# ---- block 1 ----
==> block_1/m2.png <==
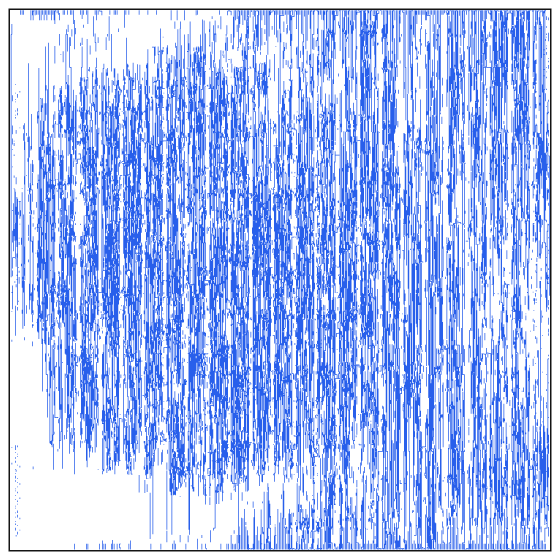

**config.mk**
```make
export PLATFORM = sky130hd
export DESIGN_NAME = retire_unit_flat
export DESIGN_NICKNAME = d
export VERILOG_FILES = /design/src/rtl/rob_head_if.sv /design/src/rtl/retire_unit.sv /design/src/flat_wrapper.sv
export SDC_FILE = /design/constraint.sdc
export NUM_CORES = 2
export LEC_CHECK = 0
export CAP_MARGIN = 20
export CELL_PAD_IN_SITES_DETAIL_PLACEMENT = 0
export CELL_PAD_IN_SITES_GLOBAL_PLACEMENT = 2
export CORE_MARGIN = 2
export CORE_UTILIZATION = 30
export CTS_BUF_LIST = sky130_fd_sc_hd__clkbuf_2 sky130_fd_sc_hd__clkbuf_4 sky130_fd_sc_hd__clkbuf_8
export DETAILED_ROUTE_END_ITERATION = 10
export HOLD_SLACK_MARGIN = 0.05
export PLACE_DENSITY_LB_ADDON = 0.2
export SYNTH_ARGS = -nofsm -noshare
export SYNTH_HDL_FRONTEND = slang
export SYNTH_SLANG_ARGS = --single-unit
export TNS_END_PERCENT = 50
```
**constraint.sdc**
```tcl
create_clock -name clk -period 19.7 [get_ports clk]
set_clock_uncertainty 0.2 [all_clocks]
set_input_delay 3.94 -clock clk [delete_from_list [all_inputs] [get_ports clk]]
set_output_delay 3.94 -clock clk [all_outputs]
set_load 0.01 [all_outputs]
```
**src/rtl/rob_head_if.sv**
```systemverilog
// rob_head_if -- view of the reorder-buffer head as seen by the retire unit.
//
// Carries COMMIT_W head slots (slot 0 is the oldest) from the ROB to the
// retire unit, and the number of entries the retire unit pops each cycle
// back to the ROB.
//
// Handshake: a slot is offered while rob_valid[i] is high. The retire unit
// answers in the same cycle with rob_retire_cnt; the ROB must pop exactly
// that many entries from the head on the next rising clock edge. A count
// of 0 means nothing is taken and the ROB keeps presenting the same head.
//
// Modports:
//   master : ROB side (drives the slots, reads rob_retire_cnt)
//   slave  : retire unit side (reads the slots, drives rob_retire_cnt)
interface rob_head_if #(
  parameter int COMMIT_W  = 4,
  parameter int XLEN      = 32,
  parameter int PHYS_W    = 6,
  parameter int ROB_IDX_W = 5
);
  localparam int CNT_W = $clog2(COMMIT_W + 1);

  logic [COMMIT_W-1:0]                 rob_valid;
  logic [COMMIT_W-1:0][ROB_IDX_W-1:0]  rob_idx;
  logic [COMMIT_W-1:0][4:0]            rob_arch_rd;
  logic [COMMIT_W-1:0][PHYS_W-1:0]     rob_phys_rd;
  logic [COMMIT_W-1:0]                 rob_exc;
  logic [COMMIT_W-1:0][4:0]            rob_exc_cause;
  logic [COMMIT_W-1:0]                 rob_is_store;
  logic [COMMIT_W-1:0]                 rob_is_branch;
  logic [COMMIT_W-1:0]                 rob_br_taken;
  logic [COMMIT_W-1:0]                 rob_br_mispred;
  logic [COMMIT_W-1:0][XLEN-1:0]       rob_br_target;
  logic [COMMIT_W-1:0][XLEN-1:0]       rob_pc;
  logic [CNT_W-1:0]                    rob_retire_cnt;

  modport master (
    output rob_valid, rob_idx, rob_arch_rd, rob_phys_rd, rob_exc, rob_exc_cause,
           rob_is_store, rob_is_branch, rob_br_taken, rob_br_mispred,
           rob_br_target, rob_pc,
    input  rob_retire_cnt
  );

  modport slave (
    input  rob_valid, rob_idx, rob_arch_rd, rob_phys_rd, rob_exc, rob_exc_cause,
           rob_is_store, rob_is_branch, rob_br_taken, rob_br_mispred,
           rob_br_target, rob_pc,
    output rob_retire_cnt
  );
endinterface

```
**src/rtl/retire_unit.sv**
```systemverilog
// retire_unit -- in-order commit stage, up to COMMIT_W entries per cycle.
//
// Picks the longest retirable prefix of the ROB head (combinational
// rob_retire_cnt), and one cycle later pulses the side effects: free-list
// releases, committed-RAT updates, store commit, branch-predictor update,
// flush / exception. An exception or a mispredict puts the unit in RECOVER
// for exactly one cycle, during which nothing retires.
//
// Ports:
//   clk, reset            clock; asynchronous active-high reset
//   rob                   rob_head_if.slave (head slots in, retire count out)
//   lsu_st_ready_i        LSU can accept a store commit this cycle
//   lsu_st_commit_en_o/lsu_st_rob_idx_o            store commit pulse
//   freelist_free_en_o/freelist_free_phys_o        per-slot phys release
//   rat_commit_en_o/rat_commit_arch_o/rat_commit_phys_o  per-slot commit
//   bp_upd_*_o            branch-predictor training pulse
//   flush_o/flush_pc_o    pipeline flush pulse and redirect target
//   exc_valid_o/exc_cause_o/exc_pc_o               exception report
//   mtvec_wen_i/mtvec_wdata_i                      trap-vector write
//   perf_*_o              64-bit performance counters
//   state_dbg_o           1 while in RECOVER
//
// Store handshake: a store slot retires only while lsu_st_ready_i is high;
// the commit pulse lsu_st_commit_en_o follows on the next cycle.
//
// Build option: define RETIRE_PERF_COUNTERS_EN to implement the perf_*
// counters; otherwise those outputs are tied to 0.
module retire_unit #(
  parameter int COMMIT_W  = 4,
  parameter int XLEN      = 32,
  parameter int PHYS_W    = 6,
  parameter int ROB_IDX_W = 5,
  parameter int ARCH_REGS = 32
) (
  input  logic                               clk,
  input  logic                               reset,
  rob_head_if.slave                          rob,
  input  logic                               lsu_st_ready_i,
  output logic                               lsu_st_commit_en_o,
  output logic [ROB_IDX_W-1:0]               lsu_st_rob_idx_o,
  output logic [COMMIT_W-1:0]                freelist_free_en_o,
  output logic [COMMIT_W-1:0][PHYS_W-1:0]    freelist_free_phys_o,
  output logic [COMMIT_W-1:0]                rat_commit_en_o,
  output logic [COMMIT_W-1:0][4:0]           rat_commit_arch_o,
  output logic [COMMIT_W-1:0][PHYS_W-1:0]    rat_commit_phys_o,
  output logic                               bp_upd_en_o,
  output logic [XLEN-1:0]                    bp_upd_pc_o,
  output logic                               bp_upd_taken_o,
  output logic [XLEN-1:0]                    bp_upd_target_o,
  output logic                               flush_o,
  output logic [XLEN-1:0]                    flush_pc_o,
  output logic                               exc_valid_o,
  output logic [4:0]                         exc_cause_o,
  output logic [XLEN-1:0]                    exc_pc_o,
  input  logic                               mtvec_wen_i,
  input  logic [XLEN-1:0]                    mtvec_wdata_i,
  output logic [63:0]                        perf_retired_o,
  output logic [63:0]                        perf_cycles_o,
  output logic [63:0]                        perf_exc_o,
  output logic [63:0]                        perf_mispred_o,
  output logic                               state_dbg_o
);
  localparam int CNT_W = $clog2(COMMIT_W + 1);

  typedef enum logic {RUN = 1'b0, RECOVER = 1'b1} state_e;

  state_e                          state_q;
  logic [XLEN-1:0]                 mtvec_q;
  logic [PHYS_W-1:0]               rat_q [ARCH_REGS];
  logic [PHYS_W-1:0]               rat_d [ARCH_REGS];

  logic [CNT_W-1:0]                cnt_d;
  logic [COMMIT_W-1:0]             retire_mask;
  logic                            exc_take, mis_take;
  logic                            stop, seen_store, seen_branch;
  logic                            st_en_d;
  logic [ROB_IDX_W-1:0]            st_idx_d;
  logic                            bp_en_d, bp_taken_d;
  logic [XLEN-1:0]                 bp_pc_d, bp_target_d, flush_pc_d;
  logic [COMMIT_W-1:0]             free_en_d;
  logic [COMMIT_W-1:0][PHYS_W-1:0] free_phys_d, commit_phys_d;
  logic [COMMIT_W-1:0][4:0]        commit_arch_d;

  // Retirable prefix. At most one store and one branch per group; an
  // exception on slot 0 pops that entry alone, anywhere else it just ends
  // the prefix; a mispredicted branch retires and then ends the prefix.
  always_comb begin
    cnt_d       = '0;
    retire_mask = '0;
    exc_take    = 1'b0;
    mis_take    = 1'b0;
    stop        = reset || (state_q != RUN);
    seen_store  = 1'b0;
    seen_branch = 1'b0;
    st_en_d     = 1'b0;
    st_idx_d    = '0;
    bp_en_d     = 1'b0;
    bp_taken_d  = 1'b0;
    bp_pc_d     = '0;
    bp_target_d = '0;
    for (int i = 0; i < COMMIT_W; i++) begin
      if (!stop) begin
        if (!rob.rob_valid[i]) begin
          stop = 1'b1;
        end else if (rob.rob_exc[i]) begin
          if (i == 0) begin
            exc_take = 1'b1;
            cnt_d    = CNT_W'(1);
          end
          stop = 1'b1;
        end else if (rob.rob_is_store[i] && (seen_store || !lsu_st_ready_i)) begin
          stop = 1'b1;
        end else if (rob.rob_is_branch[i] && seen_branch) begin
          stop = 1'b1;
        end else begin
          retire_mask[i] = 1'b1;
          cnt_d          = cnt_d + CNT_W'(1);
          if (rob.rob_is_store[i]) begin
            seen_store = 1'b1;
            st_en_d    = 1'b1;
            st_idx_d   = rob.rob_idx[i];
          end
          if (rob.rob_is_branch[i]) begin
            seen_branch = 1'b1;
            bp_en_d     = 1'b1;
            bp_pc_d     = rob.rob_pc[i];
            bp_taken_d  = rob.rob_br_taken[i];
            bp_target_d = rob.rob_br_target[i];
            if (rob.rob_br_mispred[i]) begin
              mis_take = 1'b1;
              stop     = 1'b1;
            end
          end
        end
      end
    end
  end

  // Committed-RAT walk in slot order: each slot frees whatever the mapping
  // was after the older slots of the same group were applied, so duplicate
  // destinations chain correctly and the youngest writer wins.
  always_comb begin
    rat_d         = rat_q;
    free_en_d     = '0;
    free_phys_d   = '0;
    commit_arch_d = '0;
    commit_phys_d = '0;
    for (int i = 0; i < COMMIT_W; i++) begin
      if (retire_mask[i]) begin
        commit_arch_d[i] = rob.rob_arch_rd[i];
        commit_phys_d[i] = rob.rob_phys_rd[i];
        if (rob.rob_arch_rd[i] != 5'd0) begin
          free_en_d[i]                = 1'b1;
          free_phys_d[i]              = rat_d[rob.rob_arch_rd[i]];
          rat_d[rob.rob_arch_rd[i]]   = rob.rob_phys_rd[i];
        end
      end
    end
  end

  always_comb begin
    flush_pc_d = '0;
    if (exc_take)      flush_pc_d = mtvec_q;
    else if (mis_take) flush_pc_d = bp_taken_d ? bp_target_d : bp_pc_d + XLEN'(4);
  end

  assign rob.rob_retire_cnt = cnt_d;
  assign state_dbg_o        = (state_q == RECOVER);

  always_ff @(posedge clk or posedge reset) begin
    if (reset) begin
      state_q              <= RUN;
      mtvec_q              <= XLEN'(32'h0000_0100);
      for (int r = 0; r < ARCH_REGS; r++) rat_q[r] <= PHYS_W'(r);
      lsu_st_commit_en_o   <= 1'b0;
      lsu_st_rob_idx_o     <= '0;
      freelist_free_en_o   <= '0;
      freelist_free_phys_o <= '0;
      rat_commit_en_o      <= '0;
      rat_commit_arch_o    <= '0;
      rat_commit_phys_o    <= '0;
      bp_upd_en_o          <= 1'b0;
      bp_upd_pc_o          <= '0;
      bp_upd_taken_o       <= 1'b0;
      bp_upd_target_o      <= '0;
      flush_o              <= 1'b0;
      flush_pc_o           <= '0;
      exc_valid_o          <= 1'b0;
      exc_cause_o          <= '0;
      exc_pc_o             <= '0;
    end else begin
      case (state_q)
        RUN:     state_q <= (exc_take || mis_take) ? RECOVER : RUN;
        RECOVER: state_q <= RUN;
        default: state_q <= RUN;
      endcase
      // The exception in this same cycle has already sampled the old value.
      if (mtvec_wen_i) mtvec_q <= mtvec_wdata_i;
      rat_q                <= rat_d;
      lsu_st_commit_en_o   <= st_en_d;
      lsu_st_rob_idx_o     <= st_idx_d;
      freelist_free_en_o   <= free_en_d;
      freelist_free_phys_o <= free_phys_d;
      rat_commit_en_o      <= retire_mask;
      rat_commit_arch_o    <= commit_arch_d;
      rat_commit_phys_o    <= commit_phys_d;
      bp_upd_en_o          <= bp_en_d;
      bp_upd_pc_o          <= bp_pc_d;
      bp_upd_taken_o       <= bp_taken_d;
      bp_upd_target_o      <= bp_target_d;
      flush_o              <= exc_take || mis_take;
      flush_pc_o           <= flush_pc_d;
      exc_valid_o          <= exc_take;
      exc_cause_o          <= exc_take ? rob.rob_exc_cause[0] : 5'd0;
      exc_pc_o             <= exc_take ? rob.rob_pc[0] : '0;
    end
  end

`ifdef RETIRE_PERF_COUNTERS_EN
  logic [63:0] perf_retired_q, perf_cycles_q, perf_exc_q, perf_mispred_q;

  always_ff @(posedge clk or posedge reset) begin
    if (reset) begin
      perf_retired_q <= '0;
      perf_cycles_q  <= '0;
      perf_exc_q     <= '0;
      perf_mispred_q <= '0;
    end else begin
      perf_cycles_q  <= perf_cycles_q + 64'd1;
      // The exception pop is not counted as a retirement.
      perf_retired_q <= perf_retired_q + 64'($countones(retire_mask));
      perf_exc_q     <= perf_exc_q + 64'(exc_take);
      perf_mispred_q <= perf_mispred_q + 64'(mis_take);
    end
  end

  assign perf_retired_o = perf_retired_q;
  assign perf_cycles_o  = perf_cycles_q;
  assign perf_exc_o     = perf_exc_q;
  assign perf_mispred_o = perf_mispred_q;
`else
  assign perf_retired_o = '0;
  assign perf_cycles_o  = '0;
  assign perf_exc_o     = '0;
  assign perf_mispred_o = '0;
`endif
endmodule

```
**src/flat_wrapper.sv**
```systemverilog
// flat-port wrapper written by rule: the top's interface ports become plain ports
module retire_unit_flat 
#(
  parameter int COMMIT_W  = 4,
  parameter int XLEN      = 32,
  parameter int PHYS_W    = 6,
  parameter int ROB_IDX_W = 5,
  parameter int ARCH_REGS = 32
)
  (clk, reset, lsu_st_ready_i, lsu_st_commit_en_o, lsu_st_rob_idx_o, freelist_free_en_o, freelist_free_phys_o, rat_commit_en_o, rat_commit_arch_o, rat_commit_phys_o, bp_upd_en_o, bp_upd_pc_o, bp_upd_taken_o, bp_upd_target_o, flush_o, flush_pc_o, exc_valid_o, exc_cause_o, exc_pc_o, mtvec_wen_i, mtvec_wdata_i, perf_retired_o, perf_cycles_o, perf_exc_o, perf_mispred_o, state_dbg_o, rob_rob_valid, rob_rob_idx, rob_rob_arch_rd, rob_rob_phys_rd, rob_rob_exc, rob_rob_exc_cause, rob_rob_is_store, rob_rob_is_branch, rob_rob_br_taken, rob_rob_br_mispred, rob_rob_br_target, rob_rob_pc, rob_rob_retire_cnt);
  rob_head_if #(.COMMIT_W(COMMIT_W), .XLEN(XLEN), .PHYS_W(PHYS_W), .ROB_IDX_W(ROB_IDX_W)) rob_i ();
  input  logic clk;
  input  logic reset;
  input  logic lsu_st_ready_i;
  output logic lsu_st_commit_en_o;
  output logic [ROB_IDX_W-1:0] lsu_st_rob_idx_o;
  output logic [COMMIT_W-1:0] freelist_free_en_o;
  output logic [COMMIT_W-1:0][PHYS_W-1:0] freelist_free_phys_o;
  output logic [COMMIT_W-1:0] rat_commit_en_o;
  output logic [COMMIT_W-1:0][4:0] rat_commit_arch_o;
  output logic [COMMIT_W-1:0][PHYS_W-1:0] rat_commit_phys_o;
  output logic bp_upd_en_o;
  output logic [XLEN-1:0] bp_upd_pc_o;
  output logic bp_upd_taken_o;
  output logic [XLEN-1:0] bp_upd_target_o;
  output logic flush_o;
  output logic [XLEN-1:0] flush_pc_o;
  output logic exc_valid_o;
  output logic [4:0] exc_cause_o;
  output logic [XLEN-1:0] exc_pc_o;
  input  logic mtvec_wen_i;
  input  logic [XLEN-1:0] mtvec_wdata_i;
  output logic [63:0] perf_retired_o;
  output logic [63:0] perf_cycles_o;
  output logic [63:0] perf_exc_o;
  output logic [63:0] perf_mispred_o;
  output logic state_dbg_o;
  input wire logic [$bits(rob_i.rob_valid)-1:0] rob_rob_valid;
  input wire logic [$bits(rob_i.rob_idx)-1:0] rob_rob_idx;
  input wire logic [$bits(rob_i.rob_arch_rd)-1:0] rob_rob_arch_rd;
  input wire logic [$bits(rob_i.rob_phys_rd)-1:0] rob_rob_phys_rd;
  input wire logic [$bits(rob_i.rob_exc)-1:0] rob_rob_exc;
  input wire logic [$bits(rob_i.rob_exc_cause)-1:0] rob_rob_exc_cause;
  input wire logic [$bits(rob_i.rob_is_store)-1:0] rob_rob_is_store;
  input wire logic [$bits(rob_i.rob_is_branch)-1:0] rob_rob_is_branch;
  input wire logic [$bits(rob_i.rob_br_taken)-1:0] rob_rob_br_taken;
  input wire logic [$bits(rob_i.rob_br_mispred)-1:0] rob_rob_br_mispred;
  input wire logic [$bits(rob_i.rob_br_target)-1:0] rob_rob_br_target;
  input wire logic [$bits(rob_i.rob_pc)-1:0] rob_rob_pc;
  output wire logic [$bits(rob_i.rob_retire_cnt)-1:0] rob_rob_retire_cnt;
  assign rob_i.rob_valid = rob_rob_valid;
  assign rob_i.rob_idx = rob_rob_idx;
  assign rob_i.rob_arch_rd = rob_rob_arch_rd;
  assign rob_i.rob_phys_rd = rob_rob_phys_rd;
  assign rob_i.rob_exc = rob_rob_exc;
  assign rob_i.rob_exc_cause = rob_rob_exc_cause;
  assign rob_i.rob_is_store = rob_rob_is_store;
  assign rob_i.rob_is_branch = rob_rob_is_branch;
  assign rob_i.rob_br_taken = rob_rob_br_taken;
  assign rob_i.rob_br_mispred = rob_rob_br_mispred;
  assign rob_i.rob_br_target = rob_rob_br_target;
  assign rob_i.rob_pc = rob_rob_pc;
  assign rob_rob_retire_cnt = rob_i.rob_retire_cnt;
  retire_unit #(.COMMIT_W(COMMIT_W), .XLEN(XLEN), .PHYS_W(PHYS_W), .ROB_IDX_W(ROB_IDX_W), .ARCH_REGS(ARCH_REGS)) u_core (.clk(clk), .reset(reset), .rob(rob_i), .lsu_st_ready_i(lsu_st_ready_i), .lsu_st_commit_en_o(lsu_st_commit_en_o), .lsu_st_rob_idx_o(lsu_st_rob_idx_o), .freelist_free_en_o(freelist_free_en_o), .freelist_free_phys_o(freelist_free_phys_o), .rat_commit_en_o(rat_commit_en_o), .rat_commit_arch_o(rat_commit_arch_o), .rat_commit_phys_o(rat_commit_phys_o), .bp_upd_en_o(bp_upd_en_o), .bp_upd_pc_o(bp_upd_pc_o), .bp_upd_taken_o(bp_upd_taken_o), .bp_upd_target_o(bp_upd_target_o), .flush_o(flush_o), .flush_pc_o(flush_pc_o), .exc_valid_o(exc_valid_o), .exc_cause_o(exc_cause_o), .exc_pc_o(exc_pc_o), .mtvec_wen_i(mtvec_wen_i), .mtvec_wdata_i(mtvec_wdata_i), .perf_retired_o(perf_retired_o), .perf_cycles_o(perf_cycles_o), .perf_exc_o(perf_exc_o), .perf_mispred_o(perf_mispred_o), .state_dbg_o(state_dbg_o));
endmodule
```
# ---- block 2 ----
[src/rtl/ex_operand_stage_if.sv]
// rtl/ex_operand_stage_if.sv - ID->EX operand stage bus: decoded instruction, pipeline control,
// forwarding sources and the EX-side operand/control outputs.
interface ex_operand_stage_if;
   logic        id_valid;
   logic [31:0] id_pc;
   logic [31:0] id_rs1_data;
   logic [31:0] id_rs2_data;
   logic [31:0] id_imm;
   logic [4:0]  id_rs1;
   logic [4:0]  id_rs2;
   logic [4:0]  id_rd;
   logic [3:0]  id_alu_select;
   logic        id_use_imm;
   logic        id_reg_write;
   logic        id_mem_read;
   logic        id_mem_write;

   logic        stall;
   logic        flush;

   logic [4:0]  exmem_rd;
   logic        exmem_reg_write;
   logic [31:0] exmem_result;
   logic [4:0]  memwb_rd;
   logic        memwb_reg_write;
   logic [31:0] memwb_result;

   logic        ex_valid;
   logic [31:0] alu_inp1;
   logic [31:0] alu_inp2;
   logic [3:0]  alu_select;
   logic [31:0] ex_pc;
   logic [31:0] ex_store_data;
   logic [4:0]  ex_rd;
   logic        ex_reg_write;
   logic        ex_mem_read;
   logic        ex_mem_write;
   logic        load_use_hazard;

   modport master (
      output id_valid, id_pc, id_rs1_data, id_rs2_data, id_imm, id_rs1, id_rs2, id_rd,
             id_alu_select, id_use_imm, id_reg_write, id_mem_read, id_mem_write,
             stall, flush,
             exmem_rd, exmem_reg_write, exmem_result, memwb_rd, memwb_reg_write, memwb_result,
      input  ex_valid, alu_inp1, alu_inp2, alu_select, ex_pc, ex_store_data, ex_rd,
             ex_reg_write, ex_mem_read, ex_mem_write, load_use_hazard
   );

   modport slave (
      input  id_valid, id_pc, id_rs1_data, id_rs2_data, id_imm, id_rs1, id_rs2, id_rd,
             id_alu_select, id_use_imm, id_reg_write, id_mem_read, id_mem_write,
             stall, flush,
             exmem_rd, exmem_reg_write, exmem_result, memwb_rd, memwb_reg_write, memwb_result,
      output ex_valid, alu_inp1, alu_inp2, alu_select, ex_pc, ex_store_data, ex_rd,
             ex_reg_write, ex_mem_read, ex_mem_write, load_use_hazard
   );
endinterface

[src/rtl/ex_operand_stage.sv]
// rtl/ex_operand_stage.sv - ID/EX pipeline register with operand forwarding and load-use detection.
// Define FORWARDING_EN for EX/MEM and MEM/WB bypassing; otherwise dependencies stall via load_use_hazard.
module ex_operand_stage (
   input  logic                 clk,
   input  logic                 rst_n,
   ex_operand_stage_if.slave    bus
);

   typedef struct packed {
      logic        valid;
      logic [31:0] pc;
      logic [31:0] rs1_data;
      logic [31:0] rs2_data;
      logic [31:0] imm;
      logic [4:0]  rs1;
      logic [4:0]  rs2;
      logic [4:0]  rd;
      logic [3:0]  alu_select;
      logic        use_imm;
      logic        reg_write;
      logic        mem_read;
      logic        mem_write;
   } ex_reg_t;

   ex_reg_t     ex_q, ex_d;
   logic [31:0] fwd_rs1;
   logic [31:0] fwd_rs2;
   logic        hazard;

`ifdef FORWARDING_EN
   logic exmem_hit1, exmem_hit2, memwb_hit1, memwb_hit2;

   // EX/MEM is checked first so the youngest producer wins; rd=0 never matches.
   always_comb begin
      exmem_hit1 = bus.exmem_reg_write && (bus.exmem_rd != 5'd0) && (bus.exmem_rd == ex_q.rs1);
      exmem_hit2 = bus.exmem_reg_write && (bus.exmem_rd != 5'd0) && (bus.exmem_rd == ex_q.rs2);
      memwb_hit1 = bus.memwb_reg_write && (bus.memwb_rd != 5'd0) && (bus.memwb_rd == ex_q.rs1);
      memwb_hit2 = bus.memwb_reg_write && (bus.memwb_rd != 5'd0) && (bus.memwb_rd == ex_q.rs2);
      fwd_rs1 = exmem_hit1 ? bus.exmem_result : (memwb_hit1 ? bus.memwb_result : ex_q.rs1_data);
      fwd_rs2 = exmem_hit2 ? bus.exmem_result : (memwb_hit2 ? bus.memwb_result : ex_q.rs2_data);
      hazard  = bus.id_valid && ex_q.valid && ex_q.mem_read && (ex_q.rd != 5'd0) &&
                ((ex_q.rd == bus.id_rs1) || (ex_q.rd == bus.id_rs2));
   end
`else
   logic ex_dep, exmem_dep, memwb_dep;
   logic unused_nofwd;

   // Without bypassing, any in-flight writer of an ID source holds ID until it retires.
   always_comb begin
      fwd_rs1   = ex_q.rs1_data;
      fwd_rs2   = ex_q.rs2_data;
      ex_dep    = ex_q.valid && ex_q.reg_write && (ex_q.rd != 5'd0) &&
                  ((ex_q.rd == bus.id_rs1) || (ex_q.rd == bus.id_rs2));
      exmem_dep = bus.exmem_reg_write && (bus.exmem_rd != 5'd0) &&
                  ((bus.exmem_rd == bus.id_rs1) || (bus.exmem_rd == bus.id_rs2));
      memwb_dep = bus.memwb_reg_write && (bus.memwb_rd != 5'd0) &&
                  ((bus.memwb_rd == bus.id_rs1) || (bus.memwb_rd == bus.id_rs2));
      hazard    = bus.id_valid && (ex_dep || exmem_dep || memwb_dep);
   end

   assign unused_nofwd = ^{ex_q.rs1, ex_q.rs2, bus.exmem_result, bus.memwb_result};
`endif

   always_comb begin
      ex_d = ex_q;
      if (bus.flush || (!bus.stall && hazard)) begin
         ex_d.valid      = 1'b0;
         ex_d.reg_write  = 1'b0;
         ex_d.mem_read   = 1'b0;
         ex_d.mem_write  = 1'b0;
         ex_d.alu_select = 4'b0000;
      end else if (bus.stall) begin
         // Reload operands so a writeback retiring during the stall is not lost.
         ex_d.rs1_data = fwd_rs1;
         ex_d.rs2_data = fwd_rs2;
      end else begin
         ex_d.valid      = bus.id_valid;
         ex_d.pc         = bus.id_pc;
         ex_d.rs1_data   = bus.id_rs1_data;
         ex_d.rs2_data   = bus.id_rs2_data;
         ex_d.imm        = bus.id_imm;
         ex_d.rs1        = bus.id_rs1;
         ex_d.rs2        = bus.id_rs2;
         ex_d.rd         = bus.id_rd;
         ex_d.alu_select = bus.id_alu_select;
         ex_d.use_imm    = bus.id_use_imm;
         ex_d.reg_write  = bus.id_valid && bus.id_reg_write;
         ex_d.mem_read   = bus.id_valid && bus.id_mem_read;
         ex_d.mem_write  = bus.id_valid && bus.id_mem_write;
      end
   end

   always_ff @(posedge clk or negedge rst_n) begin
      if (!rst_n) ex_q <= '0;
      else        ex_q <= ex_d;
   end

   assign bus.ex_valid        = ex_q.valid;
   assign bus.alu_inp1        = fwd_rs1;
   assign bus.alu_inp2        = ex_q.use_imm ? ex_q.imm : fwd_rs2;
   assign bus.alu_select      = ex_q.alu_select;
   assign bus.ex_pc           = ex_q.pc;
   assign bus.ex_store_data   = fwd_rs2;
   assign bus.ex_rd           = ex_q.rd;
   assign bus.ex_reg_write    = ex_q.reg_write;
   assign bus.ex_mem_read     = ex_q.mem_read;
   assign bus.ex_mem_write    = ex_q.mem_write;
   assign bus.load_use_hazard = hazard && rst_n;

endmodule

[src/flat_wrapper.sv]
// flat-port wrapper written by rule: the top's interface ports become plain ports
module ex_operand_stage_flat 
  (clk, rst_n, bus_id_valid, bus_id_pc, bus_id_rs1_data, bus_id_rs2_data, bus_id_imm, bus_id_rs1, bus_id_rs2, bus_id_rd, bus_id_alu_select, bus_id_use_imm, bus_id_reg_write, bus_id_mem_read, bus_id_mem_write, bus_stall, bus_flush, bus_exmem_rd, bus_exmem_reg_write, bus_exmem_result, bus_memwb_rd, bus_memwb_reg_write, bus_memwb_result, bus_ex_valid, bus_alu_inp1, bus_alu_inp2, bus_alu_select, bus_ex_pc, bus_ex_store_data, bus_ex_rd, bus_ex_reg_write, bus_ex_mem_read, bus_ex_mem_write, bus_load_use_hazard);
  ex_operand_stage_if bus_i ();
  input  logic clk;
  input  logic rst_n;
  input wire logic [$bits(bus_i.id_valid)-1:0] bus_id_valid;
  input wire logic [$bits(bus_i.id_pc)-1:0] bus_id_pc;
  input wire logic [$bits(bus_i.id_rs1_data)-1:0] bus_id_rs1_data;
  input wire logic [$bits(bus_i.id_rs2_data)-1:0] bus_id_rs2_data;
  input wire logic [$bits(bus_i.id_imm)-1:0] bus_id_imm;
  input wire logic [$bits(bus_i.id_rs1)-1:0] bus_id_rs1;
  input wire logic [$bits(bus_i.id_rs2)-1:0] bus_id_rs2;
  input wire logic [$bits(bus_i.id_rd)-1:0] bus_id_rd;
  input wire logic [$bits(bus_i.id_alu_select)-1:0] bus_id_alu_select;
  input wire logic [$bits(bus_i.id_use_imm)-1:0] bus_id_use_imm;
  input wire logic [$bits(bus_i.id_reg_write)-1:0] bus_id_reg_write;
  input wire logic [$bits(bus_i.id_mem_read)-1:0] bus_id_mem_read;
  input wire logic [$bits(bus_i.id_mem_write)-1:0] bus_id_mem_write;
  input wire logic [$bits(bus_i.stall)-1:0] bus_stall;
  input wire logic [$bits(bus_i.flush)-1:0] bus_flush;
  input wire logic [$bits(bus_i.exmem_rd)-1:0] bus_exmem_rd;
  input wire logic [$bits(bus_i.exmem_reg_write)-1:0] bus_exmem_reg_write;
  input wire logic [$bits(bus_i.exmem_result)-1:0] bus_exmem_result;
  input wire logic [$bits(bus_i.memwb_rd)-1:0] bus_memwb_rd;
  input wire logic [$bits(bus_i.memwb_reg_write)-1:0] bus_memwb_reg_write;
  input wire logic [$bits(bus_i.memwb_result)-1:0] bus_memwb_result;
  output wire logic [$bits(bus_i.ex_valid)-1:0] bus_ex_valid;
  output wire logic [$bits(bus_i.alu_inp1)-1:0] bus_alu_inp1;
  output wire logic [$bits(bus_i.alu_inp2)-1:0] bus_alu_inp2;
  output wire logic [$bits(bus_i.alu_select)-1:0] bus_alu_select;
  output wire logic [$bits(bus_i.ex_pc)-1:0] bus_ex_pc;
  output wire logic [$bits(bus_i.ex_store_data)-1:0] bus_ex_store_data;
  output wire logic [$bits(bus_i.ex_rd)-1:0] bus_ex_rd;
  output wire logic [$bits(bus_i.ex_reg_write)-1:0] bus_ex_reg_write;
  output wire logic [$bits(bus_i.ex_mem_read)-1:0] bus_ex_mem_read;
  output wire logic [$bits(bus_i.ex_mem_write)-1:0] bus_ex_mem_write;
  output wire logic [$bits(bus_i.load_use_hazard)-1:0] bus_load_use_hazard;
  assign bus_i.id_valid = bus_id_valid;
  assign bus_i.id_pc = bus_id_pc;
  assign bus_i.id_rs1_data = bus_id_rs1_data;
  assign bus_i.id_rs2_data = bus_id_rs2_data;
  assign bus_i.id_imm = bus_id_imm;
  assign bus_i.id_rs1 = bus_id_rs1;
  assign bus_i.id_rs2 = bus_id_rs2;
  assign bus_i.id_rd = bus_id_rd;
  assign bus_i.id_alu_select = bus_id_alu_select;
  assign bus_i.id_use_imm = bus_id_use_imm;
  assign bus_i.id_reg_write = bus_id_reg_write;
  assign bus_i.id_mem_read = bus_id_mem_read;
  assign bus_i.id_mem_write = bus_id_mem_write;
  assign bus_i.stall = bus_stall;
  assign bus_i.flush = bus_flush;
  assign bus_i.exmem_rd = bus_exmem_rd;
  assign bus_i.exmem_reg_write = bus_exmem_reg_write;
  assign bus_i.exmem_result = bus_exmem_result;
  assign bus_i.memwb_rd = bus_memwb_rd;
  assign bus_i.memwb_reg_write = bus_memwb_reg_write;
  assign bus_i.memwb_result = bus_memwb_result;
  assign bus_ex_valid = bus_i.ex_valid;
  assign bus_alu_inp1 = bus_i.alu_inp1;
  assign bus_alu_inp2 = bus_i.alu_inp2;
  assign bus_alu_select = bus_i.alu_select;
  assign bus_ex_pc = bus_i.ex_pc;
  assign bus_ex_store_data = bus_i.ex_store_data;
  assign bus_ex_rd = bus_i.ex_rd;
  assign bus_ex_reg_write = bus_i.ex_reg_write;
  assign bus_ex_mem_read = bus_i.ex_mem_read;
  assign bus_ex_mem_write = bus_i.ex_mem_write;
  assign bus_load_use_hazard = bus_i.load_use_hazard;
  ex_operand_stage u_core (.clk(clk), .rst_n(rst_n), .bus(bus_i));
endmodule
[config.mk]
export PLATFORM = sky130hd
export DESIGN_NAME = ex_operand_stage_flat
export DESIGN_NICKNAME = d
export VERILOG_FILES = /design/src/rtl/ex_operand_stage_if.sv /design/src/rtl/ex_operand_stage.sv /design/src/flat_wrapper.sv
export SDC_FILE = /design/constraint.sdc
export NUM_CORES = 1
export LEC_CHECK = 0
export CAP_MARGIN = 20
export CORE_MARGIN = 1.5
export CORE_UTILIZATION = 48
export DETAILED_ROUTE_END_ITERATION = 10
export HOLD_SLACK_MARGIN = 0.03
export PLACE_DENSITY = 0.83
export SLEW_MARGIN = 10
export SYNTH_ARGS = -nofsm -noshare
export SYNTH_HDL_FRONTEND = slang
export SYNTH_SLANG_ARGS = --single-unit
[constraint.sdc]
create_clock -name clk -period 3.2 [get_ports clk]
set_clock_uncertainty 0.2 [all_clocks]
set_input_delay 0.64 -clock clk [delete_from_list [all_inputs] [get_ports clk]]
set_output_delay 0.64 -clock clk [all_outputs]
set_load 0.01 [all_outputs]
# ---- block 3 ----
[src/rtl/zeph_pkg.sv]
// zeph_pkg: shared register-file defaults, select type and named register indices.
package zeph_pkg;
    localparam int ZEPH_WIDTH = 8;
    localparam int ZEPH_NREGS = 4;
    localparam int ZEPH_AW    = $clog2(ZEPH_NREGS);

    typedef logic [ZEPH_AW-1:0] reg_sel_t;

    localparam reg_sel_t R0 = reg_sel_t'(0);
    localparam reg_sel_t R1 = reg_sel_t'(1);
    localparam reg_sel_t R2 = reg_sel_t'(2);
    localparam reg_sel_t R3 = reg_sel_t'(3);
endpackage

[src/rtl/zregfile_rdport.sv]
// zregfile_rdport: one combinational read port with write bypass, zero-register masking and busy lookup.
module zregfile_rdport #(
    parameter int WIDTH    = 8,
    parameter int DEPTH    = 4,
    parameter int BYPASS   = 1,
    parameter int ZERO_REG = 0,
    localparam int AW      = $clog2(DEPTH)
) (
    input  logic [AW-1:0]               rsel,
    input  logic [DEPTH-1:0][WIDTH-1:0] regs,
    input  logic [DEPTH-1:0]            busy,
    input  logic                        we,
    input  logic [AW-1:0]               wsel,
    input  logic [WIDTH-1:0]            wdata,
    output logic [WIDTH-1:0]            rd_data,
    output logic                        rd_busy
);
    logic zero, fwd;

    always_comb begin
        zero    = ZERO_REG != 0 && rsel == '0;
        fwd     = BYPASS != 0 && we && wsel == rsel && !zero;
        rd_data = zero ? '0 : fwd ? wdata : regs[rsel];
        rd_busy = !zero && !fwd && busy[rsel];
    end
endmodule

[src/rtl/zregfile_mp.sv]
// zregfile_mp: register file with one write port, two read ports and a busy scoreboard
// for read-after-write hazard detection.
module zregfile_mp
    import zeph_pkg::*;
#(
    parameter int WIDTH    = ZEPH_WIDTH,
    parameter int DEPTH    = ZEPH_NREGS,
    parameter int BYPASS   = 1,
    parameter int ZERO_REG = 0,
    localparam int AW      = $clog2(DEPTH)
) (
    input  logic             clk,
    input  logic             rst_n,
    input  logic             we,
    input  logic [AW-1:0]    wsel,
    input  logic [WIDTH-1:0] wdata,
    input  logic [AW-1:0]    rsel_a,
    output logic [WIDTH-1:0] out_a,
    input  logic [AW-1:0]    rsel_b,
    output logic [WIDTH-1:0] out_b,
    input  logic             res_en,
    input  logic [AW-1:0]    res_sel,
    output logic             busy_a,
    output logic             busy_b,
    input  logic             clr,
    output logic             res_err,
    output logic [DEPTH-1:0] busy_vec
);
    logic [DEPTH-1:0][WIDTH-1:0] regs;
    logic [DEPTH-1:0]            busy, busy_nxt;
    logic                        wr_ok, res_ok, err_nxt;

    always_comb begin
        wr_ok   = we && !(ZERO_REG != 0 && wsel == '0);
        res_ok  = res_en && !(ZERO_REG != 0 && res_sel == '0);
        // a same-cycle write to the reserved register retires the old producer, so no error
        err_nxt = res_ok && busy[res_sel] && !(wr_ok && wsel == res_sel);
        busy_nxt = busy;
        if (wr_ok) busy_nxt[wsel] = 1'b0;
        if (res_ok) busy_nxt[res_sel] = 1'b1;
    end

    always_ff @(posedge clk or negedge rst_n) begin
        if (!rst_n) begin
            regs    <= '0;
            busy    <= '0;
            res_err <= 1'b0;
        end else if (clr) begin
            regs    <= '0;
            busy    <= '0;
            res_err <= 1'b0;
        end else begin
            if (wr_ok) regs[wsel] <= wdata;
            busy    <= busy_nxt;
            res_err <= err_nxt;
        end
    end

    assign busy_vec = busy;

    zregfile_rdport #(.WIDTH(WIDTH), .DEPTH(DEPTH), .BYPASS(BYPASS), .ZERO_REG(ZERO_REG)) u_rd_a (
        .rsel(rsel_a), .regs(regs), .busy(busy), .we(we), .wsel(wsel), .wdata(wdata),
        .rd_data(out_a), .rd_busy(busy_a)
    );

    zregfile_rdport #(.WIDTH(WIDTH), .DEPTH(DEPTH), .BYPASS(BYPASS), .ZERO_REG(ZERO_REG)) u_rd_b (
        .rsel(rsel_b), .regs(regs), .busy(busy), .we(we), .wsel(wsel), .wdata(wdata),
        .rd_data(out_b), .rd_busy(busy_b)
    );
endmodule

[config.mk]
export PLATFORM = sky130hd
export DESIGN_NAME = zregfile_mp
export DESIGN_NICKNAME = d
export VERILOG_FILES = /design/src/rtl/zeph_pkg.sv /design/src/rtl/zregfile_rdport.sv /design/src/rtl/zregfile_mp.sv
export SDC_FILE = /design/constraint.sdc
export NUM_CORES = 1
export LEC_CHECK = 0
export ABC_AREA = 1
export CAP_MARGIN = 20
export CORE_MARGIN = 2
export CORE_UTILIZATION = 49
export CTS_CLUSTER_SIZE = 12
export DETAILED_ROUTE_END_ITERATION = 10
export GPL_TIMING_DRIVEN = 1
export PLACE_DENSITY = 0.77
export SYNTH_ARGS = -nofsm -noshare
export SYNTH_HDL_FRONTEND = slang
export SYNTH_HIERARCHICAL = 1
export SYNTH_SLANG_ARGS = --single-unit
[constraint.sdc]
create_clock -name clk -period 1 [get_ports clk]
set_clock_uncertainty 0.2 [all_clocks]
set_input_delay 0.1 -clock clk [delete_from_list [all_inputs] [get_ports clk]]
set_output_delay 0.1 -clock clk [all_outputs]
set_load 0.03 [all_outputs]
==> block_1/m4.png <==
Scale bar: 100 µm.
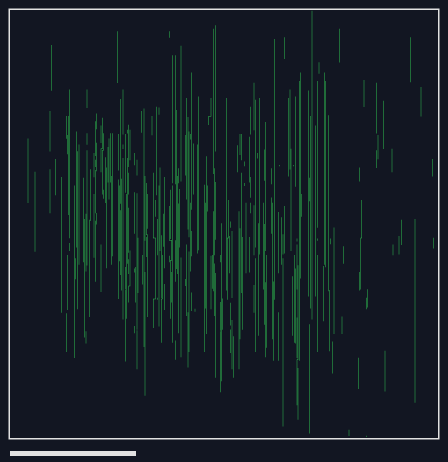
share of all routed wire	6.4%
longest straight run	245 µm
nets with wire on the layer	193
wire length on this layer	14200 µm
main direction	vertical
total number of vias: 35000
Detailed Route WL: 221000 µm

## Picture notes: block_1/m2.png
wire length on this layer	100 mm
main direction	vertical
longest straight run	153 µm
nets with wire on the layer	4038
global-route track usage on met2: 58.9%

==> impl_results.html, block 1 <==
<h2>Synthesis and place &amp; route</h2>
<table>
<tr><th>Metric</th><th>Value</th></tr>
<tr><th colspan="2">Finish</th></tr>
<tr><td>Final Util</td><td>38.2%</td></tr>
<tr><td>Multi-input combinational cell area</td><td>20300 µm²</td></tr>
<tr><td>Area taken by flip-flops and latches</td><td>between 10000 and 15000 µm²</td></tr>
<tr><td>Sequential portion of the cell area</td><td>26.1%</td></tr>
<tr><th colspan="2">Place</th></tr>
<tr><td>Worst slack, placed</td><td>6.68 ns</td></tr>
<tr><td>Number of instances in the placed design</td><td>5821</td></tr>
<tr><td>Quantity of I/O buffers inserted on ports</td><td>607</td></tr>
<tr><th colspan="2">Synthesis</th></tr>
<tr><td>Syn Area/Cell</td><td>slightly below 9 µm²</td></tr>
<tr><td>Post-synth seq share</td><td>33.2%</td></tr>
<tr><td>Main logic family after synthesis</td><td>multiplexers</td></tr>
<tr><td>Distinct lib cells used</td><td>86</td></tr>
<tr><td>Synth flops</td><td>roughly 440</td></tr>
<tr><td>Arithmetic-cell share of the synthesized area counting full adders, half adders and majority gates</td><td>0.178%</td></tr>
<tr><th colspan="2">Drt</th></tr>
<tr><td>Via-to-Cell Ratio</td><td>5.82</td></tr>
<tr><td>Routed length per placed instance</td><td>36.7 µm</td></tr>
<tr><th colspan="2">Worst hold path</th></tr>
<tr><td>Hold path startpoint</td><td>u_core.rat_q[191]</td></tr>
<tr><th colspan="2">Run status</th></tr>
<tr><td>Outcome</td><td>finished, final reports clean</td></tr>
<tr><th colspan="2">Floorplan</th></tr>
<tr><td>Std cell rows</td><td>123</td></tr>
<tr><th colspan="2">Power and ir drop</th></tr>
<tr><td>Share of total power in the clock network</td><td>between 40% and 50%</td></tr>
<tr><td>Internal power summed over all cells</td><td>between 1.5 and 2 mW</td></tr>
<tr><td>Sequential group power</td><td>around 1 mW</td></tr>
<tr><th colspan="2">GRT</th></tr>
<tr><td>Met1 Resource Use GR</td><td>44.6%</td></tr>
<tr><th colspan="2">Setup path</th></tr>
<tr><td>CP endpoint kind</td><td>output pin</td></tr>
<tr><td>Cell family with most CP delay</td><td>buffers and inverters</td></tr>
<tr><td>Maximum fanout along the worst path</td><td>20</td></tr>
<tr><th colspan="2">Clock tree</th></tr>
<tr><td>CTS tree</td><td>yes</td></tr>
<tr><td>CTS HTree Levels</td><td>3</td></tr>
<tr><td>Insertion delay at the late pin of the worst-skew pair</td><td>0.82 ns</td></tr>
<tr><th colspan="2">Final timing</th></tr>
<tr><td>Setup TNS after final layout</td><td>0 ns</td></tr>
<tr><td>Tcrit/Tclk final</td><td>66.6%</td></tr>
<tr><td>Worst slew slack as a fraction of its limit</td><td>15.9%</td></tr>
</table>
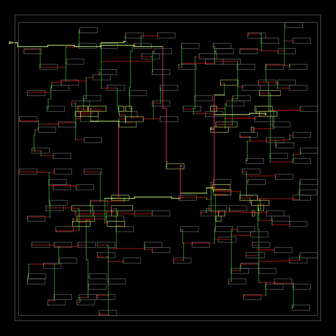
(block_2/clock_nets.png)
TritonCTS buffer count: 17
insertion delay at the late pin of the worst-skew pair: 0.42 ns
power dissipated in the clock network: 2.20 mW
number of clock buffers in the layout: 20

==> impl_results.html, block 2 <==
<h2>Synthesis and place &amp; route</h2>
<table>
<tr><th>Metric</th><th>Value</th></tr>
<tr><th colspan="2">Run status</th></tr>
<tr><td>Outcome</td><td>finished, final reports clean</td></tr>
<tr><th colspan="2">Floorplan</th></tr>
<tr><td>I/O Pins</td><td>374</td></tr>
<tr><td>Core area</td><td>approximately 24000 µm²</td></tr>
<tr><th colspan="2">Power and ir drop</th></tr>
<tr><td>Power Density</td><td>487 nW/µm²</td></tr>
<tr><td>Share of total power in the clock network</td><td>30.2%</td></tr>
<tr><td>Proportion of power drawn by combinational gates</td><td>between 30% and 40%</td></tr>
<tr><td>Sequential group power</td><td>2.42 mW</td></tr>
<tr><th colspan="2">Setup path</th></tr>
<tr><td>CP endpoint kind</td><td>output pin</td></tr>
<tr><td>Reg2Reg Depth</td><td>6</td></tr>
<tr><td>Endpoint of the lowest-slack register-to-register path</td><td>u_core.bus.ex_pc[27]</td></tr>
<tr><td>Worst path max stage delay</td><td>0.54 ns</td></tr>
<tr><td>Cells along the critical path</td><td>clkdlybuf4s50_1 -&gt; or4_1 -&gt; o21ai_2 -&gt; o22ai_4 -&gt; o211a_1 -&gt; buf_2</td></tr>
<tr><th colspan="2">Clock tree</th></tr>
<tr><td>Post-CTS setup-driven buffer insertion count</td><td>0</td></tr>
<tr><td>CTS tree</td><td>yes</td></tr>
<tr><td>Maximum clock insertion buffer count</td><td>2</td></tr>
<tr><th colspan="2">Finish</th></tr>
<tr><td>Sequential portion of the cell area</td><td>a little under a quarter</td></tr>
<tr><td>Final standard cell count with taps included and fillers excluded</td><td>1758</td></tr>
<tr><td>Inverters excl. clock</td><td>0</td></tr>
<tr><th colspan="2">Final timing</th></tr>
<tr><td>Unrepaired setup endpoints after global routing</td><td>false</td></tr>
<tr><td>Actual transition at the worst max-transition pin</td><td>0.963 ns</td></tr>
<tr><th colspan="2">Synthesis</th></tr>
<tr><td>Most popular library cell in the synthesized design by count</td><td>sky130_fd_sc_hd__nand2_1</td></tr>
<tr><td>Area of the mapped netlist</td><td>around 12000 µm²</td></tr>
<tr><td>Yosys chip area</td><td>11700 µm²</td></tr>
<tr><th colspan="2">Drt</th></tr>
<tr><td>Count of unresolved DRC violations after routing</td><td>0</td></tr>
<tr><td>Final antenna-violating net count</td><td>0</td></tr>
<tr><td>Detailed-routed wire length on met2</td><td>16300 µm</td></tr>
<tr><td>Detailed Route WL</td><td>around 34000 µm</td></tr>
<tr><th colspan="2">Place</th></tr>
<tr><td>Total cell area at the placement stage</td><td>roughly 14000 µm²</td></tr>
<tr><th colspan="2">GRT</th></tr>
<tr><td>Antenna violations before repair</td><td>1</td></tr>
</table>
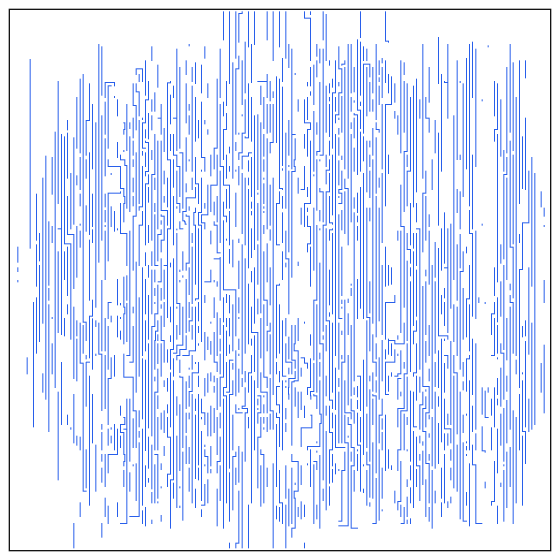
(block_3/m2.png)
nets with wire on the layer	525
share of all routed wire	42%
wire length on this layer	6540 µm
main direction	vertical
longest straight run	38.1 µm
Detailed Route WL: 15500 µm
global-route track usage on met2: 63.9%
total number of vias: 4179

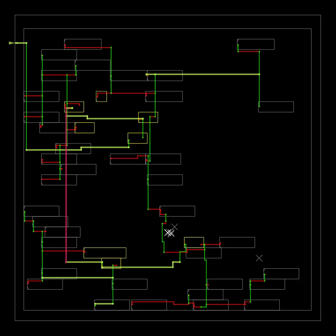
(block_3/clock_nets.png)
TritonCTS buffer count: 5
insertion delay at the late pin of the worst-skew pair: 0.31 ns
number of clock buffers in the layout: 6

==> impl_results.html, block 3 <==
<h2>Synthesis and place &amp; route</h2>
<table>
<tr><th>Metric</th><th>Value</th></tr>
<tr><th colspan="2">Synthesis</th></tr>
<tr><td>Post-synth seq share</td><td>32.9%</td></tr>
<tr><td>Syn Area/Cell</td><td>6.37 µm²</td></tr>
<tr><td>Commonest cells in the synthesized netlist</td><td>sky130_fd_sc_hd__nand2_1 (152), sky130_fd_sc_hd__nand3_1 (88), sky130_fd_sc_hd__inv_1 (77), sky130_fd_sc_hd__dfrtp_1 (37), sky130_fd_sc_hd__o21ai_0 (22)</td></tr>
<tr><td>Number of standard cells reported by yosys</td><td>441</td></tr>
<tr><th colspan="2">Finish</th></tr>
<tr><td>Most numerous logic cell after layout</td><td>sky130_fd_sc_hd__nand2_1</td></tr>
<tr><td>Total number of multi-input combinational cells</td><td>approximately 300</td></tr>
<tr><td>Fraction of area in multi-input gates</td><td>39.8%</td></tr>
<tr><td>Buffers outside the clock class</td><td>121</td></tr>
<tr><th colspan="2">Floorplan</th></tr>
<tr><td>Core area</td><td>about 5500 µm²</td></tr>
<tr><td>Std cell rows</td><td>27</td></tr>
<tr><th colspan="2">Clock tree</th></tr>
<tr><td>CTS HTree Levels</td><td>2</td></tr>
<tr><td>CTS tree</td><td>yes</td></tr>
<tr><th colspan="2">Place</th></tr>
<tr><td>Final estimated routing congestion in global placement</td><td>0.899</td></tr>
<tr><th colspan="2">Drt</th></tr>
<tr><td>Count of unresolved DRC violations after routing</td><td>10</td></tr>
<tr><th colspan="2">Setup path</th></tr>
<tr><td>Endpoint of the lowest-slack register-to-register path</td><td>res_err</td></tr>
<tr><td>Critical Path Most Common Cell</td><td>sky130_fd_sc_hd__nand2_1</td></tr>
<tr><td>Reg2Reg Depth</td><td>7</td></tr>
<tr><th colspan="2">Final timing</th></tr>
<tr><td>Setup ws final</td><td>-0.756 ns</td></tr>
<tr><td>Count of endpoints failing setup in the final report</td><td>42</td></tr>
<tr><td>Worst slew slack as a fraction of its limit</td><td>between 80% and 90%</td></tr>
<tr><td>Shortest period the worst path allows</td><td>1.76 ns</td></tr>
<tr><td>Peak Freq</td><td>569 MHz</td></tr>
<tr><th colspan="2">GRT</th></tr>
<tr><td>Via count of the first global-routing pass</td><td>3755</td></tr>
<tr><th colspan="2">Run status</th></tr>
<tr><td>Outcome</td><td>finished with violations</td></tr>
<tr><td>Failing checks</td><td>design-rule violations, negative setup slack</td></tr>
<tr><th colspan="2">Power and ir drop</th></tr>
<tr><td>Comb power</td><td>1.98 mW</td></tr>
<tr><td>Power Density</td><td>around 1000 nW/µm²</td></tr>
</table>

# ---- block 4 ----
==> block_4/m4.png <==
Scale bar: 50 µm.
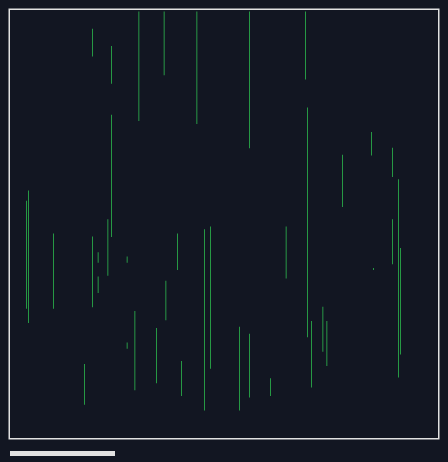

$ cat src/rtl/cq_req_ctrl.sv
// cq_req_ctrl: turns parsed BAR0 requests into register-file accesses.
// Writes are posted straight to the register write port. Reads are queued in
// a small FIFO and served one at a time by a read FSM that issues the register
// read, waits (with timeout) for the data and then holds a completion request
// until the completer accepts it.
// Ports:
//   user_clk, user_reset              clock, async active-high reset
//   cq_*                              parsed request (no backpressure)
//   reg_wr_en/addr/data               register write port
//   reg_rd_en/addr, reg_rd_valid/data register read port, variable latency
//   cpl_* , cpl_ready                 completion request handshake
//   rd_drop_cnt, rd_timeout_cnt       saturating status counters
module cq_req_ctrl #(
    parameter int unsigned BAR0_SIZE     = 16,
    parameter int unsigned RD_FIFO_DEPTH = 4,
    parameter int unsigned RD_TIMEOUT    = 255
) (
    input  logic                 user_clk,
    input  logic                 user_reset,
    input  logic                 cq_valid,
    input  logic                 cq_is_write,
    input  logic                 cq_is_read,
    input  logic [BAR0_SIZE-1:0] cq_reg_addr,
    input  logic [63:0]          cq_wr_data,
    input  logic [2:0]           cq_bar_id,
    input  logic [15:0]          cq_requester_id,
    input  logic [7:0]           cq_tag,
    input  logic [2:0]           cq_tc,
    input  logic [6:0]           cq_lower_addr,
    input  logic [10:0]          cq_dword_count,
    output logic                 reg_wr_en,
    output logic [BAR0_SIZE-1:0] reg_wr_addr,
    output logic [63:0]          reg_wr_data,
    output logic                 reg_rd_en,
    output logic [BAR0_SIZE-1:0] reg_rd_addr,
    input  logic                 reg_rd_valid,
    input  logic [63:0]          reg_rd_data,
    output logic                 cpl_valid,
    output logic [15:0]          cpl_requester_id,
    output logic [7:0]           cpl_tag,
    output logic [2:0]           cpl_tc,
    output logic [6:0]           cpl_lower_addr,
    output logic [10:0]          cpl_dword_count,
    output logic [12:0]          cpl_byte_count,
    output logic [63:0]          cpl_data,
    input  logic                 cpl_ready,
    output logic [15:0]          rd_drop_cnt,
    output logic [15:0]          rd_timeout_cnt
);

    localparam int unsigned PW = $clog2(RD_FIFO_DEPTH);
    localparam int unsigned CW = PW + 1;
    localparam int unsigned TW = $clog2(RD_TIMEOUT + 1);

    typedef struct packed {
        logic [BAR0_SIZE-1:0] addr;
        logic [15:0]          requester_id;
        logic [7:0]           tag;
        logic [2:0]           tc;
        logic [6:0]           lower_addr;
        logic [10:0]          dword_count;
    } rd_req_t;

    typedef enum logic [1:0] {IDLE, RD_REQ, RD_WAIT, CPL} state_t;

    state_t               state_q, state_d;
    rd_req_t              mem_q [RD_FIFO_DEPTH];
    logic [PW-1:0]        wr_ptr_q, wr_ptr_d, rd_ptr_q, rd_ptr_d;
    logic [CW-1:0]        count_q, count_d;
    logic [TW-1:0]        tmo_q, tmo_d;
    logic                 wr_en_q, wr_en_d;
    logic [BAR0_SIZE-1:0] wr_addr_q, wr_addr_d;
    logic [63:0]          wr_data_q, wr_data_d;
    logic                 rd_en_q, rd_en_d;
    logic [BAR0_SIZE-1:0] rd_addr_q, rd_addr_d;
    logic                 cpl_valid_q, cpl_valid_d;
    logic [15:0]          cpl_rid_q, cpl_rid_d;
    logic [7:0]           cpl_tag_q, cpl_tag_d;
    logic [2:0]           cpl_tc_q, cpl_tc_d;
    logic [6:0]           cpl_la_q, cpl_la_d;
    logic [10:0]          cpl_dw_q, cpl_dw_d;
    logic [12:0]          cpl_bc_q, cpl_bc_d;
    logic [63:0]          cpl_data_q, cpl_data_d;
    logic [15:0]          drop_cnt_q, drop_cnt_d;
    logic [15:0]          tmo_cnt_q, tmo_cnt_d;

    logic    acc_wr, acc_rd, push, pop, full, empty;
    rd_req_t head, new_req;

    assign head    = mem_q[rd_ptr_q];
    assign new_req = '{addr: cq_reg_addr, requester_id: cq_requester_id, tag: cq_tag,
                       tc: cq_tc, lower_addr: cq_lower_addr, dword_count: cq_dword_count};
    assign full    = (count_q == CW'(RD_FIFO_DEPTH));
    assign empty   = (count_q == '0);

    // Next-state, FIFO bookkeeping and output register updates
    always_comb begin
        state_d     = state_q;
        wr_ptr_d    = wr_ptr_q;
        rd_ptr_d    = rd_ptr_q;
        count_d     = count_q;
        tmo_d       = tmo_q;
        wr_en_d     = 1'b0;
        wr_addr_d   = wr_addr_q;
        wr_data_d   = wr_data_q;
        rd_en_d     = 1'b0;
        rd_addr_d   = rd_addr_q;
        cpl_valid_d = cpl_valid_q;
        cpl_rid_d   = cpl_rid_q;
        cpl_tag_d   = cpl_tag_q;
        cpl_tc_d    = cpl_tc_q;
        cpl_la_d    = cpl_la_q;
        cpl_dw_d    = cpl_dw_q;
        cpl_bc_d    = cpl_bc_q;
        cpl_data_d  = cpl_data_q;
        drop_cnt_d  = drop_cnt_q;
        tmo_cnt_d   = tmo_cnt_q;
        pop         = 1'b0;

        // A request flagged as both write and read is handled as a write
        acc_wr = cq_valid && (cq_bar_id == 3'd0) && cq_is_write;
        acc_rd = cq_valid && (cq_bar_id == 3'd0) && cq_is_read && !cq_is_write;

        if (acc_wr) begin
            wr_en_d   = 1'b1;
            wr_addr_d = cq_reg_addr;
            wr_data_d = cq_wr_data;
        end

        unique case (state_q)
            IDLE: begin
                if (!empty) begin
                    pop       = 1'b1;
                    rd_en_d   = 1'b1;
                    rd_addr_d = head.addr;
                    cpl_rid_d = head.requester_id;
                    cpl_tag_d = head.tag;
                    cpl_tc_d  = head.tc;
                    cpl_la_d  = head.lower_addr;
                    cpl_dw_d  = head.dword_count;
                    // dword_count of zero encodes 1024 DW
                    cpl_bc_d  = (head.dword_count == 11'd0) ? 13'h1000
                                                            : {head.dword_count, 2'b00};
                    state_d   = RD_REQ;
                end
            end
            RD_REQ: begin
                tmo_d   = '0;
                state_d = RD_WAIT;
            end
            RD_WAIT: begin
                // Real data wins over a timeout expiring in the same cycle
                if (reg_rd_valid) begin
                    cpl_data_d  = reg_rd_data;
                    cpl_valid_d = 1'b1;
                    state_d     = CPL;
                end else if (tmo_q == TW'(RD_TIMEOUT - 1)) begin
                    cpl_data_d  = 64'hFFFF_FFFF_FFFF_FFFF;
                    cpl_valid_d = 1'b1;
                    if (tmo_cnt_q != 16'hFFFF) tmo_cnt_d = tmo_cnt_q + 16'd1;
                    state_d     = CPL;
                end else begin
                    tmo_d = tmo_q + TW'(1);
                end
            end
            CPL: begin
                if (cpl_ready) begin
                    cpl_valid_d = 1'b0;
                    state_d     = IDLE;
                end
            end
            default: state_d = IDLE;
        endcase

        // A full FIFO still accepts a read when the head is leaving this cycle
        push = acc_rd && (!full || pop);
        if (acc_rd && full && !pop && drop_cnt_q != 16'hFFFF) drop_cnt_d = drop_cnt_q + 16'd1;

        if (push) wr_ptr_d = wr_ptr_q + PW'(1);
        if (pop)  rd_ptr_d = rd_ptr_q + PW'(1);
        if (push && !pop)      count_d = count_q + CW'(1);
        else if (pop && !push) count_d = count_q - CW'(1);
    end

    // State and output registers
    always_ff @(posedge user_clk or posedge user_reset) begin
        if (user_reset) begin
            state_q     <= IDLE;
            wr_ptr_q    <= '0;
            rd_ptr_q    <= '0;
            count_q     <= '0;
            tmo_q       <= '0;
            wr_en_q     <= 1'b0;
            wr_addr_q   <= '0;
            wr_data_q   <= '0;
            rd_en_q     <= 1'b0;
            rd_addr_q   <= '0;
            cpl_valid_q <= 1'b0;
            cpl_rid_q   <= '0;
            cpl_tag_q   <= '0;
            cpl_tc_q    <= '0;
            cpl_la_q    <= '0;
            cpl_dw_q    <= '0;
            cpl_bc_q    <= '0;
            cpl_data_q  <= '0;
            drop_cnt_q  <= '0;
            tmo_cnt_q   <= '0;
        end else begin
            state_q     <= state_d;
            wr_ptr_q    <= wr_ptr_d;
            rd_ptr_q    <= rd_ptr_d;
            count_q     <= count_d;
            tmo_q       <= tmo_d;
            wr_en_q     <= wr_en_d;
            wr_addr_q   <= wr_addr_d;
            wr_data_q   <= wr_data_d;
            rd_en_q     <= rd_en_d;
            rd_addr_q   <= rd_addr_d;
            cpl_valid_q <= cpl_valid_d;
            cpl_rid_q   <= cpl_rid_d;
            cpl_tag_q   <= cpl_tag_d;
            cpl_tc_q    <= cpl_tc_d;
            cpl_la_q    <= cpl_la_d;
            cpl_dw_q    <= cpl_dw_d;
            cpl_bc_q    <= cpl_bc_d;
            cpl_data_q  <= cpl_data_d;
            drop_cnt_q  <= drop_cnt_d;
            tmo_cnt_q   <= tmo_cnt_d;
        end
    end

    // FIFO storage; validity is tracked by the pointers, so no reset needed
    always_ff @(posedge user_clk) begin
        if (push) mem_q[wr_ptr_q] <= new_req;
    end

    assign reg_wr_en        = wr_en_q;
    assign reg_wr_addr      = wr_addr_q;
    assign reg_wr_data      = wr_data_q;
    assign reg_rd_en        = rd_en_q;
    assign reg_rd_addr      = rd_addr_q;
    assign cpl_valid        = cpl_valid_q;
    assign cpl_requester_id = cpl_rid_q;
    assign cpl_tag          = cpl_tag_q;
    assign cpl_tc           = cpl_tc_q;
    assign cpl_lower_addr   = cpl_la_q;
    assign cpl_dword_count  = cpl_dw_q;
    assign cpl_byte_count   = cpl_bc_q;
    assign cpl_data         = cpl_data_q;
    assign rd_drop_cnt      = drop_cnt_q;
    assign rd_timeout_cnt   = tmo_cnt_q;

endmodule

$ cat config.mk
export PLATFORM = sky130hd
export DESIGN_NAME = cq_req_ctrl
export DESIGN_NICKNAME = d
export VERILOG_FILES = /design/src/rtl/cq_req_ctrl.sv
export SDC_FILE = /design/constraint.sdc
export NUM_CORES = 1
export LEC_CHECK = 0
export ABC_AREA = 1
export CAP_MARGIN = 20
export CORE_MARGIN = 3
export CORE_UTILIZATION = 52
export CTS_BUF_LIST = sky130_fd_sc_hd__clkbuf_8
export DETAILED_ROUTE_END_ITERATION = 16
export PLACE_DENSITY = 0.82
export SLEW_MARGIN = 15
export SYNTH_ARGS = -nofsm -noshare
export SYNTH_HDL_FRONTEND = slang
export SYNTH_SLANG_ARGS = --single-unit
$ cat constraint.sdc
create_clock -name user_clk -period 11.5 [get_ports user_clk]
set_input_delay 2.3 -clock user_clk [delete_from_list [all_inputs] [get_ports user_clk]]
set_output_delay 2.3 -clock user_clk [all_outputs]
set_load 0.02 [all_outputs]
# ---- block 5 ----
[config.mk]
export PLATFORM = sky130hd
export DESIGN_NAME = dac_stream_seq
export DESIGN_NICKNAME = d
export VERILOG_FILES = /design/src/rtl/dac_stream_seq.sv
export SDC_FILE = /design/constraint.sdc
export NUM_CORES = 1
export LEC_CHECK = 0
export CORE_ASPECT_RATIO = 0.9
export CORE_MARGIN = 2
export CORE_UTILIZATION = 61
export CTS_CLUSTER_DIAMETER = 80
export DETAILED_ROUTE_END_ITERATION = 7
export GPL_TIMING_DRIVEN = 0
export PLACE_DENSITY = 0.95
export SLEW_MARGIN = 0
export SYNTH_ARGS = -nofsm -noshare
export SYNTH_HDL_FRONTEND = slang
export SYNTH_SLANG_ARGS = --single-unit
[constraint.sdc]
create_clock -name CLK -period 5.8 [get_ports CLK]
set_input_delay 1.16 -clock CLK [delete_from_list [all_inputs] [get_ports CLK]]
set_output_delay 1.16 -clock CLK [all_outputs]
set_load 0.05 [all_outputs]
[src/rtl/dac_stream_seq.sv]
// Sample sequencer: buffers tagged DAC codes from the core and releases one per
// rate tick to the addressed channel register, holding the last code on underrun.
module dac_stream_seq #(
    parameter int DW = 10,
    parameter int NCH = 2,
    parameter int DEPTH = 8,
    parameter int DIVW = 16,
    parameter logic [DW-1:0] RST_CODE = '0,
    localparam int CW = (NCH > 1) ? $clog2(NCH) : 1,
    localparam int AW = $clog2(DEPTH)
) (
    input  logic              CLK,
    input  logic              reset,
    input  logic              enable,
    input  logic [DIVW-1:0]   rate_div,
    input  logic              flush,
    input  logic              s_valid,
    output logic              s_ready,
    input  logic [DW-1:0]     s_data,
    input  logic [CW-1:0]     s_chan,
    output logic [NCH*DW-1:0] dac_d,
    output logic [NCH-1:0]    dac_upd,
    output logic [AW:0]       level,
    output logic [7:0]        underrun_cnt,
    input  logic              clr_underrun
);

    logic [CW+DW-1:0] mem [DEPTH];
    logic [AW:0]      wr_ptr;
    logic [AW:0]      rd_ptr;
    logic [DIVW-1:0]  div_cnt;
    logic             full;
    logic             empty;
    logic             tick;
    logic             push;
    logic             write;
    logic             pop;
    logic             underrun;
    logic [CW-1:0]    head_chan;
    logic [DW-1:0]    head_data;

    assign full  = (wr_ptr[AW] != rd_ptr[AW]) && (wr_ptr[AW-1:0] == rd_ptr[AW-1:0]);
    assign empty = (wr_ptr == rd_ptr);
    assign level = wr_ptr - rd_ptr;

    assign s_ready = reset && !full && !flush;
    assign push    = s_valid && s_ready;
    // Beats addressed to a nonexistent channel are swallowed without a FIFO write.
    assign write   = push && (32'(s_chan) < NCH);

    assign tick     = enable && (div_cnt >= rate_div);
    assign pop      = tick && !empty && !flush;
    assign underrun = tick && empty && !flush;

    assign {head_chan, head_data} = mem[rd_ptr[AW-1:0]];

    always_ff @(posedge CLK) begin
        if (write)
            mem[wr_ptr[AW-1:0]] <= {s_chan, s_data};
    end

    always_ff @(posedge CLK or negedge reset) begin
        if (!reset) begin
            wr_ptr       <= '0;
            rd_ptr       <= '0;
            div_cnt      <= '0;
            underrun_cnt <= '0;
        end else begin
            if (write)
                wr_ptr <= wr_ptr + 1'b1;
            if (flush)
                rd_ptr <= wr_ptr;
            else if (pop)
                rd_ptr <= rd_ptr + 1'b1;

            if (!enable)
                div_cnt <= '0;
            else if (tick)
                div_cnt <= '0;
            else
                div_cnt <= div_cnt + 1'b1;

            // Clear takes priority over a coincident underrun.
            if (clr_underrun)
                underrun_cnt <= '0;
            else if (underrun && underrun_cnt != 8'hFF)
                underrun_cnt <= underrun_cnt + 1'b1;
        end
    end

    always_ff @(posedge CLK or negedge reset) begin
        if (!reset) begin
            for (int c = 0; c < NCH; c++)
                dac_d[c*DW +: DW] <= RST_CODE;
            dac_upd <= '0;
        end else begin
            for (int c = 0; c < NCH; c++) begin
                dac_upd[c] <= pop && (head_chan == CW'(c));
                if (pop && (head_chan == CW'(c)))
                    dac_d[c*DW +: DW] <= head_data;
            end
        end
    end

endmodule

# ---- block 6 ----
### src/rtl/mem_port_arbiter.sv
// rtl/mem_port_arbiter.sv - shares one single-port memory between the CPU controller and a debug/loader port
// MEM_ARB_RR_EN: round-robin tie-break instead of CPU priority with a starvation counter.
module mem_port_arbiter #(
    parameter int ADDR_W     = 12,
    parameter int DATA_W     = 16,
    parameter int MEM_LAT    = 1,
    parameter int STARVE_MAX = 4
) (
    input  logic              clk,
    input  logic              rst,
    input  logic              i_cpu_req,
    input  logic              i_cpu_we,
    input  logic [ADDR_W-1:0] i_cpu_addr,
    input  logic [DATA_W-1:0] i_cpu_wdata,
    output logic              o_cpu_gnt,
    output logic              o_cpu_rvalid,
    output logic [DATA_W-1:0] o_cpu_rdata,
    input  logic              i_dbg_req,
    input  logic              i_dbg_we,
    input  logic [ADDR_W-1:0] i_dbg_addr,
    input  logic [DATA_W-1:0] i_dbg_wdata,
    output logic              o_dbg_gnt,
    output logic              o_dbg_rvalid,
    output logic [DATA_W-1:0] o_dbg_rdata,
    output logic              o_mem_en,
    output logic              o_mem_we,
    output logic [ADDR_W-1:0] o_mem_adr,
    output logic [DATA_W-1:0] o_mem_wdata,
    input  logic [DATA_W-1:0] i_mem_rdata,
    output logic              o_busy
);
    typedef enum logic [1:0] {S_IDLE, S_ISSUE, S_WAIT} state_t;

    state_t            r_state;
    state_t            w_state_nxt;
    logic [1:0]        r_wait_cnt;
    logic              r_owner_dbg;
    logic              r_mem_en;
    logic              r_mem_we;
    logic [ADDR_W-1:0] r_mem_adr;
    logic [DATA_W-1:0] r_mem_wdata;
    logic              w_any_req;
    logic              w_pick_dbg;
    logic              w_rd_done;
`ifdef MEM_ARB_RR_EN
    logic              r_last_dbg;
`else
    logic [3:0]        r_starve_cnt;
`endif

    assign w_any_req = i_cpu_req | i_dbg_req;

    always_comb begin
        w_pick_dbg = 1'b0;
`ifdef MEM_ARB_RR_EN
        if (i_cpu_req && i_dbg_req)
            w_pick_dbg = ~r_last_dbg;
        else
            w_pick_dbg = i_dbg_req;
`else
        // The debug port only beats a waiting CPU once it has been passed over STARVE_MAX times.
        if (i_dbg_req && (!i_cpu_req || r_starve_cnt == 4'(STARVE_MAX)))
            w_pick_dbg = 1'b1;
`endif
    end

    always_comb begin
        w_state_nxt = r_state;
        case (r_state)
            S_IDLE:  if (w_any_req) w_state_nxt = S_ISSUE;
            S_ISSUE: w_state_nxt = r_mem_we ? S_IDLE : S_WAIT;
            S_WAIT:  if (r_wait_cnt == 2'd0) w_state_nxt = S_IDLE;
            default: w_state_nxt = S_IDLE;
        endcase
    end

    always_ff @(posedge clk or posedge rst) begin
        if (rst) begin
            r_state     <= S_IDLE;
            r_wait_cnt  <= 2'd0;
            r_owner_dbg <= 1'b0;
            r_mem_en    <= 1'b0;
            r_mem_we    <= 1'b0;
            r_mem_adr   <= '0;
            r_mem_wdata <= '0;
`ifdef MEM_ARB_RR_EN
            r_last_dbg  <= 1'b1;
`else
            r_starve_cnt <= 4'd0;
`endif
        end else begin
            r_state  <= w_state_nxt;
            r_mem_en <= 1'b0;
            r_mem_we <= 1'b0;
            if (r_state == S_IDLE && w_any_req) begin
                r_mem_en    <= 1'b1;
                r_owner_dbg <= w_pick_dbg;
                r_mem_we    <= w_pick_dbg ? i_dbg_we    : i_cpu_we;
                r_mem_adr   <= w_pick_dbg ? i_dbg_addr  : i_cpu_addr;
                r_mem_wdata <= w_pick_dbg ? i_dbg_wdata : i_cpu_wdata;
`ifdef MEM_ARB_RR_EN
                r_last_dbg  <= w_pick_dbg;
`else
                if (w_pick_dbg)
                    r_starve_cnt <= 4'd0;
                else if (i_dbg_req)
                    r_starve_cnt <= r_starve_cnt + 4'd1;
`endif
            end
            if (r_state == S_ISSUE)
                r_wait_cnt <= 2'(MEM_LAT - 1);
            else if (r_state == S_WAIT && r_wait_cnt != 2'd0)
                r_wait_cnt <= r_wait_cnt - 2'd1;
        end
    end

    // Read data is valid in the final WAIT cycle, so it is steered straight from the memory bus.
    assign w_rd_done    = (r_state == S_WAIT) && (r_wait_cnt == 2'd0);
    assign o_cpu_gnt    = (r_state == S_ISSUE) && !r_owner_dbg;
    assign o_dbg_gnt    = (r_state == S_ISSUE) &&  r_owner_dbg;
    assign o_cpu_rvalid = w_rd_done && !r_owner_dbg;
    assign o_dbg_rvalid = w_rd_done &&  r_owner_dbg;
    assign o_cpu_rdata  = o_cpu_rvalid ? i_mem_rdata : '0;
    assign o_dbg_rdata  = o_dbg_rvalid ? i_mem_rdata : '0;
    assign o_mem_en     = r_mem_en;
    assign o_mem_we     = r_mem_we;
    assign o_mem_adr    = r_mem_adr;
    assign o_mem_wdata  = r_mem_wdata;
    assign o_busy       = (r_state != S_IDLE);
endmodule

### config.mk
export PLATFORM = sky130hd
export DESIGN_NAME = mem_port_arbiter
export DESIGN_NICKNAME = d
export VERILOG_FILES = /design/src/rtl/mem_port_arbiter.sv
export SDC_FILE = /design/constraint.sdc
export NUM_CORES = 1
export LEC_CHECK = 0
export ABC_CLOCK_PERIOD_IN_PS = 2900
export CAP_MARGIN = 10
export CELL_PAD_IN_SITES_DETAIL_PLACEMENT = 0
export CELL_PAD_IN_SITES_GLOBAL_PLACEMENT = 2
export CORE_MARGIN = 4
export CORE_UTILIZATION = 19
export CTS_CLUSTER_SIZE = 10
export DETAILED_ROUTE_END_ITERATION = 8
export PLACE_DENSITY_LB_ADDON = 0.1
export SLEW_MARGIN = 20
export SYNTH_ARGS = -nofsm -noshare
export SYNTH_HDL_FRONTEND = slang
export SYNTH_SLANG_ARGS = --single-unit
### constraint.sdc
create_clock -name clk -period 2.9 [get_ports clk]
set_clock_uncertainty 0.2 [all_clocks]
set_input_delay 0.435 -clock clk [delete_from_list [all_inputs] [get_ports clk]]
set_output_delay 0.435 -clock clk [all_outputs]
set_load 0.02 [all_outputs]
# ---- block 7 ----
**src/rtl/pchb_adder_driver.sv**
```systemverilog
// Clocked front-end for the asynchronous PCHB 4-bit adder stage.
// Operand pairs are queued in a small FIFO and presented to the adder
// under bundled-data rules with a four-phase req/ack handshake. The
// returned sum is captured into a single-entry valid/ready result slot.
// A per-phase watchdog pulses the adder reset and posts an error result
// when the adder stops responding.
//
// state      | meaning
// S_IDLE     | no operation in flight, en low, waiting for FIFO data
// S_SETUP    | operands driven, one cycle of data setup before req rises
// S_REQ_HI   | req high, waiting for synchronized ack and a free result slot
// S_REQ_LO   | req low, waiting for synchronized ack to return to zero
// S_RECOVER  | adder held in reset for two cycles after a watchdog expiry

module pchb_adder_driver #(
    parameter int DEPTH       = 4,
    parameter int SYNC_STAGES = 2,
    parameter int TIMEOUT     = 255
) (
    input  logic                     i_clk,
    input  logic                     i_reset_n,
    input  logic                     i_in_valid,
    output logic                     o_in_ready,
    input  logic [3:0]               i_in_a,
    input  logic [3:0]               i_in_b,
    output logic                     o_req,
    input  logic                     i_ack,
    output logic [3:0]               o_a_out,
    output logic [3:0]               o_b_out,
    output logic                     o_en,
    output logic                     o_adder_rst,
    input  logic [3:0]               i_sum_in,
    output logic                     o_res_valid,
    input  logic                     i_res_ready,
    output logic [3:0]               o_res_sum,
    output logic                     o_res_err,
    output logic                     o_timeout_err,
    output logic [$clog2(DEPTH):0]   o_count
);

    localparam int AW = $clog2(DEPTH);
    localparam int CW = AW + 1;
    localparam logic [CW-1:0] FULL_CNT = CW'(DEPTH);
    // Down-counter load value: terminal count is reached after TIMEOUT
    // cycles spent in a handshake wait state.
    localparam logic [7:0] TMO_LOAD = 8'(TIMEOUT - 1);

    typedef enum logic [2:0] {
        S_IDLE    = 3'd0,
        S_SETUP   = 3'd1,
        S_REQ_HI  = 3'd2,
        S_REQ_LO  = 3'd3,
        S_RECOVER = 3'd4
    } state_t;

    state_t                r_state;

    logic [7:0]            r_mem [DEPTH];
    logic [AW-1:0]         r_wr_ptr;
    logic [AW-1:0]         r_rd_ptr;
    logic [CW-1:0]         r_count;

    logic [SYNC_STAGES-1:0] r_ack_sync;

    logic                  r_req;
    logic                  r_en;
    logic                  r_adder_rst;
    logic [3:0]            r_a_out;
    logic [3:0]            r_b_out;
    logic                  r_res_valid;
    logic [3:0]            r_res_sum;
    logic                  r_res_err;
    logic                  r_timeout_err;
    logic                  r_err_pend;
    logic [7:0]            r_tmo_cnt;
    logic                  r_rec_cnt;

    logic                  w_ack_s;
    logic                  w_push;
    logic                  w_pop;
    logic [7:0]            w_head;
    logic                  w_slot_free;
    logic                  w_hs_done;
    logic                  w_tmo_tc;

    assign w_ack_s     = r_ack_sync[SYNC_STAGES-1];
    assign o_in_ready  = (r_count < FULL_CNT);
    assign w_push      = i_in_valid && o_in_ready;
    // The FSM takes a new operand pair only from IDLE or when closing a
    // handshake in REQ_LO; both paths share this single pop condition.
    assign w_pop       = (r_count != '0) &&
                         ((r_state == S_IDLE) || ((r_state == S_REQ_LO) && !w_ack_s));
    assign w_head      = r_mem[r_rd_ptr];
    assign w_slot_free = !r_res_valid || i_res_ready;
    // A pending timeout error result must leave the slot before any newer sum.
    assign w_hs_done   = w_ack_s && w_slot_free && !r_err_pend;
    assign w_tmo_tc    = (r_tmo_cnt == 8'd0);

    // Bring the asynchronous adder acknowledge into the clock domain.
    always_ff @(posedge i_clk or negedge i_reset_n) begin
        if (!i_reset_n) begin
            r_ack_sync <= '0;
        end else begin
            r_ack_sync <= {r_ack_sync[SYNC_STAGES-2:0], i_ack};
        end
    end

    // Operand storage; contents are don't-care until written, pointers guard reads.
    always_ff @(posedge i_clk) begin
        if (w_push) begin
            r_mem[r_wr_ptr] <= {i_in_a, i_in_b};
        end
    end

    // FIFO pointers and occupancy; pointers wrap naturally since DEPTH is a power of two.
    always_ff @(posedge i_clk or negedge i_reset_n) begin
        if (!i_reset_n) begin
            r_wr_ptr <= '0;
            r_rd_ptr <= '0;
            r_count  <= '0;
        end else begin
            if (w_push) begin
                r_wr_ptr <= r_wr_ptr + AW'(1);
            end
            if (w_pop) begin
                r_rd_ptr <= r_rd_ptr + AW'(1);
            end
            if (w_push && !w_pop) begin
                r_count <= r_count + CW'(1);
            end else if (!w_push && w_pop) begin
                r_count <= r_count - CW'(1);
            end
        end
    end

    // Handshake sequencer with registered adder controls and result slot.
    always_ff @(posedge i_clk or negedge i_reset_n) begin
        if (!i_reset_n) begin
            r_state       <= S_IDLE;
            r_req         <= 1'b0;
            r_en          <= 1'b0;
            r_adder_rst   <= 1'b0;
            r_a_out       <= '0;
            r_b_out       <= '0;
            r_res_valid   <= 1'b0;
            r_res_sum     <= '0;
            r_res_err     <= 1'b0;
            r_timeout_err <= 1'b0;
            r_err_pend    <= 1'b0;
            r_tmo_cnt     <= '0;
            r_rec_cnt     <= 1'b0;
        end else begin
            if (r_res_valid && i_res_ready) begin
                r_res_valid <= 1'b0;
            end
            if (r_err_pend && w_slot_free) begin
                r_res_valid <= 1'b1;
                r_res_err   <= 1'b1;
                r_res_sum   <= '0;
                r_err_pend  <= 1'b0;
            end

            case (r_state)
                S_IDLE: begin
                    if (w_pop) begin
                        r_a_out <= w_head[7:4];
                        r_b_out <= w_head[3:0];
                        r_en    <= 1'b1;
                        r_state <= S_SETUP;
                    end
                end

                S_SETUP: begin
                    r_req     <= 1'b1;
                    r_tmo_cnt <= TMO_LOAD;
                    r_state   <= S_REQ_HI;
                end

                S_REQ_HI: begin
                    if (w_hs_done) begin
                        r_res_valid <= 1'b1;
                        r_res_err   <= 1'b0;
                        r_res_sum   <= i_sum_in;
                        r_req       <= 1'b0;
                        r_tmo_cnt   <= TMO_LOAD;
                        r_state     <= S_REQ_LO;
                    end else if (w_tmo_tc) begin
                        r_req         <= 1'b0;
                        r_en          <= 1'b0;
                        r_adder_rst   <= 1'b1;
                        r_timeout_err <= 1'b1;
                        r_rec_cnt     <= 1'b0;
                        r_state       <= S_RECOVER;
                        // If an older error result is draining this cycle, this
                        // one is queued behind it rather than overwriting it.
                        if (w_slot_free && !r_err_pend) begin
                            r_res_valid <= 1'b1;
                            r_res_err   <= 1'b1;
                            r_res_sum   <= '0;
                        end else begin
                            r_err_pend  <= 1'b1;
                        end
                    end else begin
                        r_tmo_cnt <= r_tmo_cnt - 8'd1;
                    end
                end

                S_REQ_LO: begin
                    if (!w_ack_s) begin
                        if (w_pop) begin
                            r_a_out <= w_head[7:4];
                            r_b_out <= w_head[3:0];
                            r_state <= S_SETUP;
                        end else begin
                            r_en    <= 1'b0;
                            r_state <= S_IDLE;
                        end
                    end else if (w_tmo_tc) begin
                        r_en          <= 1'b0;
                        r_adder_rst   <= 1'b1;
                        r_timeout_err <= 1'b1;
                        r_rec_cnt     <= 1'b0;
                        r_state       <= S_RECOVER;
                    end else begin
                        r_tmo_cnt <= r_tmo_cnt - 8'd1;
                    end
                end

                S_RECOVER: begin
                    if (r_rec_cnt) begin
                        r_adder_rst <= 1'b0;
                        r_state     <= S_IDLE;
                    end else begin
                        r_rec_cnt <= 1'b1;
                    end
                end

                default: begin
                    r_req       <= 1'b0;
                    r_en        <= 1'b0;
                    r_adder_rst <= 1'b0;
                    r_state     <= S_IDLE;
                end
            endcase
        end
    end

    assign o_req         = r_req;
    assign o_en          = r_en;
    assign o_adder_rst   = r_adder_rst;
    assign o_a_out       = r_a_out;
    assign o_b_out       = r_b_out;
    assign o_res_valid   = r_res_valid;
    assign o_res_sum     = r_res_sum;
    assign o_res_err     = r_res_err;
    assign o_timeout_err = r_timeout_err;
    assign o_count       = r_count;

endmodule

```
**config.mk**
```make
export PLATFORM = sky130hd
export DESIGN_NAME = pchb_adder_driver
export DESIGN_NICKNAME = d
export VERILOG_FILES = /design/src/rtl/pchb_adder_driver.sv
export SDC_FILE = /design/constraint.sdc
export NUM_CORES = 1
export LEC_CHECK = 0
export CAP_MARGIN = 10
export CORE_ASPECT_RATIO = 2
export CORE_MARGIN = 2
export CORE_UTILIZATION = 50
export DETAILED_ROUTE_END_ITERATION = 8
export PLACE_DENSITY_LB_ADDON = 0.25
export SETUP_SLACK_MARGIN = 0.3
export SKIP_LAST_GASP = 1
export SLEW_MARGIN = 10
export SYNTH_ARGS = -nofsm -noshare
export SYNTH_HDL_FRONTEND = slang
export SYNTH_SLANG_ARGS = --single-unit
```
**constraint.sdc**
```tcl
create_clock -name i_clk -period 6.9 [get_ports i_clk]
set_input_delay 1.38 -clock i_clk [delete_from_list [all_inputs] [get_ports i_clk]]
set_output_delay 1.38 -clock i_clk [all_outputs]
set_load 0.01 [all_outputs]
```
==> block_4/m2.png <==
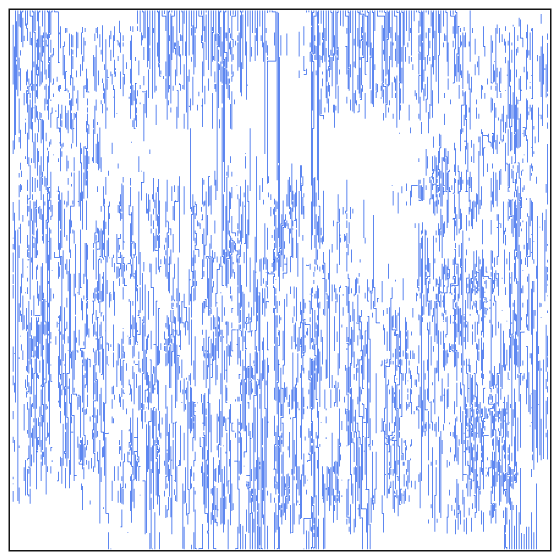
longest straight run	102 µm
share of all routed wire	49%
main direction	vertical
nets with wire on the layer	2129
wire length on this layer	26.2 mm
Detailed Route WL: 53500 µm
global-route track usage on met2: 42.7%

About block_4/m4.png:
nets with wire on the layer	28
main direction	vertical
total number of vias: 15300

==> impl_results.html, block 4 <==
<h2>Synthesis and place &amp; route</h2>
<table>
<tr><th>Metric</th><th>Value</th></tr>
<tr><th colspan="2">Drt</th></tr>
<tr><td>Via-to-Cell Ratio</td><td>5.15</td></tr>
<tr><td>Detailed-routed wire length on met2</td><td>26200 µm</td></tr>
<tr><td>Count of unresolved DRC violations after routing</td><td>0</td></tr>
<tr><td>Top routing layer used</td><td>met5</td></tr>
<tr><th colspan="2">Setup path</th></tr>
<tr><td>Launch point of the worst path</td><td>cq_bar_id[0]</td></tr>
<tr><td>End of the critical path</td><td>mem_q[2][1]</td></tr>
<tr><td>Critical Path Most Common Cell</td><td>sky130_fd_sc_hd__nor2_1</td></tr>
<tr><th colspan="2">Final timing</th></tr>
<tr><td>Worst slew slack as a fraction of its limit</td><td>29.5%</td></tr>
<tr><td>Actual transition at the worst max-transition pin</td><td>approximately 1.1 ns</td></tr>
<tr><td>Peak Freq</td><td>208 MHz</td></tr>
<tr><th colspan="2">Place</th></tr>
<tr><td>Total cell area at the placement stage</td><td>about 25000 µm²</td></tr>
<tr><th colspan="2">Finish</th></tr>
<tr><td>Ratio of cells with drive above 1 in the final layout</td><td>around 6.2%</td></tr>
<tr><td>Highest-count cells in the layout ignoring fill and taps</td><td>sky130_fd_sc_hd__clkdlybuf4s50_1 (449), sky130_fd_sc_hd__nand2_1 (445), sky130_fd_sc_hd__nor2_1 (371)</td></tr>
<tr><td>Sequential portion of the cell area</td><td>52.3%</td></tr>
<tr><td>Layout Nets</td><td>roughly 2600</td></tr>
<tr><th colspan="2">Power and ir drop</th></tr>
<tr><td>Leakage power</td><td>11.5 nW</td></tr>
<tr><td>Fraction of power spent switching nets</td><td>36.4%</td></tr>
<tr><th colspan="2">Clock tree</th></tr>
<tr><td>CTS HTree Levels</td><td>3</td></tr>
<tr><td>Clock-pin slew on the worst setup and hold paths</td><td>0.06 ns</td></tr>
<tr><td>TritonCTS buffer count</td><td>between 80 and 90</td></tr>
<tr><td>CTS tree</td><td>yes</td></tr>
<tr><th colspan="2">Run status</th></tr>
<tr><td>Outcome</td><td>finished, final reports clean</td></tr>
<tr><th colspan="2">Synthesis</th></tr>
<tr><td>Area of the mapped netlist</td><td>20200 µm²</td></tr>
<tr><td>Distinct lib cells used</td><td>32</td></tr>
<tr><td>Post-synth tally of flip-flops with integrated enable</td><td>roughly 240</td></tr>
<tr><td>Yosys chip area</td><td>a little over 20000 µm²</td></tr>
<tr><th colspan="2">Floorplan</th></tr>
<tr><td>Taps Inserted</td><td>511</td></tr>
</table>
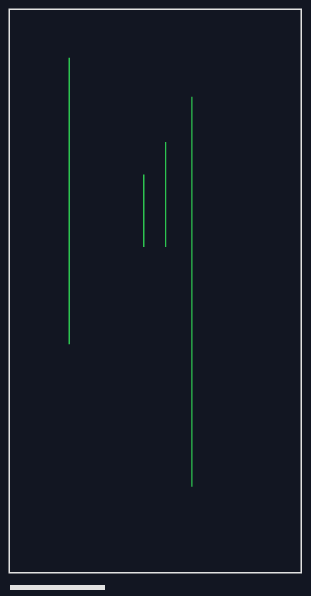
(block_7/m4.png)
Scale bar: 20 µm.
wire length on this layer	178 µm
longest straight run	81.6 µm
nets with wire on the layer	4
main direction	vertical
total number of vias: 2079
Detailed Route WL: 6080 µm

==> impl_results.html, block 7 <==
<h2>Synthesis and place &amp; route</h2>
<table>
<tr><th>Metric</th><th>Value</th></tr>
<tr><th colspan="2">Finish</th></tr>
<tr><td>Final standard cell count with taps included and fillers excluded</td><td>377</td></tr>
<tr><td>Non-Clock Buffer Area Fraction</td><td>9.41%</td></tr>
<tr><td>Signed area change from the synthesized netlist to the final layout</td><td>22.8%</td></tr>
<tr><th colspan="2">Synthesis</th></tr>
<tr><td>Synthesized-area fraction occupied by and/or/nand/nor cells</td><td>approximately an eighth</td></tr>
<tr><td>Leading register cell type out of synthesis</td><td>sky130_fd_sc_hd__dfrtp_1</td></tr>
<tr><th colspan="2">Power and ir drop</th></tr>
<tr><td>Relative contribution of sequential cells to total power</td><td>between 30% and 40%</td></tr>
<tr><th colspan="2">Setup path</th></tr>
<tr><td>Number of cells on the critical path</td><td>8</td></tr>
<tr><td>Cells along the critical path</td><td>clkdlybuf4s50_1 -&gt; nor2b_1 -&gt; ha_1 -&gt; inv_1 -&gt; fa_1 -&gt; xor2_1 -&gt; nor2_1 -&gt; xnor2_1</td></tr>
<tr><td>Reg-to-reg critical path startpoint</td><td>r_state[0]</td></tr>
<tr><th colspan="2">Clock tree</th></tr>
<tr><td>Maximum clock insertion buffer count</td><td>2</td></tr>
<tr><td>Number of buffers inserted by hold repair at cts</td><td>0</td></tr>
<tr><td>Root buffer cell</td><td>sky130_fd_sc_hd__clkbuf_16</td></tr>
<tr><td>Number of gates resized after cts</td><td>0</td></tr>
<tr><th colspan="2">Drt</th></tr>
<tr><td>Met3 Wirelength</td><td>approximately 180 µm</td></tr>
<tr><td>Length of the first detailed-routing pass in iterations</td><td>4</td></tr>
<tr><td>Top routing layer used</td><td>met4</td></tr>
<tr><td>Routed length per placed instance</td><td>16.1 µm</td></tr>
<tr><th colspan="2">GRT</th></tr>
<tr><td>Via count of the first global-routing pass</td><td>2174</td></tr>
<tr><td>First-pass GRT wire length</td><td>10500 µm</td></tr>
<tr><td>Maximum number of pins on one net before global-route repair</td><td>41</td></tr>
<tr><td>Met1 Resource Use GR</td><td>a little over a fifth</td></tr>
<tr><th colspan="2">Floorplan</th></tr>
<tr><td>Die footprint</td><td>7190 µm²</td></tr>
<tr><td>Floorplan utilization</td><td>51.5%</td></tr>
<tr><th colspan="2">Final timing</th></tr>
<tr><td>Final setup skew</td><td>around 0.0036 ns</td></tr>
<tr><td>Worst slew slack as a fraction of its limit</td><td>35.4%</td></tr>
<tr><td>Actual transition at the worst max-transition pin</td><td>a little under 1 ns</td></tr>
<tr><td>Peak Freq</td><td>328 MHz</td></tr>
<tr><td>Unrepaired setup endpoints after global routing</td><td>false</td></tr>
<tr><th colspan="2">Place</th></tr>
<tr><td>Quantity of I/O buffers inserted on ports</td><td>38</td></tr>
<tr><td>Number of instances in the placed design</td><td>around 360</td></tr>
<tr><th colspan="2">Run status</th></tr>
<tr><td>Outcome</td><td>finished, final reports clean</td></tr>
</table>
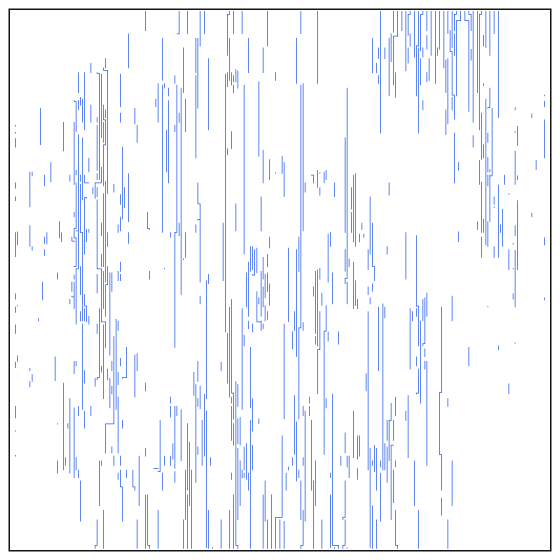
(block_6/m2.png)
wire length on this layer	4170 µm
longest straight run	56.4 µm
nets with wire on the layer	386
Detailed Route WL: 8830 µm
total number of vias: 2456
global-route track usage on met2: 20.8%

==> impl_results.html, block 6 <==
<h2>Synthesis and place &amp; route</h2>
<table>
<tr><th>Metric</th><th>Value</th></tr>
<tr><th colspan="2">Synthesis</th></tr>
<tr><td>Biggest area contributors in the synthesized netlist</td><td>sky130_fd_sc_hd__dfrtp_1 (42%), sky130_fd_sc_hd__o221ai_1 (11%), sky130_fd_sc_hd__and2_1 (8.9%), sky130_fd_sc_hd__nand4_1 (7.6%), sky130_fd_sc_hd__nand3_1 (6.7%)</td></tr>
<tr><td>Dominant cell type by area after synthesis</td><td>sky130_fd_sc_hd__dfrtp_1</td></tr>
<tr><td>Number of cells produced by synthesis</td><td>263</td></tr>
<tr><td>Syn Area/Cell</td><td>8.78 µm²</td></tr>
<tr><th colspan="2">Finish</th></tr>
<tr><td>Fill cell total of the finished layout</td><td>1245</td></tr>
<tr><td>Total number of multi-input combinational cells</td><td>162</td></tr>
<tr><td>Ratio of cells with drive above 1 in the final layout</td><td>7.46%</td></tr>
<tr><td>Max reg flops</td><td>16</td></tr>
<tr><td>Most numerous logic cell after layout</td><td>sky130_fd_sc_hd__clkdlybuf4s50_1</td></tr>
<tr><th colspan="2">Worst hold path</th></tr>
<tr><td>Hold crit path type</td><td>reg -&gt; reg</td></tr>
<tr><th colspan="2">Setup path</th></tr>
<tr><td>End of the critical path</td><td>o_cpu_rvalid</td></tr>
<tr><td>Worst path max stage delay</td><td>0.65 ns</td></tr>
<tr><td>Critical path class</td><td>reg -&gt; out</td></tr>
<tr><td>Number of cells on the critical path</td><td>5</td></tr>
<tr><td>CP endpoint kind</td><td>output pin</td></tr>
<tr><td>Maximum fanout along the worst path</td><td>17</td></tr>
<tr><th colspan="2">Drt</th></tr>
<tr><td>Met3 Wirelength</td><td>679 µm</td></tr>
<tr><th colspan="2">Power and ir drop</th></tr>
<tr><td>Fraction of power spent switching nets</td><td>41.6%</td></tr>
<tr><td>Relative contribution of sequential cells to total power</td><td>27.3%</td></tr>
<tr><td>Power Density</td><td>857 nW/µm²</td></tr>
<tr><td>Maximum vdd drop</td><td>0.000457 V</td></tr>
<tr><th colspan="2">GRT</th></tr>
<tr><td>Via count of the first global-routing pass</td><td>2506</td></tr>
<tr><td>GR Util All Layers</td><td>12.4%</td></tr>
<tr><th colspan="2">Clock tree</th></tr>
<tr><td>CTS tree</td><td>yes</td></tr>
<tr><td>Post-CTS setup-driven buffer insertion count</td><td>0</td></tr>
<tr><th colspan="2">Final timing</th></tr>
<tr><td>Setup ws final</td><td>0.110 ns</td></tr>
<tr><th colspan="2">Place</th></tr>
<tr><td>Number of instances in the placed design</td><td>541</td></tr>
<tr><td>Total cell area at the placement stage</td><td>3940 µm²</td></tr>
<tr><th colspan="2">Run status</th></tr>
<tr><td>Outcome</td><td>finished, final reports clean</td></tr>
</table>
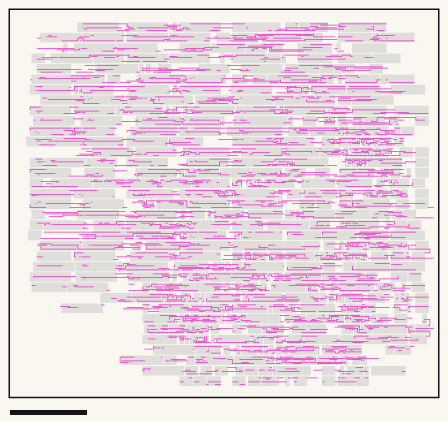
(block_5/m1.png)
Scale bar: 20 µm. Cells faint in the background.
wire length on this layer	5600 µm
longest straight run	37.3 µm
share of all routed wire	37%
nets with wire on the layer	537
main direction	horizontal
Detailed Route WL: 15200 µm
met1 Resource Use GR: 33.3%
total number of vias: 4312

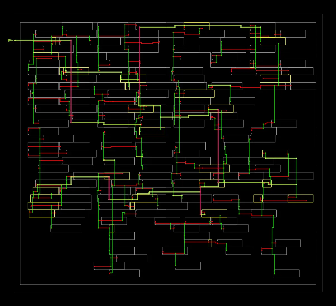
(block_5/clock_nets.png)
number of clock buffers in the layout: 20
power dissipated in the clock network: 1.17 mW

==> impl_results.html, block 5 <==
<h2>Synthesis and place &amp; route</h2>
<table>
<tr><th>Metric</th><th>Value</th></tr>
<tr><th colspan="2">Final timing</th></tr>
<tr><td>Max Slew Vio Count</td><td>0</td></tr>
<tr><td>Peak Freq</td><td>206 MHz</td></tr>
<tr><th colspan="2">Setup path</th></tr>
<tr><td>Launch point of the worst path</td><td>rd_ptr[1]</td></tr>
<tr><td>Worst path max stage delay</td><td>0.81 ns</td></tr>
<tr><td>Number of cells on the critical path</td><td>8</td></tr>
<tr><td>Cells along the critical path</td><td>clkbuf_1 -&gt; clkbuf_1 -&gt; inv_1 -&gt; ha_1 -&gt; a21o_1 -&gt; a21oi_1 -&gt; xor2_1 -&gt; clkdlybuf4s50_1</td></tr>
<tr><td>Worst EP required</td><td>4.64 ns</td></tr>
<tr><td>End of the critical path</td><td>level[3]</td></tr>
<tr><th colspan="2">Worst hold path</th></tr>
<tr><td>Hold crit path type</td><td>reg -&gt; reg</td></tr>
<tr><td>Hold path startpoint</td><td>dac_d[3]</td></tr>
<tr><th colspan="2">Finish</th></tr>
<tr><td>Most numerous logic cell after layout</td><td>sky130_fd_sc_hd__edfxtp_1</td></tr>
<tr><td>Final standard cell count with taps included and fillers excluded</td><td>671</td></tr>
<tr><td>Post-Layout Inst Area</td><td>7880 µm²</td></tr>
<tr><td>Highest-count cells in the layout ignoring fill and taps</td><td>sky130_fd_sc_hd__edfxtp_1 (88), sky130_fd_sc_hd__clkdlybuf4s50_1 (65), sky130_fd_sc_hd__dfrtp_1 (54)</td></tr>
<tr><td>Fraction of area in multi-input gates</td><td>between 20% and 30%</td></tr>
<tr><th colspan="2">Place</th></tr>
<tr><td>Estimated wirelength of the detail-placed design</td><td>9800 µm</td></tr>
<tr><th colspan="2">Floorplan</th></tr>
<tr><td>Floorplan utilization</td><td>62.6%</td></tr>
<tr><td>Taps Inserted</td><td>approximately 130</td></tr>
<tr><th colspan="2">Power and ir drop</th></tr>
<tr><td>Power Total</td><td>about 3.2 mW</td></tr>
<tr><th colspan="2">GRT</th></tr>
<tr><td>Via count of the first global-routing pass</td><td>4329</td></tr>
<tr><td>Maximum number of pins on one net before global-route repair</td><td>42</td></tr>
<tr><th colspan="2">Flow run</th></tr>
<tr><td>Number of max-capacitance violations reported</td><td>0</td></tr>
<tr><th colspan="2">Run status</th></tr>
<tr><td>Outcome</td><td>finished, final reports clean</td></tr>
<tr><th colspan="2">Synthesis</th></tr>
<tr><td>Post-synth seq share</td><td>between 60% and 70%</td></tr>
</table>

# ---- block 8 ----
==> block_8/m2.png <==
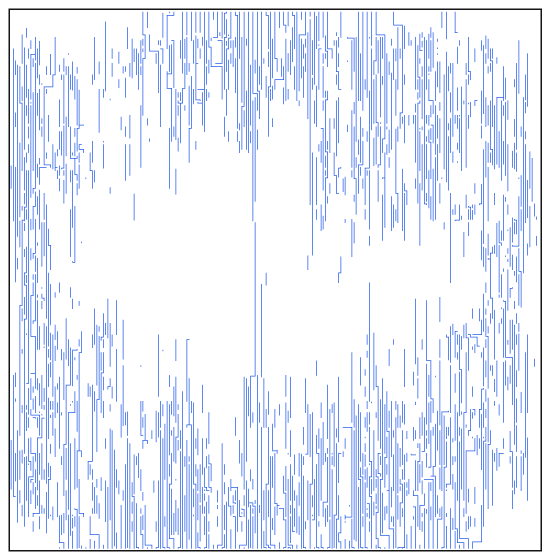

**src/rtl/id_ex_stage_pkg.sv**
```systemverilog
// Shared pipeline definitions: control-vector layout and funct width.
// Reused by the ID/EX, EX/MEM and MEM/WB pipeline registers.
package id_ex_stage_pkg;

  localparam int CTRL_W  = 8;
  localparam int FUNCT_W = 10;
  localparam int REG_W   = 5;

  // Bit positions inside the packed control vector (bit 0 = RegWrite)
  localparam int CTRL_REG_WRITE  = 0;
  localparam int CTRL_MEM_TO_REG = 1;
  localparam int CTRL_MEM_READ   = 2;
  localparam int CTRL_MEM_WRITE  = 3;
  localparam int CTRL_ALU_SRC    = 4;
  localparam int CTRL_ALU_OP_LO  = 5;
  localparam int CTRL_ALU_OP_HI  = 6;
  localparam int CTRL_BRANCH     = 7;

  // Structured view of the same vector, MSB first
  typedef struct packed {
    logic       branch;
    logic [1:0] alu_op;
    logic       alu_src;
    logic       mem_write;
    logic       mem_read;
    logic       mem_to_reg;
    logic       reg_write;
  } ctrl_t;

  typedef logic [FUNCT_W-1:0] funct_t;

  // Conversion helper for downstream stages that prefer named fields
  function automatic ctrl_t ctrl_unpack(input logic [CTRL_W-1:0] raw);
    return ctrl_t'(raw);
  endfunction

endpackage

```
**src/rtl/id_ex_stage_if.sv**
```systemverilog
// ID -> ID/EX stage bundle: decoded instruction in, registered contents,
// stall/flush controls and fetch enables out.
interface id_ex_stage_if
  import id_ex_stage_pkg::*;
#(
  parameter int DATA_W = 32,
  parameter int CNT_W  = 16
);
  logic                Mem_Stall_i;
  logic                Flush_i;
  logic                ID_Valid_i;
  logic [REG_W-1:0]    ID_RS1_i;
  logic [REG_W-1:0]    ID_RS2_i;
  logic [REG_W-1:0]    ID_Rd_i;
  logic                ID_Use_RS1_i;
  logic                ID_Use_RS2_i;
  logic [CTRL_W-1:0]   ID_Ctrl_i;
  logic [DATA_W-1:0]   ID_RS1_Data_i;
  logic [DATA_W-1:0]   ID_RS2_Data_i;
  logic [DATA_W-1:0]   ID_Imm_i;
  logic [FUNCT_W-1:0]  ID_Funct_i;

  logic                ID_EX_Valid_o;
  logic [REG_W-1:0]    ID_EX_RS1_o;
  logic [REG_W-1:0]    ID_EX_RS2_o;
  logic [REG_W-1:0]    ID_EX_Rd_o;
  logic [CTRL_W-1:0]   ID_EX_Ctrl_o;
  logic [DATA_W-1:0]   ID_EX_RS1_Data_o;
  logic [DATA_W-1:0]   ID_EX_RS2_Data_o;
  logic [DATA_W-1:0]   ID_EX_Imm_o;
  logic [FUNCT_W-1:0]  ID_EX_Funct_o;
  logic                PC_Write_o;
  logic                IF_ID_Write_o;
  logic [CNT_W-1:0]    Bubble_Count_o;

  // Upstream side: drives the decoded instruction and controls
  modport master (
    output Mem_Stall_i, Flush_i, ID_Valid_i, ID_RS1_i, ID_RS2_i, ID_Rd_i,
           ID_Use_RS1_i, ID_Use_RS2_i, ID_Ctrl_i, ID_RS1_Data_i,
           ID_RS2_Data_i, ID_Imm_i, ID_Funct_i,
    input  ID_EX_Valid_o, ID_EX_RS1_o, ID_EX_RS2_o, ID_EX_Rd_o, ID_EX_Ctrl_o,
           ID_EX_RS1_Data_o, ID_EX_RS2_Data_o, ID_EX_Imm_o, ID_EX_Funct_o,
           PC_Write_o, IF_ID_Write_o, Bubble_Count_o
  );

  // Stage side
  modport slave (
    input  Mem_Stall_i, Flush_i, ID_Valid_i, ID_RS1_i, ID_RS2_i, ID_Rd_i,
           ID_Use_RS1_i, ID_Use_RS2_i, ID_Ctrl_i, ID_RS1_Data_i,
           ID_RS2_Data_i, ID_Imm_i, ID_Funct_i,
    output ID_EX_Valid_o, ID_EX_RS1_o, ID_EX_RS2_o, ID_EX_Rd_o, ID_EX_Ctrl_o,
           ID_EX_RS1_Data_o, ID_EX_RS2_Data_o, ID_EX_Imm_o, ID_EX_Funct_o,
           PC_Write_o, IF_ID_Write_o, Bubble_Count_o
  );
endinterface

```
**src/rtl/id_ex_stage_hazard_detect.sv**
```systemverilog
// Load-use hazard detector: the load sitting in EX produces its value too
// late for the instruction in ID, which must wait one cycle.
module hazard_detect
  import id_ex_stage_pkg::*;
(
  input  logic             ex_valid,
  input  logic             ex_mem_read,
  input  logic [REG_W-1:0] ex_rd,
  input  logic             id_valid,
  input  logic [REG_W-1:0] id_rs1,
  input  logic [REG_W-1:0] id_rs2,
  input  logic             use_rs1,
  input  logic             use_rs2,
  output logic             hazard
);
  logic rs1_hit, rs2_hit;

  // x0 is hardwired zero, so a load targeting it never creates a dependency
  always_comb begin
    rs1_hit = use_rs1 && (id_rs1 == ex_rd);
    rs2_hit = use_rs2 && (id_rs2 == ex_rd);
    hazard  = ex_valid && ex_mem_read && (ex_rd != '0) && id_valid &&
              (rs1_hit || rs2_hit);
  end
endmodule

```
**src/rtl/id_ex_stage.sv**
```systemverilog
// ID/EX pipeline register with load-use bubble insertion, flush, memory
// stall freeze and a saturating count of inserted bubbles.
module id_ex_stage
  import id_ex_stage_pkg::*;
#(
  parameter int DATA_W = 32,
  parameter int CNT_W  = 16
)(
  input  logic         clk_i,
  input  logic         rst_i,
  id_ex_stage_if.slave bus
);
  logic               valid_q;
  logic [REG_W-1:0]   rs1_q, rs2_q, rd_q;
  logic [CTRL_W-1:0]  ctrl_q;
  logic [DATA_W-1:0]  rs1_data_q, rs2_data_q, imm_q;
  logic [FUNCT_W-1:0] funct_q;
  logic [CNT_W-1:0]   cnt_q;
  logic               hazard;
  logic               bubble;

  hazard_detect u_hazard (
    .ex_valid    (valid_q),
    .ex_mem_read (ctrl_q[CTRL_MEM_READ]),
    .ex_rd       (rd_q),
    .id_valid    (bus.ID_Valid_i),
    .id_rs1      (bus.ID_RS1_i),
    .id_rs2      (bus.ID_RS2_i),
    .use_rs1     (bus.ID_Use_RS1_i),
    .use_rs2     (bus.ID_Use_RS2_i),
    .hazard      (hazard)
  );

  // Fetch enables stall on hazard or memory stall; a flush lets fetch run
  // so the redirected stream can enter immediately.
  always_comb begin
    bus.PC_Write_o    = !(hazard || bus.Mem_Stall_i);
    bus.IF_ID_Write_o = !(hazard || bus.Mem_Stall_i);
    bubble            = bus.Flush_i || hazard;
  end

  // Register bank: reset > stall hold > bubble (flush/hazard) > load
  always_ff @(posedge clk_i) begin
    if (rst_i) begin
      valid_q    <= 1'b0;
      rs1_q      <= '0;
      rs2_q      <= '0;
      rd_q       <= '0;
      ctrl_q     <= '0;
      rs1_data_q <= '0;
      rs2_data_q <= '0;
      imm_q      <= '0;
      funct_q    <= '0;
    end else if (!bus.Mem_Stall_i) begin
      if (bubble) begin
        valid_q    <= 1'b0;
        rs1_q      <= '0;
        rs2_q      <= '0;
        rd_q       <= '0;
        ctrl_q     <= '0;
        rs1_data_q <= '0;
        rs2_data_q <= '0;
        imm_q      <= '0;
        funct_q    <= '0;
      end else begin
        // An empty ID slot still passes its fields, but with no side effects
        valid_q    <= bus.ID_Valid_i;
        ctrl_q     <= bus.ID_Valid_i ? bus.ID_Ctrl_i : '0;
        rs1_q      <= bus.ID_RS1_i;
        rs2_q      <= bus.ID_RS2_i;
        rd_q       <= bus.ID_Rd_i;
        rs1_data_q <= bus.ID_RS1_Data_i;
        rs2_data_q <= bus.ID_RS2_Data_i;
        imm_q      <= bus.ID_Imm_i;
        funct_q    <= bus.ID_Funct_i;
      end
    end
  end

  // Bubble counter: one increment per inserted bubble, sticks at all-ones
  always_ff @(posedge clk_i) begin
    if (rst_i) begin
      cnt_q <= '0;
    end else if (!bus.Mem_Stall_i && bubble && (cnt_q != '1)) begin
      cnt_q <= cnt_q + CNT_W'(1);
    end
  end

  // Registered contents out
  always_comb begin
    bus.ID_EX_Valid_o    = valid_q;
    bus.ID_EX_RS1_o      = rs1_q;
    bus.ID_EX_RS2_o      = rs2_q;
    bus.ID_EX_Rd_o       = rd_q;
    bus.ID_EX_Ctrl_o     = ctrl_q;
    bus.ID_EX_RS1_Data_o = rs1_data_q;
    bus.ID_EX_RS2_Data_o = rs2_data_q;
    bus.ID_EX_Imm_o      = imm_q;
    bus.ID_EX_Funct_o    = funct_q;
    bus.Bubble_Count_o   = cnt_q;
  end
endmodule

```
**src/flat_wrapper.sv**
```systemverilog
// flat-port wrapper written by rule: the top's interface ports become plain ports
module id_ex_stage_flat import id_ex_stage_pkg::*;
#(
  parameter int DATA_W = 32,
  parameter int CNT_W  = 16
)
  (clk_i, rst_i, bus_Mem_Stall_i, bus_Flush_i, bus_ID_Valid_i, bus_ID_RS1_i, bus_ID_RS2_i, bus_ID_Rd_i, bus_ID_Use_RS1_i, bus_ID_Use_RS2_i, bus_ID_Ctrl_i, bus_ID_RS1_Data_i, bus_ID_RS2_Data_i, bus_ID_Imm_i, bus_ID_Funct_i, bus_ID_EX_Valid_o, bus_ID_EX_RS1_o, bus_ID_EX_RS2_o, bus_ID_EX_Rd_o, bus_ID_EX_Ctrl_o, bus_ID_EX_RS1_Data_o, bus_ID_EX_RS2_Data_o, bus_ID_EX_Imm_o, bus_ID_EX_Funct_o, bus_PC_Write_o, bus_IF_ID_Write_o, bus_Bubble_Count_o);
  id_ex_stage_if #(.DATA_W(DATA_W), .CNT_W(CNT_W)) bus_i ();
  input  logic clk_i;
  input  logic rst_i;
  input wire logic [$bits(bus_i.Mem_Stall_i)-1:0] bus_Mem_Stall_i;
  input wire logic [$bits(bus_i.Flush_i)-1:0] bus_Flush_i;
  input wire logic [$bits(bus_i.ID_Valid_i)-1:0] bus_ID_Valid_i;
  input wire logic [$bits(bus_i.ID_RS1_i)-1:0] bus_ID_RS1_i;
  input wire logic [$bits(bus_i.ID_RS2_i)-1:0] bus_ID_RS2_i;
  input wire logic [$bits(bus_i.ID_Rd_i)-1:0] bus_ID_Rd_i;
  input wire logic [$bits(bus_i.ID_Use_RS1_i)-1:0] bus_ID_Use_RS1_i;
  input wire logic [$bits(bus_i.ID_Use_RS2_i)-1:0] bus_ID_Use_RS2_i;
  input wire logic [$bits(bus_i.ID_Ctrl_i)-1:0] bus_ID_Ctrl_i;
  input wire logic [$bits(bus_i.ID_RS1_Data_i)-1:0] bus_ID_RS1_Data_i;
  input wire logic [$bits(bus_i.ID_RS2_Data_i)-1:0] bus_ID_RS2_Data_i;
  input wire logic [$bits(bus_i.ID_Imm_i)-1:0] bus_ID_Imm_i;
  input wire logic [$bits(bus_i.ID_Funct_i)-1:0] bus_ID_Funct_i;
  output wire logic [$bits(bus_i.ID_EX_Valid_o)-1:0] bus_ID_EX_Valid_o;
  output wire logic [$bits(bus_i.ID_EX_RS1_o)-1:0] bus_ID_EX_RS1_o;
  output wire logic [$bits(bus_i.ID_EX_RS2_o)-1:0] bus_ID_EX_RS2_o;
  output wire logic [$bits(bus_i.ID_EX_Rd_o)-1:0] bus_ID_EX_Rd_o;
  output wire logic [$bits(bus_i.ID_EX_Ctrl_o)-1:0] bus_ID_EX_Ctrl_o;
  output wire logic [$bits(bus_i.ID_EX_RS1_Data_o)-1:0] bus_ID_EX_RS1_Data_o;
  output wire logic [$bits(bus_i.ID_EX_RS2_Data_o)-1:0] bus_ID_EX_RS2_Data_o;
  output wire logic [$bits(bus_i.ID_EX_Imm_o)-1:0] bus_ID_EX_Imm_o;
  output wire logic [$bits(bus_i.ID_EX_Funct_o)-1:0] bus_ID_EX_Funct_o;
  output wire logic [$bits(bus_i.PC_Write_o)-1:0] bus_PC_Write_o;
  output wire logic [$bits(bus_i.IF_ID_Write_o)-1:0] bus_IF_ID_Write_o;
  output wire logic [$bits(bus_i.Bubble_Count_o)-1:0] bus_Bubble_Count_o;
  assign bus_i.Mem_Stall_i = bus_Mem_Stall_i;
  assign bus_i.Flush_i = bus_Flush_i;
  assign bus_i.ID_Valid_i = bus_ID_Valid_i;
  assign bus_i.ID_RS1_i = bus_ID_RS1_i;
  assign bus_i.ID_RS2_i = bus_ID_RS2_i;
  assign bus_i.ID_Rd_i = bus_ID_Rd_i;
  assign bus_i.ID_Use_RS1_i = bus_ID_Use_RS1_i;
  assign bus_i.ID_Use_RS2_i = bus_ID_Use_RS2_i;
  assign bus_i.ID_Ctrl_i = bus_ID_Ctrl_i;
  assign bus_i.ID_RS1_Data_i = bus_ID_RS1_Data_i;
  assign bus_i.ID_RS2_Data_i = bus_ID_RS2_Data_i;
  assign bus_i.ID_Imm_i = bus_ID_Imm_i;
  assign bus_i.ID_Funct_i = bus_ID_Funct_i;
  assign bus_ID_EX_Valid_o = bus_i.ID_EX_Valid_o;
  assign bus_ID_EX_RS1_o = bus_i.ID_EX_RS1_o;
  assign bus_ID_EX_RS2_o = bus_i.ID_EX_RS2_o;
  assign bus_ID_EX_Rd_o = bus_i.ID_EX_Rd_o;
  assign bus_ID_EX_Ctrl_o = bus_i.ID_EX_Ctrl_o;
  assign bus_ID_EX_RS1_Data_o = bus_i.ID_EX_RS1_Data_o;
  assign bus_ID_EX_RS2_Data_o = bus_i.ID_EX_RS2_Data_o;
  assign bus_ID_EX_Imm_o = bus_i.ID_EX_Imm_o;
  assign bus_ID_EX_Funct_o = bus_i.ID_EX_Funct_o;
  assign bus_PC_Write_o = bus_i.PC_Write_o;
  assign bus_IF_ID_Write_o = bus_i.IF_ID_Write_o;
  assign bus_Bubble_Count_o = bus_i.Bubble_Count_o;
  id_ex_stage #(.DATA_W(DATA_W), .CNT_W(CNT_W)) u_core (.clk_i(clk_i), .rst_i(rst_i), .bus(bus_i));
endmodule
```
**config.mk**
```make
export PLATFORM = sky130hd
export DESIGN_NAME = id_ex_stage_flat
export DESIGN_NICKNAME = d
export VERILOG_FILES = /design/src/rtl/id_ex_stage_pkg.sv /design/src/rtl/id_ex_stage_if.sv /design/src/rtl/id_ex_stage_hazard_detect.sv /design/src/rtl/id_ex_stage.sv /design/src/flat_wrapper.sv
export SDC_FILE = /design/constraint.sdc
export NUM_CORES = 1
export LEC_CHECK = 0
export ABC_AREA = 1
export CORE_AREA = 2 2 109 111
export CTS_CLUSTER_SIZE = 24
export DETAILED_ROUTE_END_ITERATION = 6
export DIE_AREA = 0 0 111 113
export DONT_BUFFER_PORTS = 1
export PLACE_DENSITY = 0.8
export RECOVER_POWER = 100
export REMOVE_ABC_BUFFERS = 1
export SLEW_MARGIN = 15
export SYNTH_ARGS = -nofsm -noshare
export SYNTH_HDL_FRONTEND = slang
export SYNTH_SLANG_ARGS = --single-unit
```
**constraint.sdc**
```tcl
create_clock -name clk_i -period 3.93 [get_ports clk_i]
set_input_delay 0.786 -clock clk_i [delete_from_list [all_inputs] [get_ports clk_i]]
set_output_delay 0.786 -clock clk_i [all_outputs]
set_load 0.005 [all_outputs]
```
# ---- block 9 ----
[src/rtl/z80_bus_bridge.sv]
// Z80 CPU bus to single-request memory/IO bus bridge with ack timeout and sticky error.
// Optional feature: define Z80_BRIDGE_IO_EN to forward I/O cycles (otherwise they are absorbed locally).
module z80_bus_bridge #(
  parameter int unsigned TIMEOUT = 255
) (
  input  logic        clk,
  input  logic        reset_n,
  input  logic [15:0] A,
  input  logic [7:0]  dout,
  input  logic        m1_n,
  input  logic        mreq_n,
  input  logic        iorq_n,
  input  logic        rd_n,
  input  logic        wr_n,
  input  logic        rfsh_n,
  output logic [7:0]  di,
  output logic        wait_n,
  input  logic [7:0]  int_vec,
  output logic        mem_req,
  output logic        mem_we,
  output logic        mem_io,
  output logic [15:0] mem_addr,
  output logic [7:0]  mem_wdata,
  input  logic [7:0]  mem_rdata,
  input  logic        mem_ack,
  output logic        bus_err,
  input  logic        err_clr
);

  typedef enum logic [1:0] {
    S_IDLE = 2'd0,
    S_REQ  = 2'd1,
    S_DONE = 2'd2
  } state_t;

  localparam logic [7:0] LP_TO_LAST = 8'(TIMEOUT - 1);

  state_t      r_state;
  state_t      w_state_nxt;
  logic [7:0]  r_cnt;
  logic [15:0] r_addr;
  logic [7:0]  r_wdata;
  logic        r_we;
  logic        r_io;
  logic        r_req;
  logic [7:0]  r_di;
  logic        r_err;

  logic w_mem_cyc;
  logic w_io_cyc;
  logic w_inta;
  logic w_io_fwd;
  logic w_io_drop;
  logic w_fwd;
  logic w_capture;
  logic w_done;
  logic w_abort;

  assign w_mem_cyc = ~mreq_n & rfsh_n & (~rd_n | ~wr_n);
  assign w_io_cyc  = ~iorq_n & m1_n & (~rd_n | ~wr_n);
  assign w_inta    = ~m1_n & ~iorq_n;

`ifdef Z80_BRIDGE_IO_EN
  assign w_io_fwd  = w_io_cyc;
  assign w_io_drop = 1'b0;
`else
  assign w_io_fwd  = 1'b0;
  assign w_io_drop = w_io_cyc;
`endif

  assign w_fwd = w_mem_cyc | w_io_fwd;

  // Next-state decode; ack is checked before the timeout so a late ack still completes normally.
  always_comb begin
    w_state_nxt = r_state;
    w_capture   = 1'b0;
    w_done      = 1'b0;
    w_abort     = 1'b0;
    case (r_state)
      S_IDLE: begin
        if (w_fwd) begin
          w_state_nxt = S_REQ;
          w_capture   = 1'b1;
        end else begin
          w_state_nxt = S_IDLE;
        end
      end
      S_REQ: begin
        if (mem_ack) begin
          w_state_nxt = S_DONE;
          w_done      = 1'b1;
        end else if (r_cnt == LP_TO_LAST) begin
          w_state_nxt = S_DONE;
          w_abort     = 1'b1;
        end else begin
          w_state_nxt = S_REQ;
        end
      end
      S_DONE: begin
        if (rd_n && wr_n) begin
          w_state_nxt = S_IDLE;
        end else begin
          w_state_nxt = S_DONE;
        end
      end
      default: begin
        w_state_nxt = S_IDLE;
      end
    endcase
  end

  // State register.
  always_ff @(posedge clk or negedge reset_n) begin
    if (!reset_n) begin
      r_state <= S_IDLE;
    end else begin
      r_state <= w_state_nxt;
    end
  end

  // Request capture, timeout counter, read data and sticky error.
  always_ff @(posedge clk or negedge reset_n) begin
    if (!reset_n) begin
      r_cnt   <= 8'd0;
      r_addr  <= 16'h0000;
      r_wdata <= 8'h00;
      r_we    <= 1'b0;
      r_io    <= 1'b0;
      r_req   <= 1'b0;
      r_di    <= 8'hFF;
      r_err   <= 1'b0;
    end else begin
      if (w_capture) begin
        r_addr  <= A;
        r_wdata <= dout;
        r_we    <= ~wr_n;
        r_io    <= w_io_fwd & ~w_mem_cyc;
        r_cnt   <= 8'd0;
        r_req   <= 1'b1;
      end else if (w_done || w_abort) begin
        r_req <= 1'b0;
      end else if (r_state == S_REQ) begin
        r_cnt <= r_cnt + 8'd1;
      end

      // Absorbed I/O reads float the bus high, as an empty Z80 port would.
      if (w_done && !r_we) begin
        r_di <= mem_rdata;
      end else if (w_abort) begin
        r_di <= 8'hFF;
      end else if ((r_state == S_IDLE) && w_io_drop && !rd_n) begin
        r_di <= 8'hFF;
      end

      if (w_abort) begin
        r_err <= 1'b1;
      end else if (err_clr) begin
        r_err <= 1'b0;
      end
    end
  end

  assign wait_n    = ~(w_fwd & ((r_state == S_IDLE) | (r_state == S_REQ)));
  assign di        = w_inta ? int_vec : r_di;
  assign mem_req   = r_req;
  assign mem_we    = r_we;
  assign mem_io    = r_io;
  assign mem_addr  = r_addr;
  assign mem_wdata = r_wdata;
  assign bus_err   = r_err;

endmodule

[config.mk]
export PLATFORM = sky130hd
export DESIGN_NAME = z80_bus_bridge
export DESIGN_NICKNAME = d
export VERILOG_FILES = /design/src/rtl/z80_bus_bridge.sv
export SDC_FILE = /design/constraint.sdc
export NUM_CORES = 1
export LEC_CHECK = 0
export CAP_MARGIN = 10
export CORE_ASPECT_RATIO = 0.6
export CORE_MARGIN = 2
export CORE_UTILIZATION = 48
export CTS_BUF_LIST = sky130_fd_sc_hd__clkbuf_8
export DETAILED_ROUTE_END_ITERATION = 6
export MAX_ROUTING_LAYER = met4
export PLACE_DENSITY = 0.87
export SLEW_MARGIN = 10
export SYNTH_ARGS = -nofsm -noshare
export SYNTH_HDL_FRONTEND = slang
export SYNTH_SLANG_ARGS = --single-unit
[constraint.sdc]
create_clock -name clk -period 3.22 [get_ports clk]
set_input_delay 0.483 -clock clk [delete_from_list [all_inputs] [get_ports clk]]
set_output_delay 0.483 -clock clk [all_outputs]
set_load 0.01 [all_outputs]

==> screenshots <==
Clock routing.
(a)
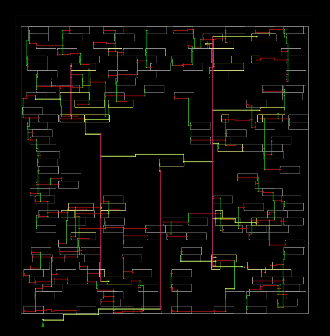
(b)
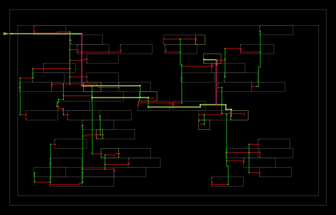
The one with the most clock buffers is (a).
The one with the most sequential cells is (a).
Block 9 is (b).
Block 8 is (a).

==> block_9/sizing.png <==
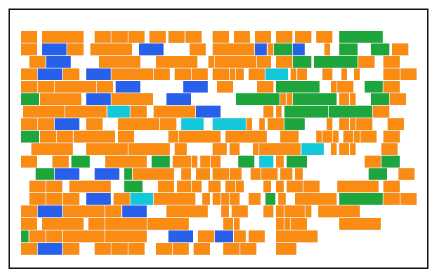
colour	size	cells	share
orange	x1 and smaller	200	78%
cyan	x6 and larger	7	2.7%
green	x2	28	11%
blue	x3 and x4	21	8.2%
signed area change from the synthesized netlist to the final layout: 43.9%
Post-Layout Inst Area: 3130 µm²
buffers outside the clock class: 86
setup ws final: 0.701 ns

==> impl_results.html, block 9 <==
<h2>Synthesis and place &amp; route</h2>
<table>
<tr><th>Metric</th><th>Value</th></tr>
<tr><th colspan="2">Run status</th></tr>
<tr><td>Outcome</td><td>finished, final reports clean</td></tr>
<tr><th colspan="2">Finish</th></tr>
<tr><td>Most numerous logic cell after layout</td><td>sky130_fd_sc_hd__clkdlybuf4s50_1</td></tr>
<tr><td>Fraction of area in multi-input gates</td><td>slightly above 30%</td></tr>
<tr><td>Multi-input combinational cell area</td><td>961 µm²</td></tr>
<tr><td>Count of sequential standard cells</td><td>45</td></tr>
<tr><th colspan="2">Clock tree</th></tr>
<tr><td>TritonCTS buffer count</td><td>5</td></tr>
<tr><td>Number of sinks driven by the clock tree</td><td>approximately 45</td></tr>
<tr><th colspan="2">Drt</th></tr>
<tr><td>Met3 Wirelength</td><td>488 µm</td></tr>
<tr><td>Total number of vias</td><td>1606</td></tr>
<tr><td>Top routing layer used</td><td>met4</td></tr>
<tr><th colspan="2">Setup path</th></tr>
<tr><td>WP buf/inv</td><td>2</td></tr>
<tr><td>Cells along the critical path</td><td>clkdlybuf4s50_1 -&gt; or3b_4 -&gt; a21o_1 -&gt; clkdlybuf4s50_1</td></tr>
<tr><td>Reg2Reg Depth</td><td>3</td></tr>
<tr><th colspan="2">Synthesis</th></tr>
<tr><td>Syn Area/Cell</td><td>between 10 and 15 µm²</td></tr>
<tr><th colspan="2">Power and ir drop</th></tr>
<tr><td>Comb power</td><td>1.04 mW</td></tr>
<tr><td>Share of total power in the clock network</td><td>15.0%</td></tr>
<tr><th colspan="2">Floorplan</th></tr>
<tr><td>Core area</td><td>about 4200 µm²</td></tr>
</table>
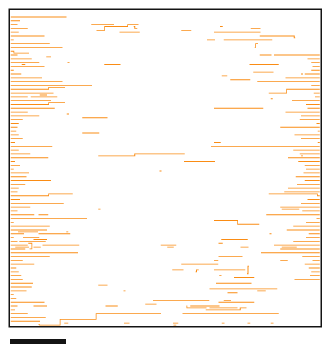
(block_8/m3.png)
Scale bar: 20 µm.
nets with wire on the layer	184
wire length on this layer	1730 µm
main direction	horizontal
total number of vias: 5614
grt met3 use: 9.91%
Detailed Route WL: 16800 µm

About block_8/m2.png:
longest straight run	44.5 µm
wire length on this layer	8370 µm
main direction	vertical
nets with wire on the layer	706
global-route track usage on met2: 44.2%

==> impl_results.html, block 8 <==
<h2>Synthesis and place &amp; route</h2>
<table>
<tr><th>Metric</th><th>Value</th></tr>
<tr><th colspan="2">Final timing</th></tr>
<tr><td>Worst slew slack as a fraction of its limit</td><td>33.3%</td></tr>
<tr><td>Shortest period the worst path allows</td><td>2.86 ns</td></tr>
<tr><td>Peak Freq</td><td>350 MHz</td></tr>
<tr><td>Hold Slack</td><td>0.434 ns</td></tr>
<tr><th colspan="2">Setup path</th></tr>
<tr><td>Data arrival, critical path</td><td>3.16 ns</td></tr>
<tr><td>Worst path max stage delay</td><td>0.58 ns</td></tr>
<tr><th colspan="2">Clock tree</th></tr>
<tr><td>CTS tree</td><td>yes</td></tr>
<tr><td>CTS HTree Levels</td><td>4</td></tr>
<tr><th colspan="2">Synthesis</th></tr>
<tr><td>Leading register cell type out of synthesis</td><td>sky130_fd_sc_hd__dfxtp_1</td></tr>
<tr><td>Ys Warns</td><td>0</td></tr>
<tr><td>Commonest cells in the synthesized netlist</td><td>sky130_fd_sc_hd__nand2_1 (193), sky130_fd_sc_hd__dfxtp_1 (146), sky130_fd_sc_hd__a21oi_1 (138), sky130_fd_sc_hd__nand4_1 (132), sky130_fd_sc_hd__clkbuf_1 (53)</td></tr>
<tr><td>Share of cell area taken by muxes after synthesis</td><td>0%</td></tr>
<tr><td>Post-synth seq share</td><td>47.9%</td></tr>
<tr><th colspan="2">Place</th></tr>
<tr><td>Quantity of I/O buffers inserted on ports</td><td>0</td></tr>
<tr><th colspan="2">Finish</th></tr>
<tr><td>Post-Layout Inst Area</td><td>~6600 µm²</td></tr>
<tr><td>Final Util</td><td>58.4%</td></tr>
<tr><td>Fill cell total of the finished layout</td><td>975</td></tr>
<tr><th colspan="2">Drt</th></tr>
<tr><td>Met1 wire length</td><td>6190 µm</td></tr>
<tr><th colspan="2">Run status</th></tr>
<tr><td>Outcome</td><td>finished, final reports clean</td></tr>
<tr><th colspan="2">GRT</th></tr>
<tr><td>Via count of the first global-routing pass</td><td>5229</td></tr>
<tr><th colspan="2">Power and ir drop</th></tr>
<tr><td>Fraction of power spent switching nets</td><td>between 20 and 25%</td></tr>
</table>


## Gallery

Clock routing.
Plate I
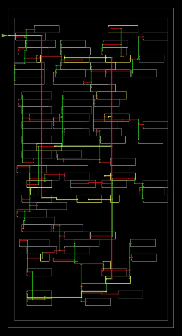
Plate II
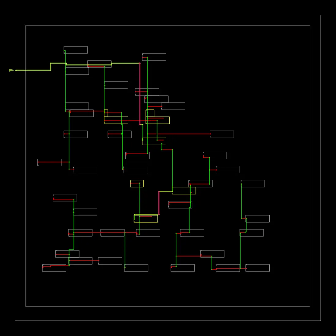
Plate III
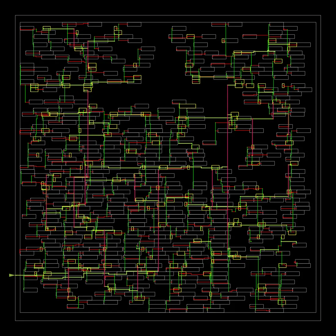
Plate IV
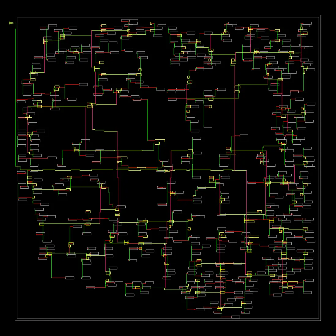
| picture | from |
|---|---|
| Plate IV | block 1 |
| Plate III | block 4 |
| Plate I | block 7 |
| Plate II | block 6 |


==> gallery <==
Met3 routing.
panel A
Scale bar: 20 µm.
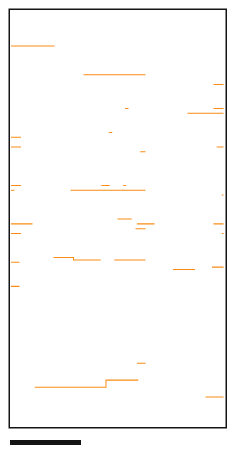
panel B
Scale bar: 50 µm.
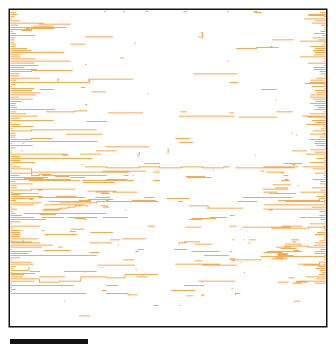
panel C
Scale bar: 20 µm.
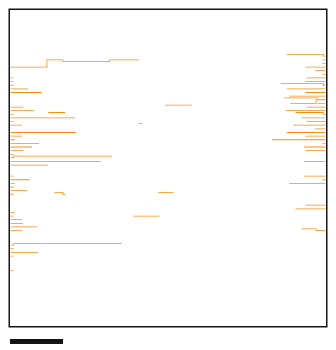
panel D
Scale bar: 20 µm.
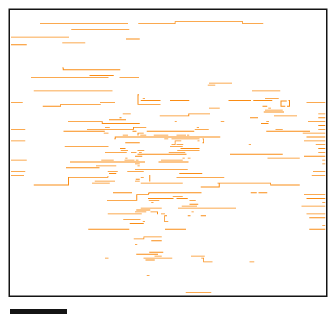
panel E
Scale bar: 20 µm.
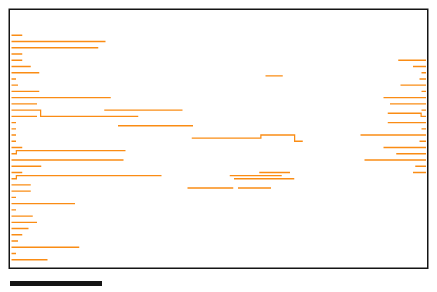
panel F
Scale bar: 100 µm.
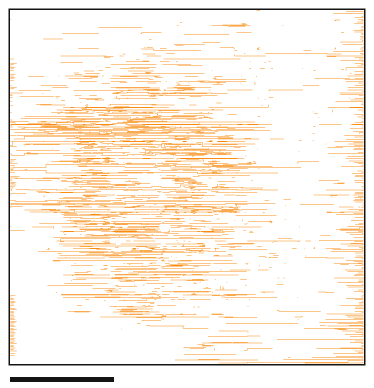
Of these, smallest die: panel E
Of these, largest die: panel F
- panel B = block 4
- panel E = block 9
- panel A = block 7
- panel C = block 6
- panel F = block 1
- panel D = block 5

Power figures rest on the tool's default switching activity, not on a simulated workload.
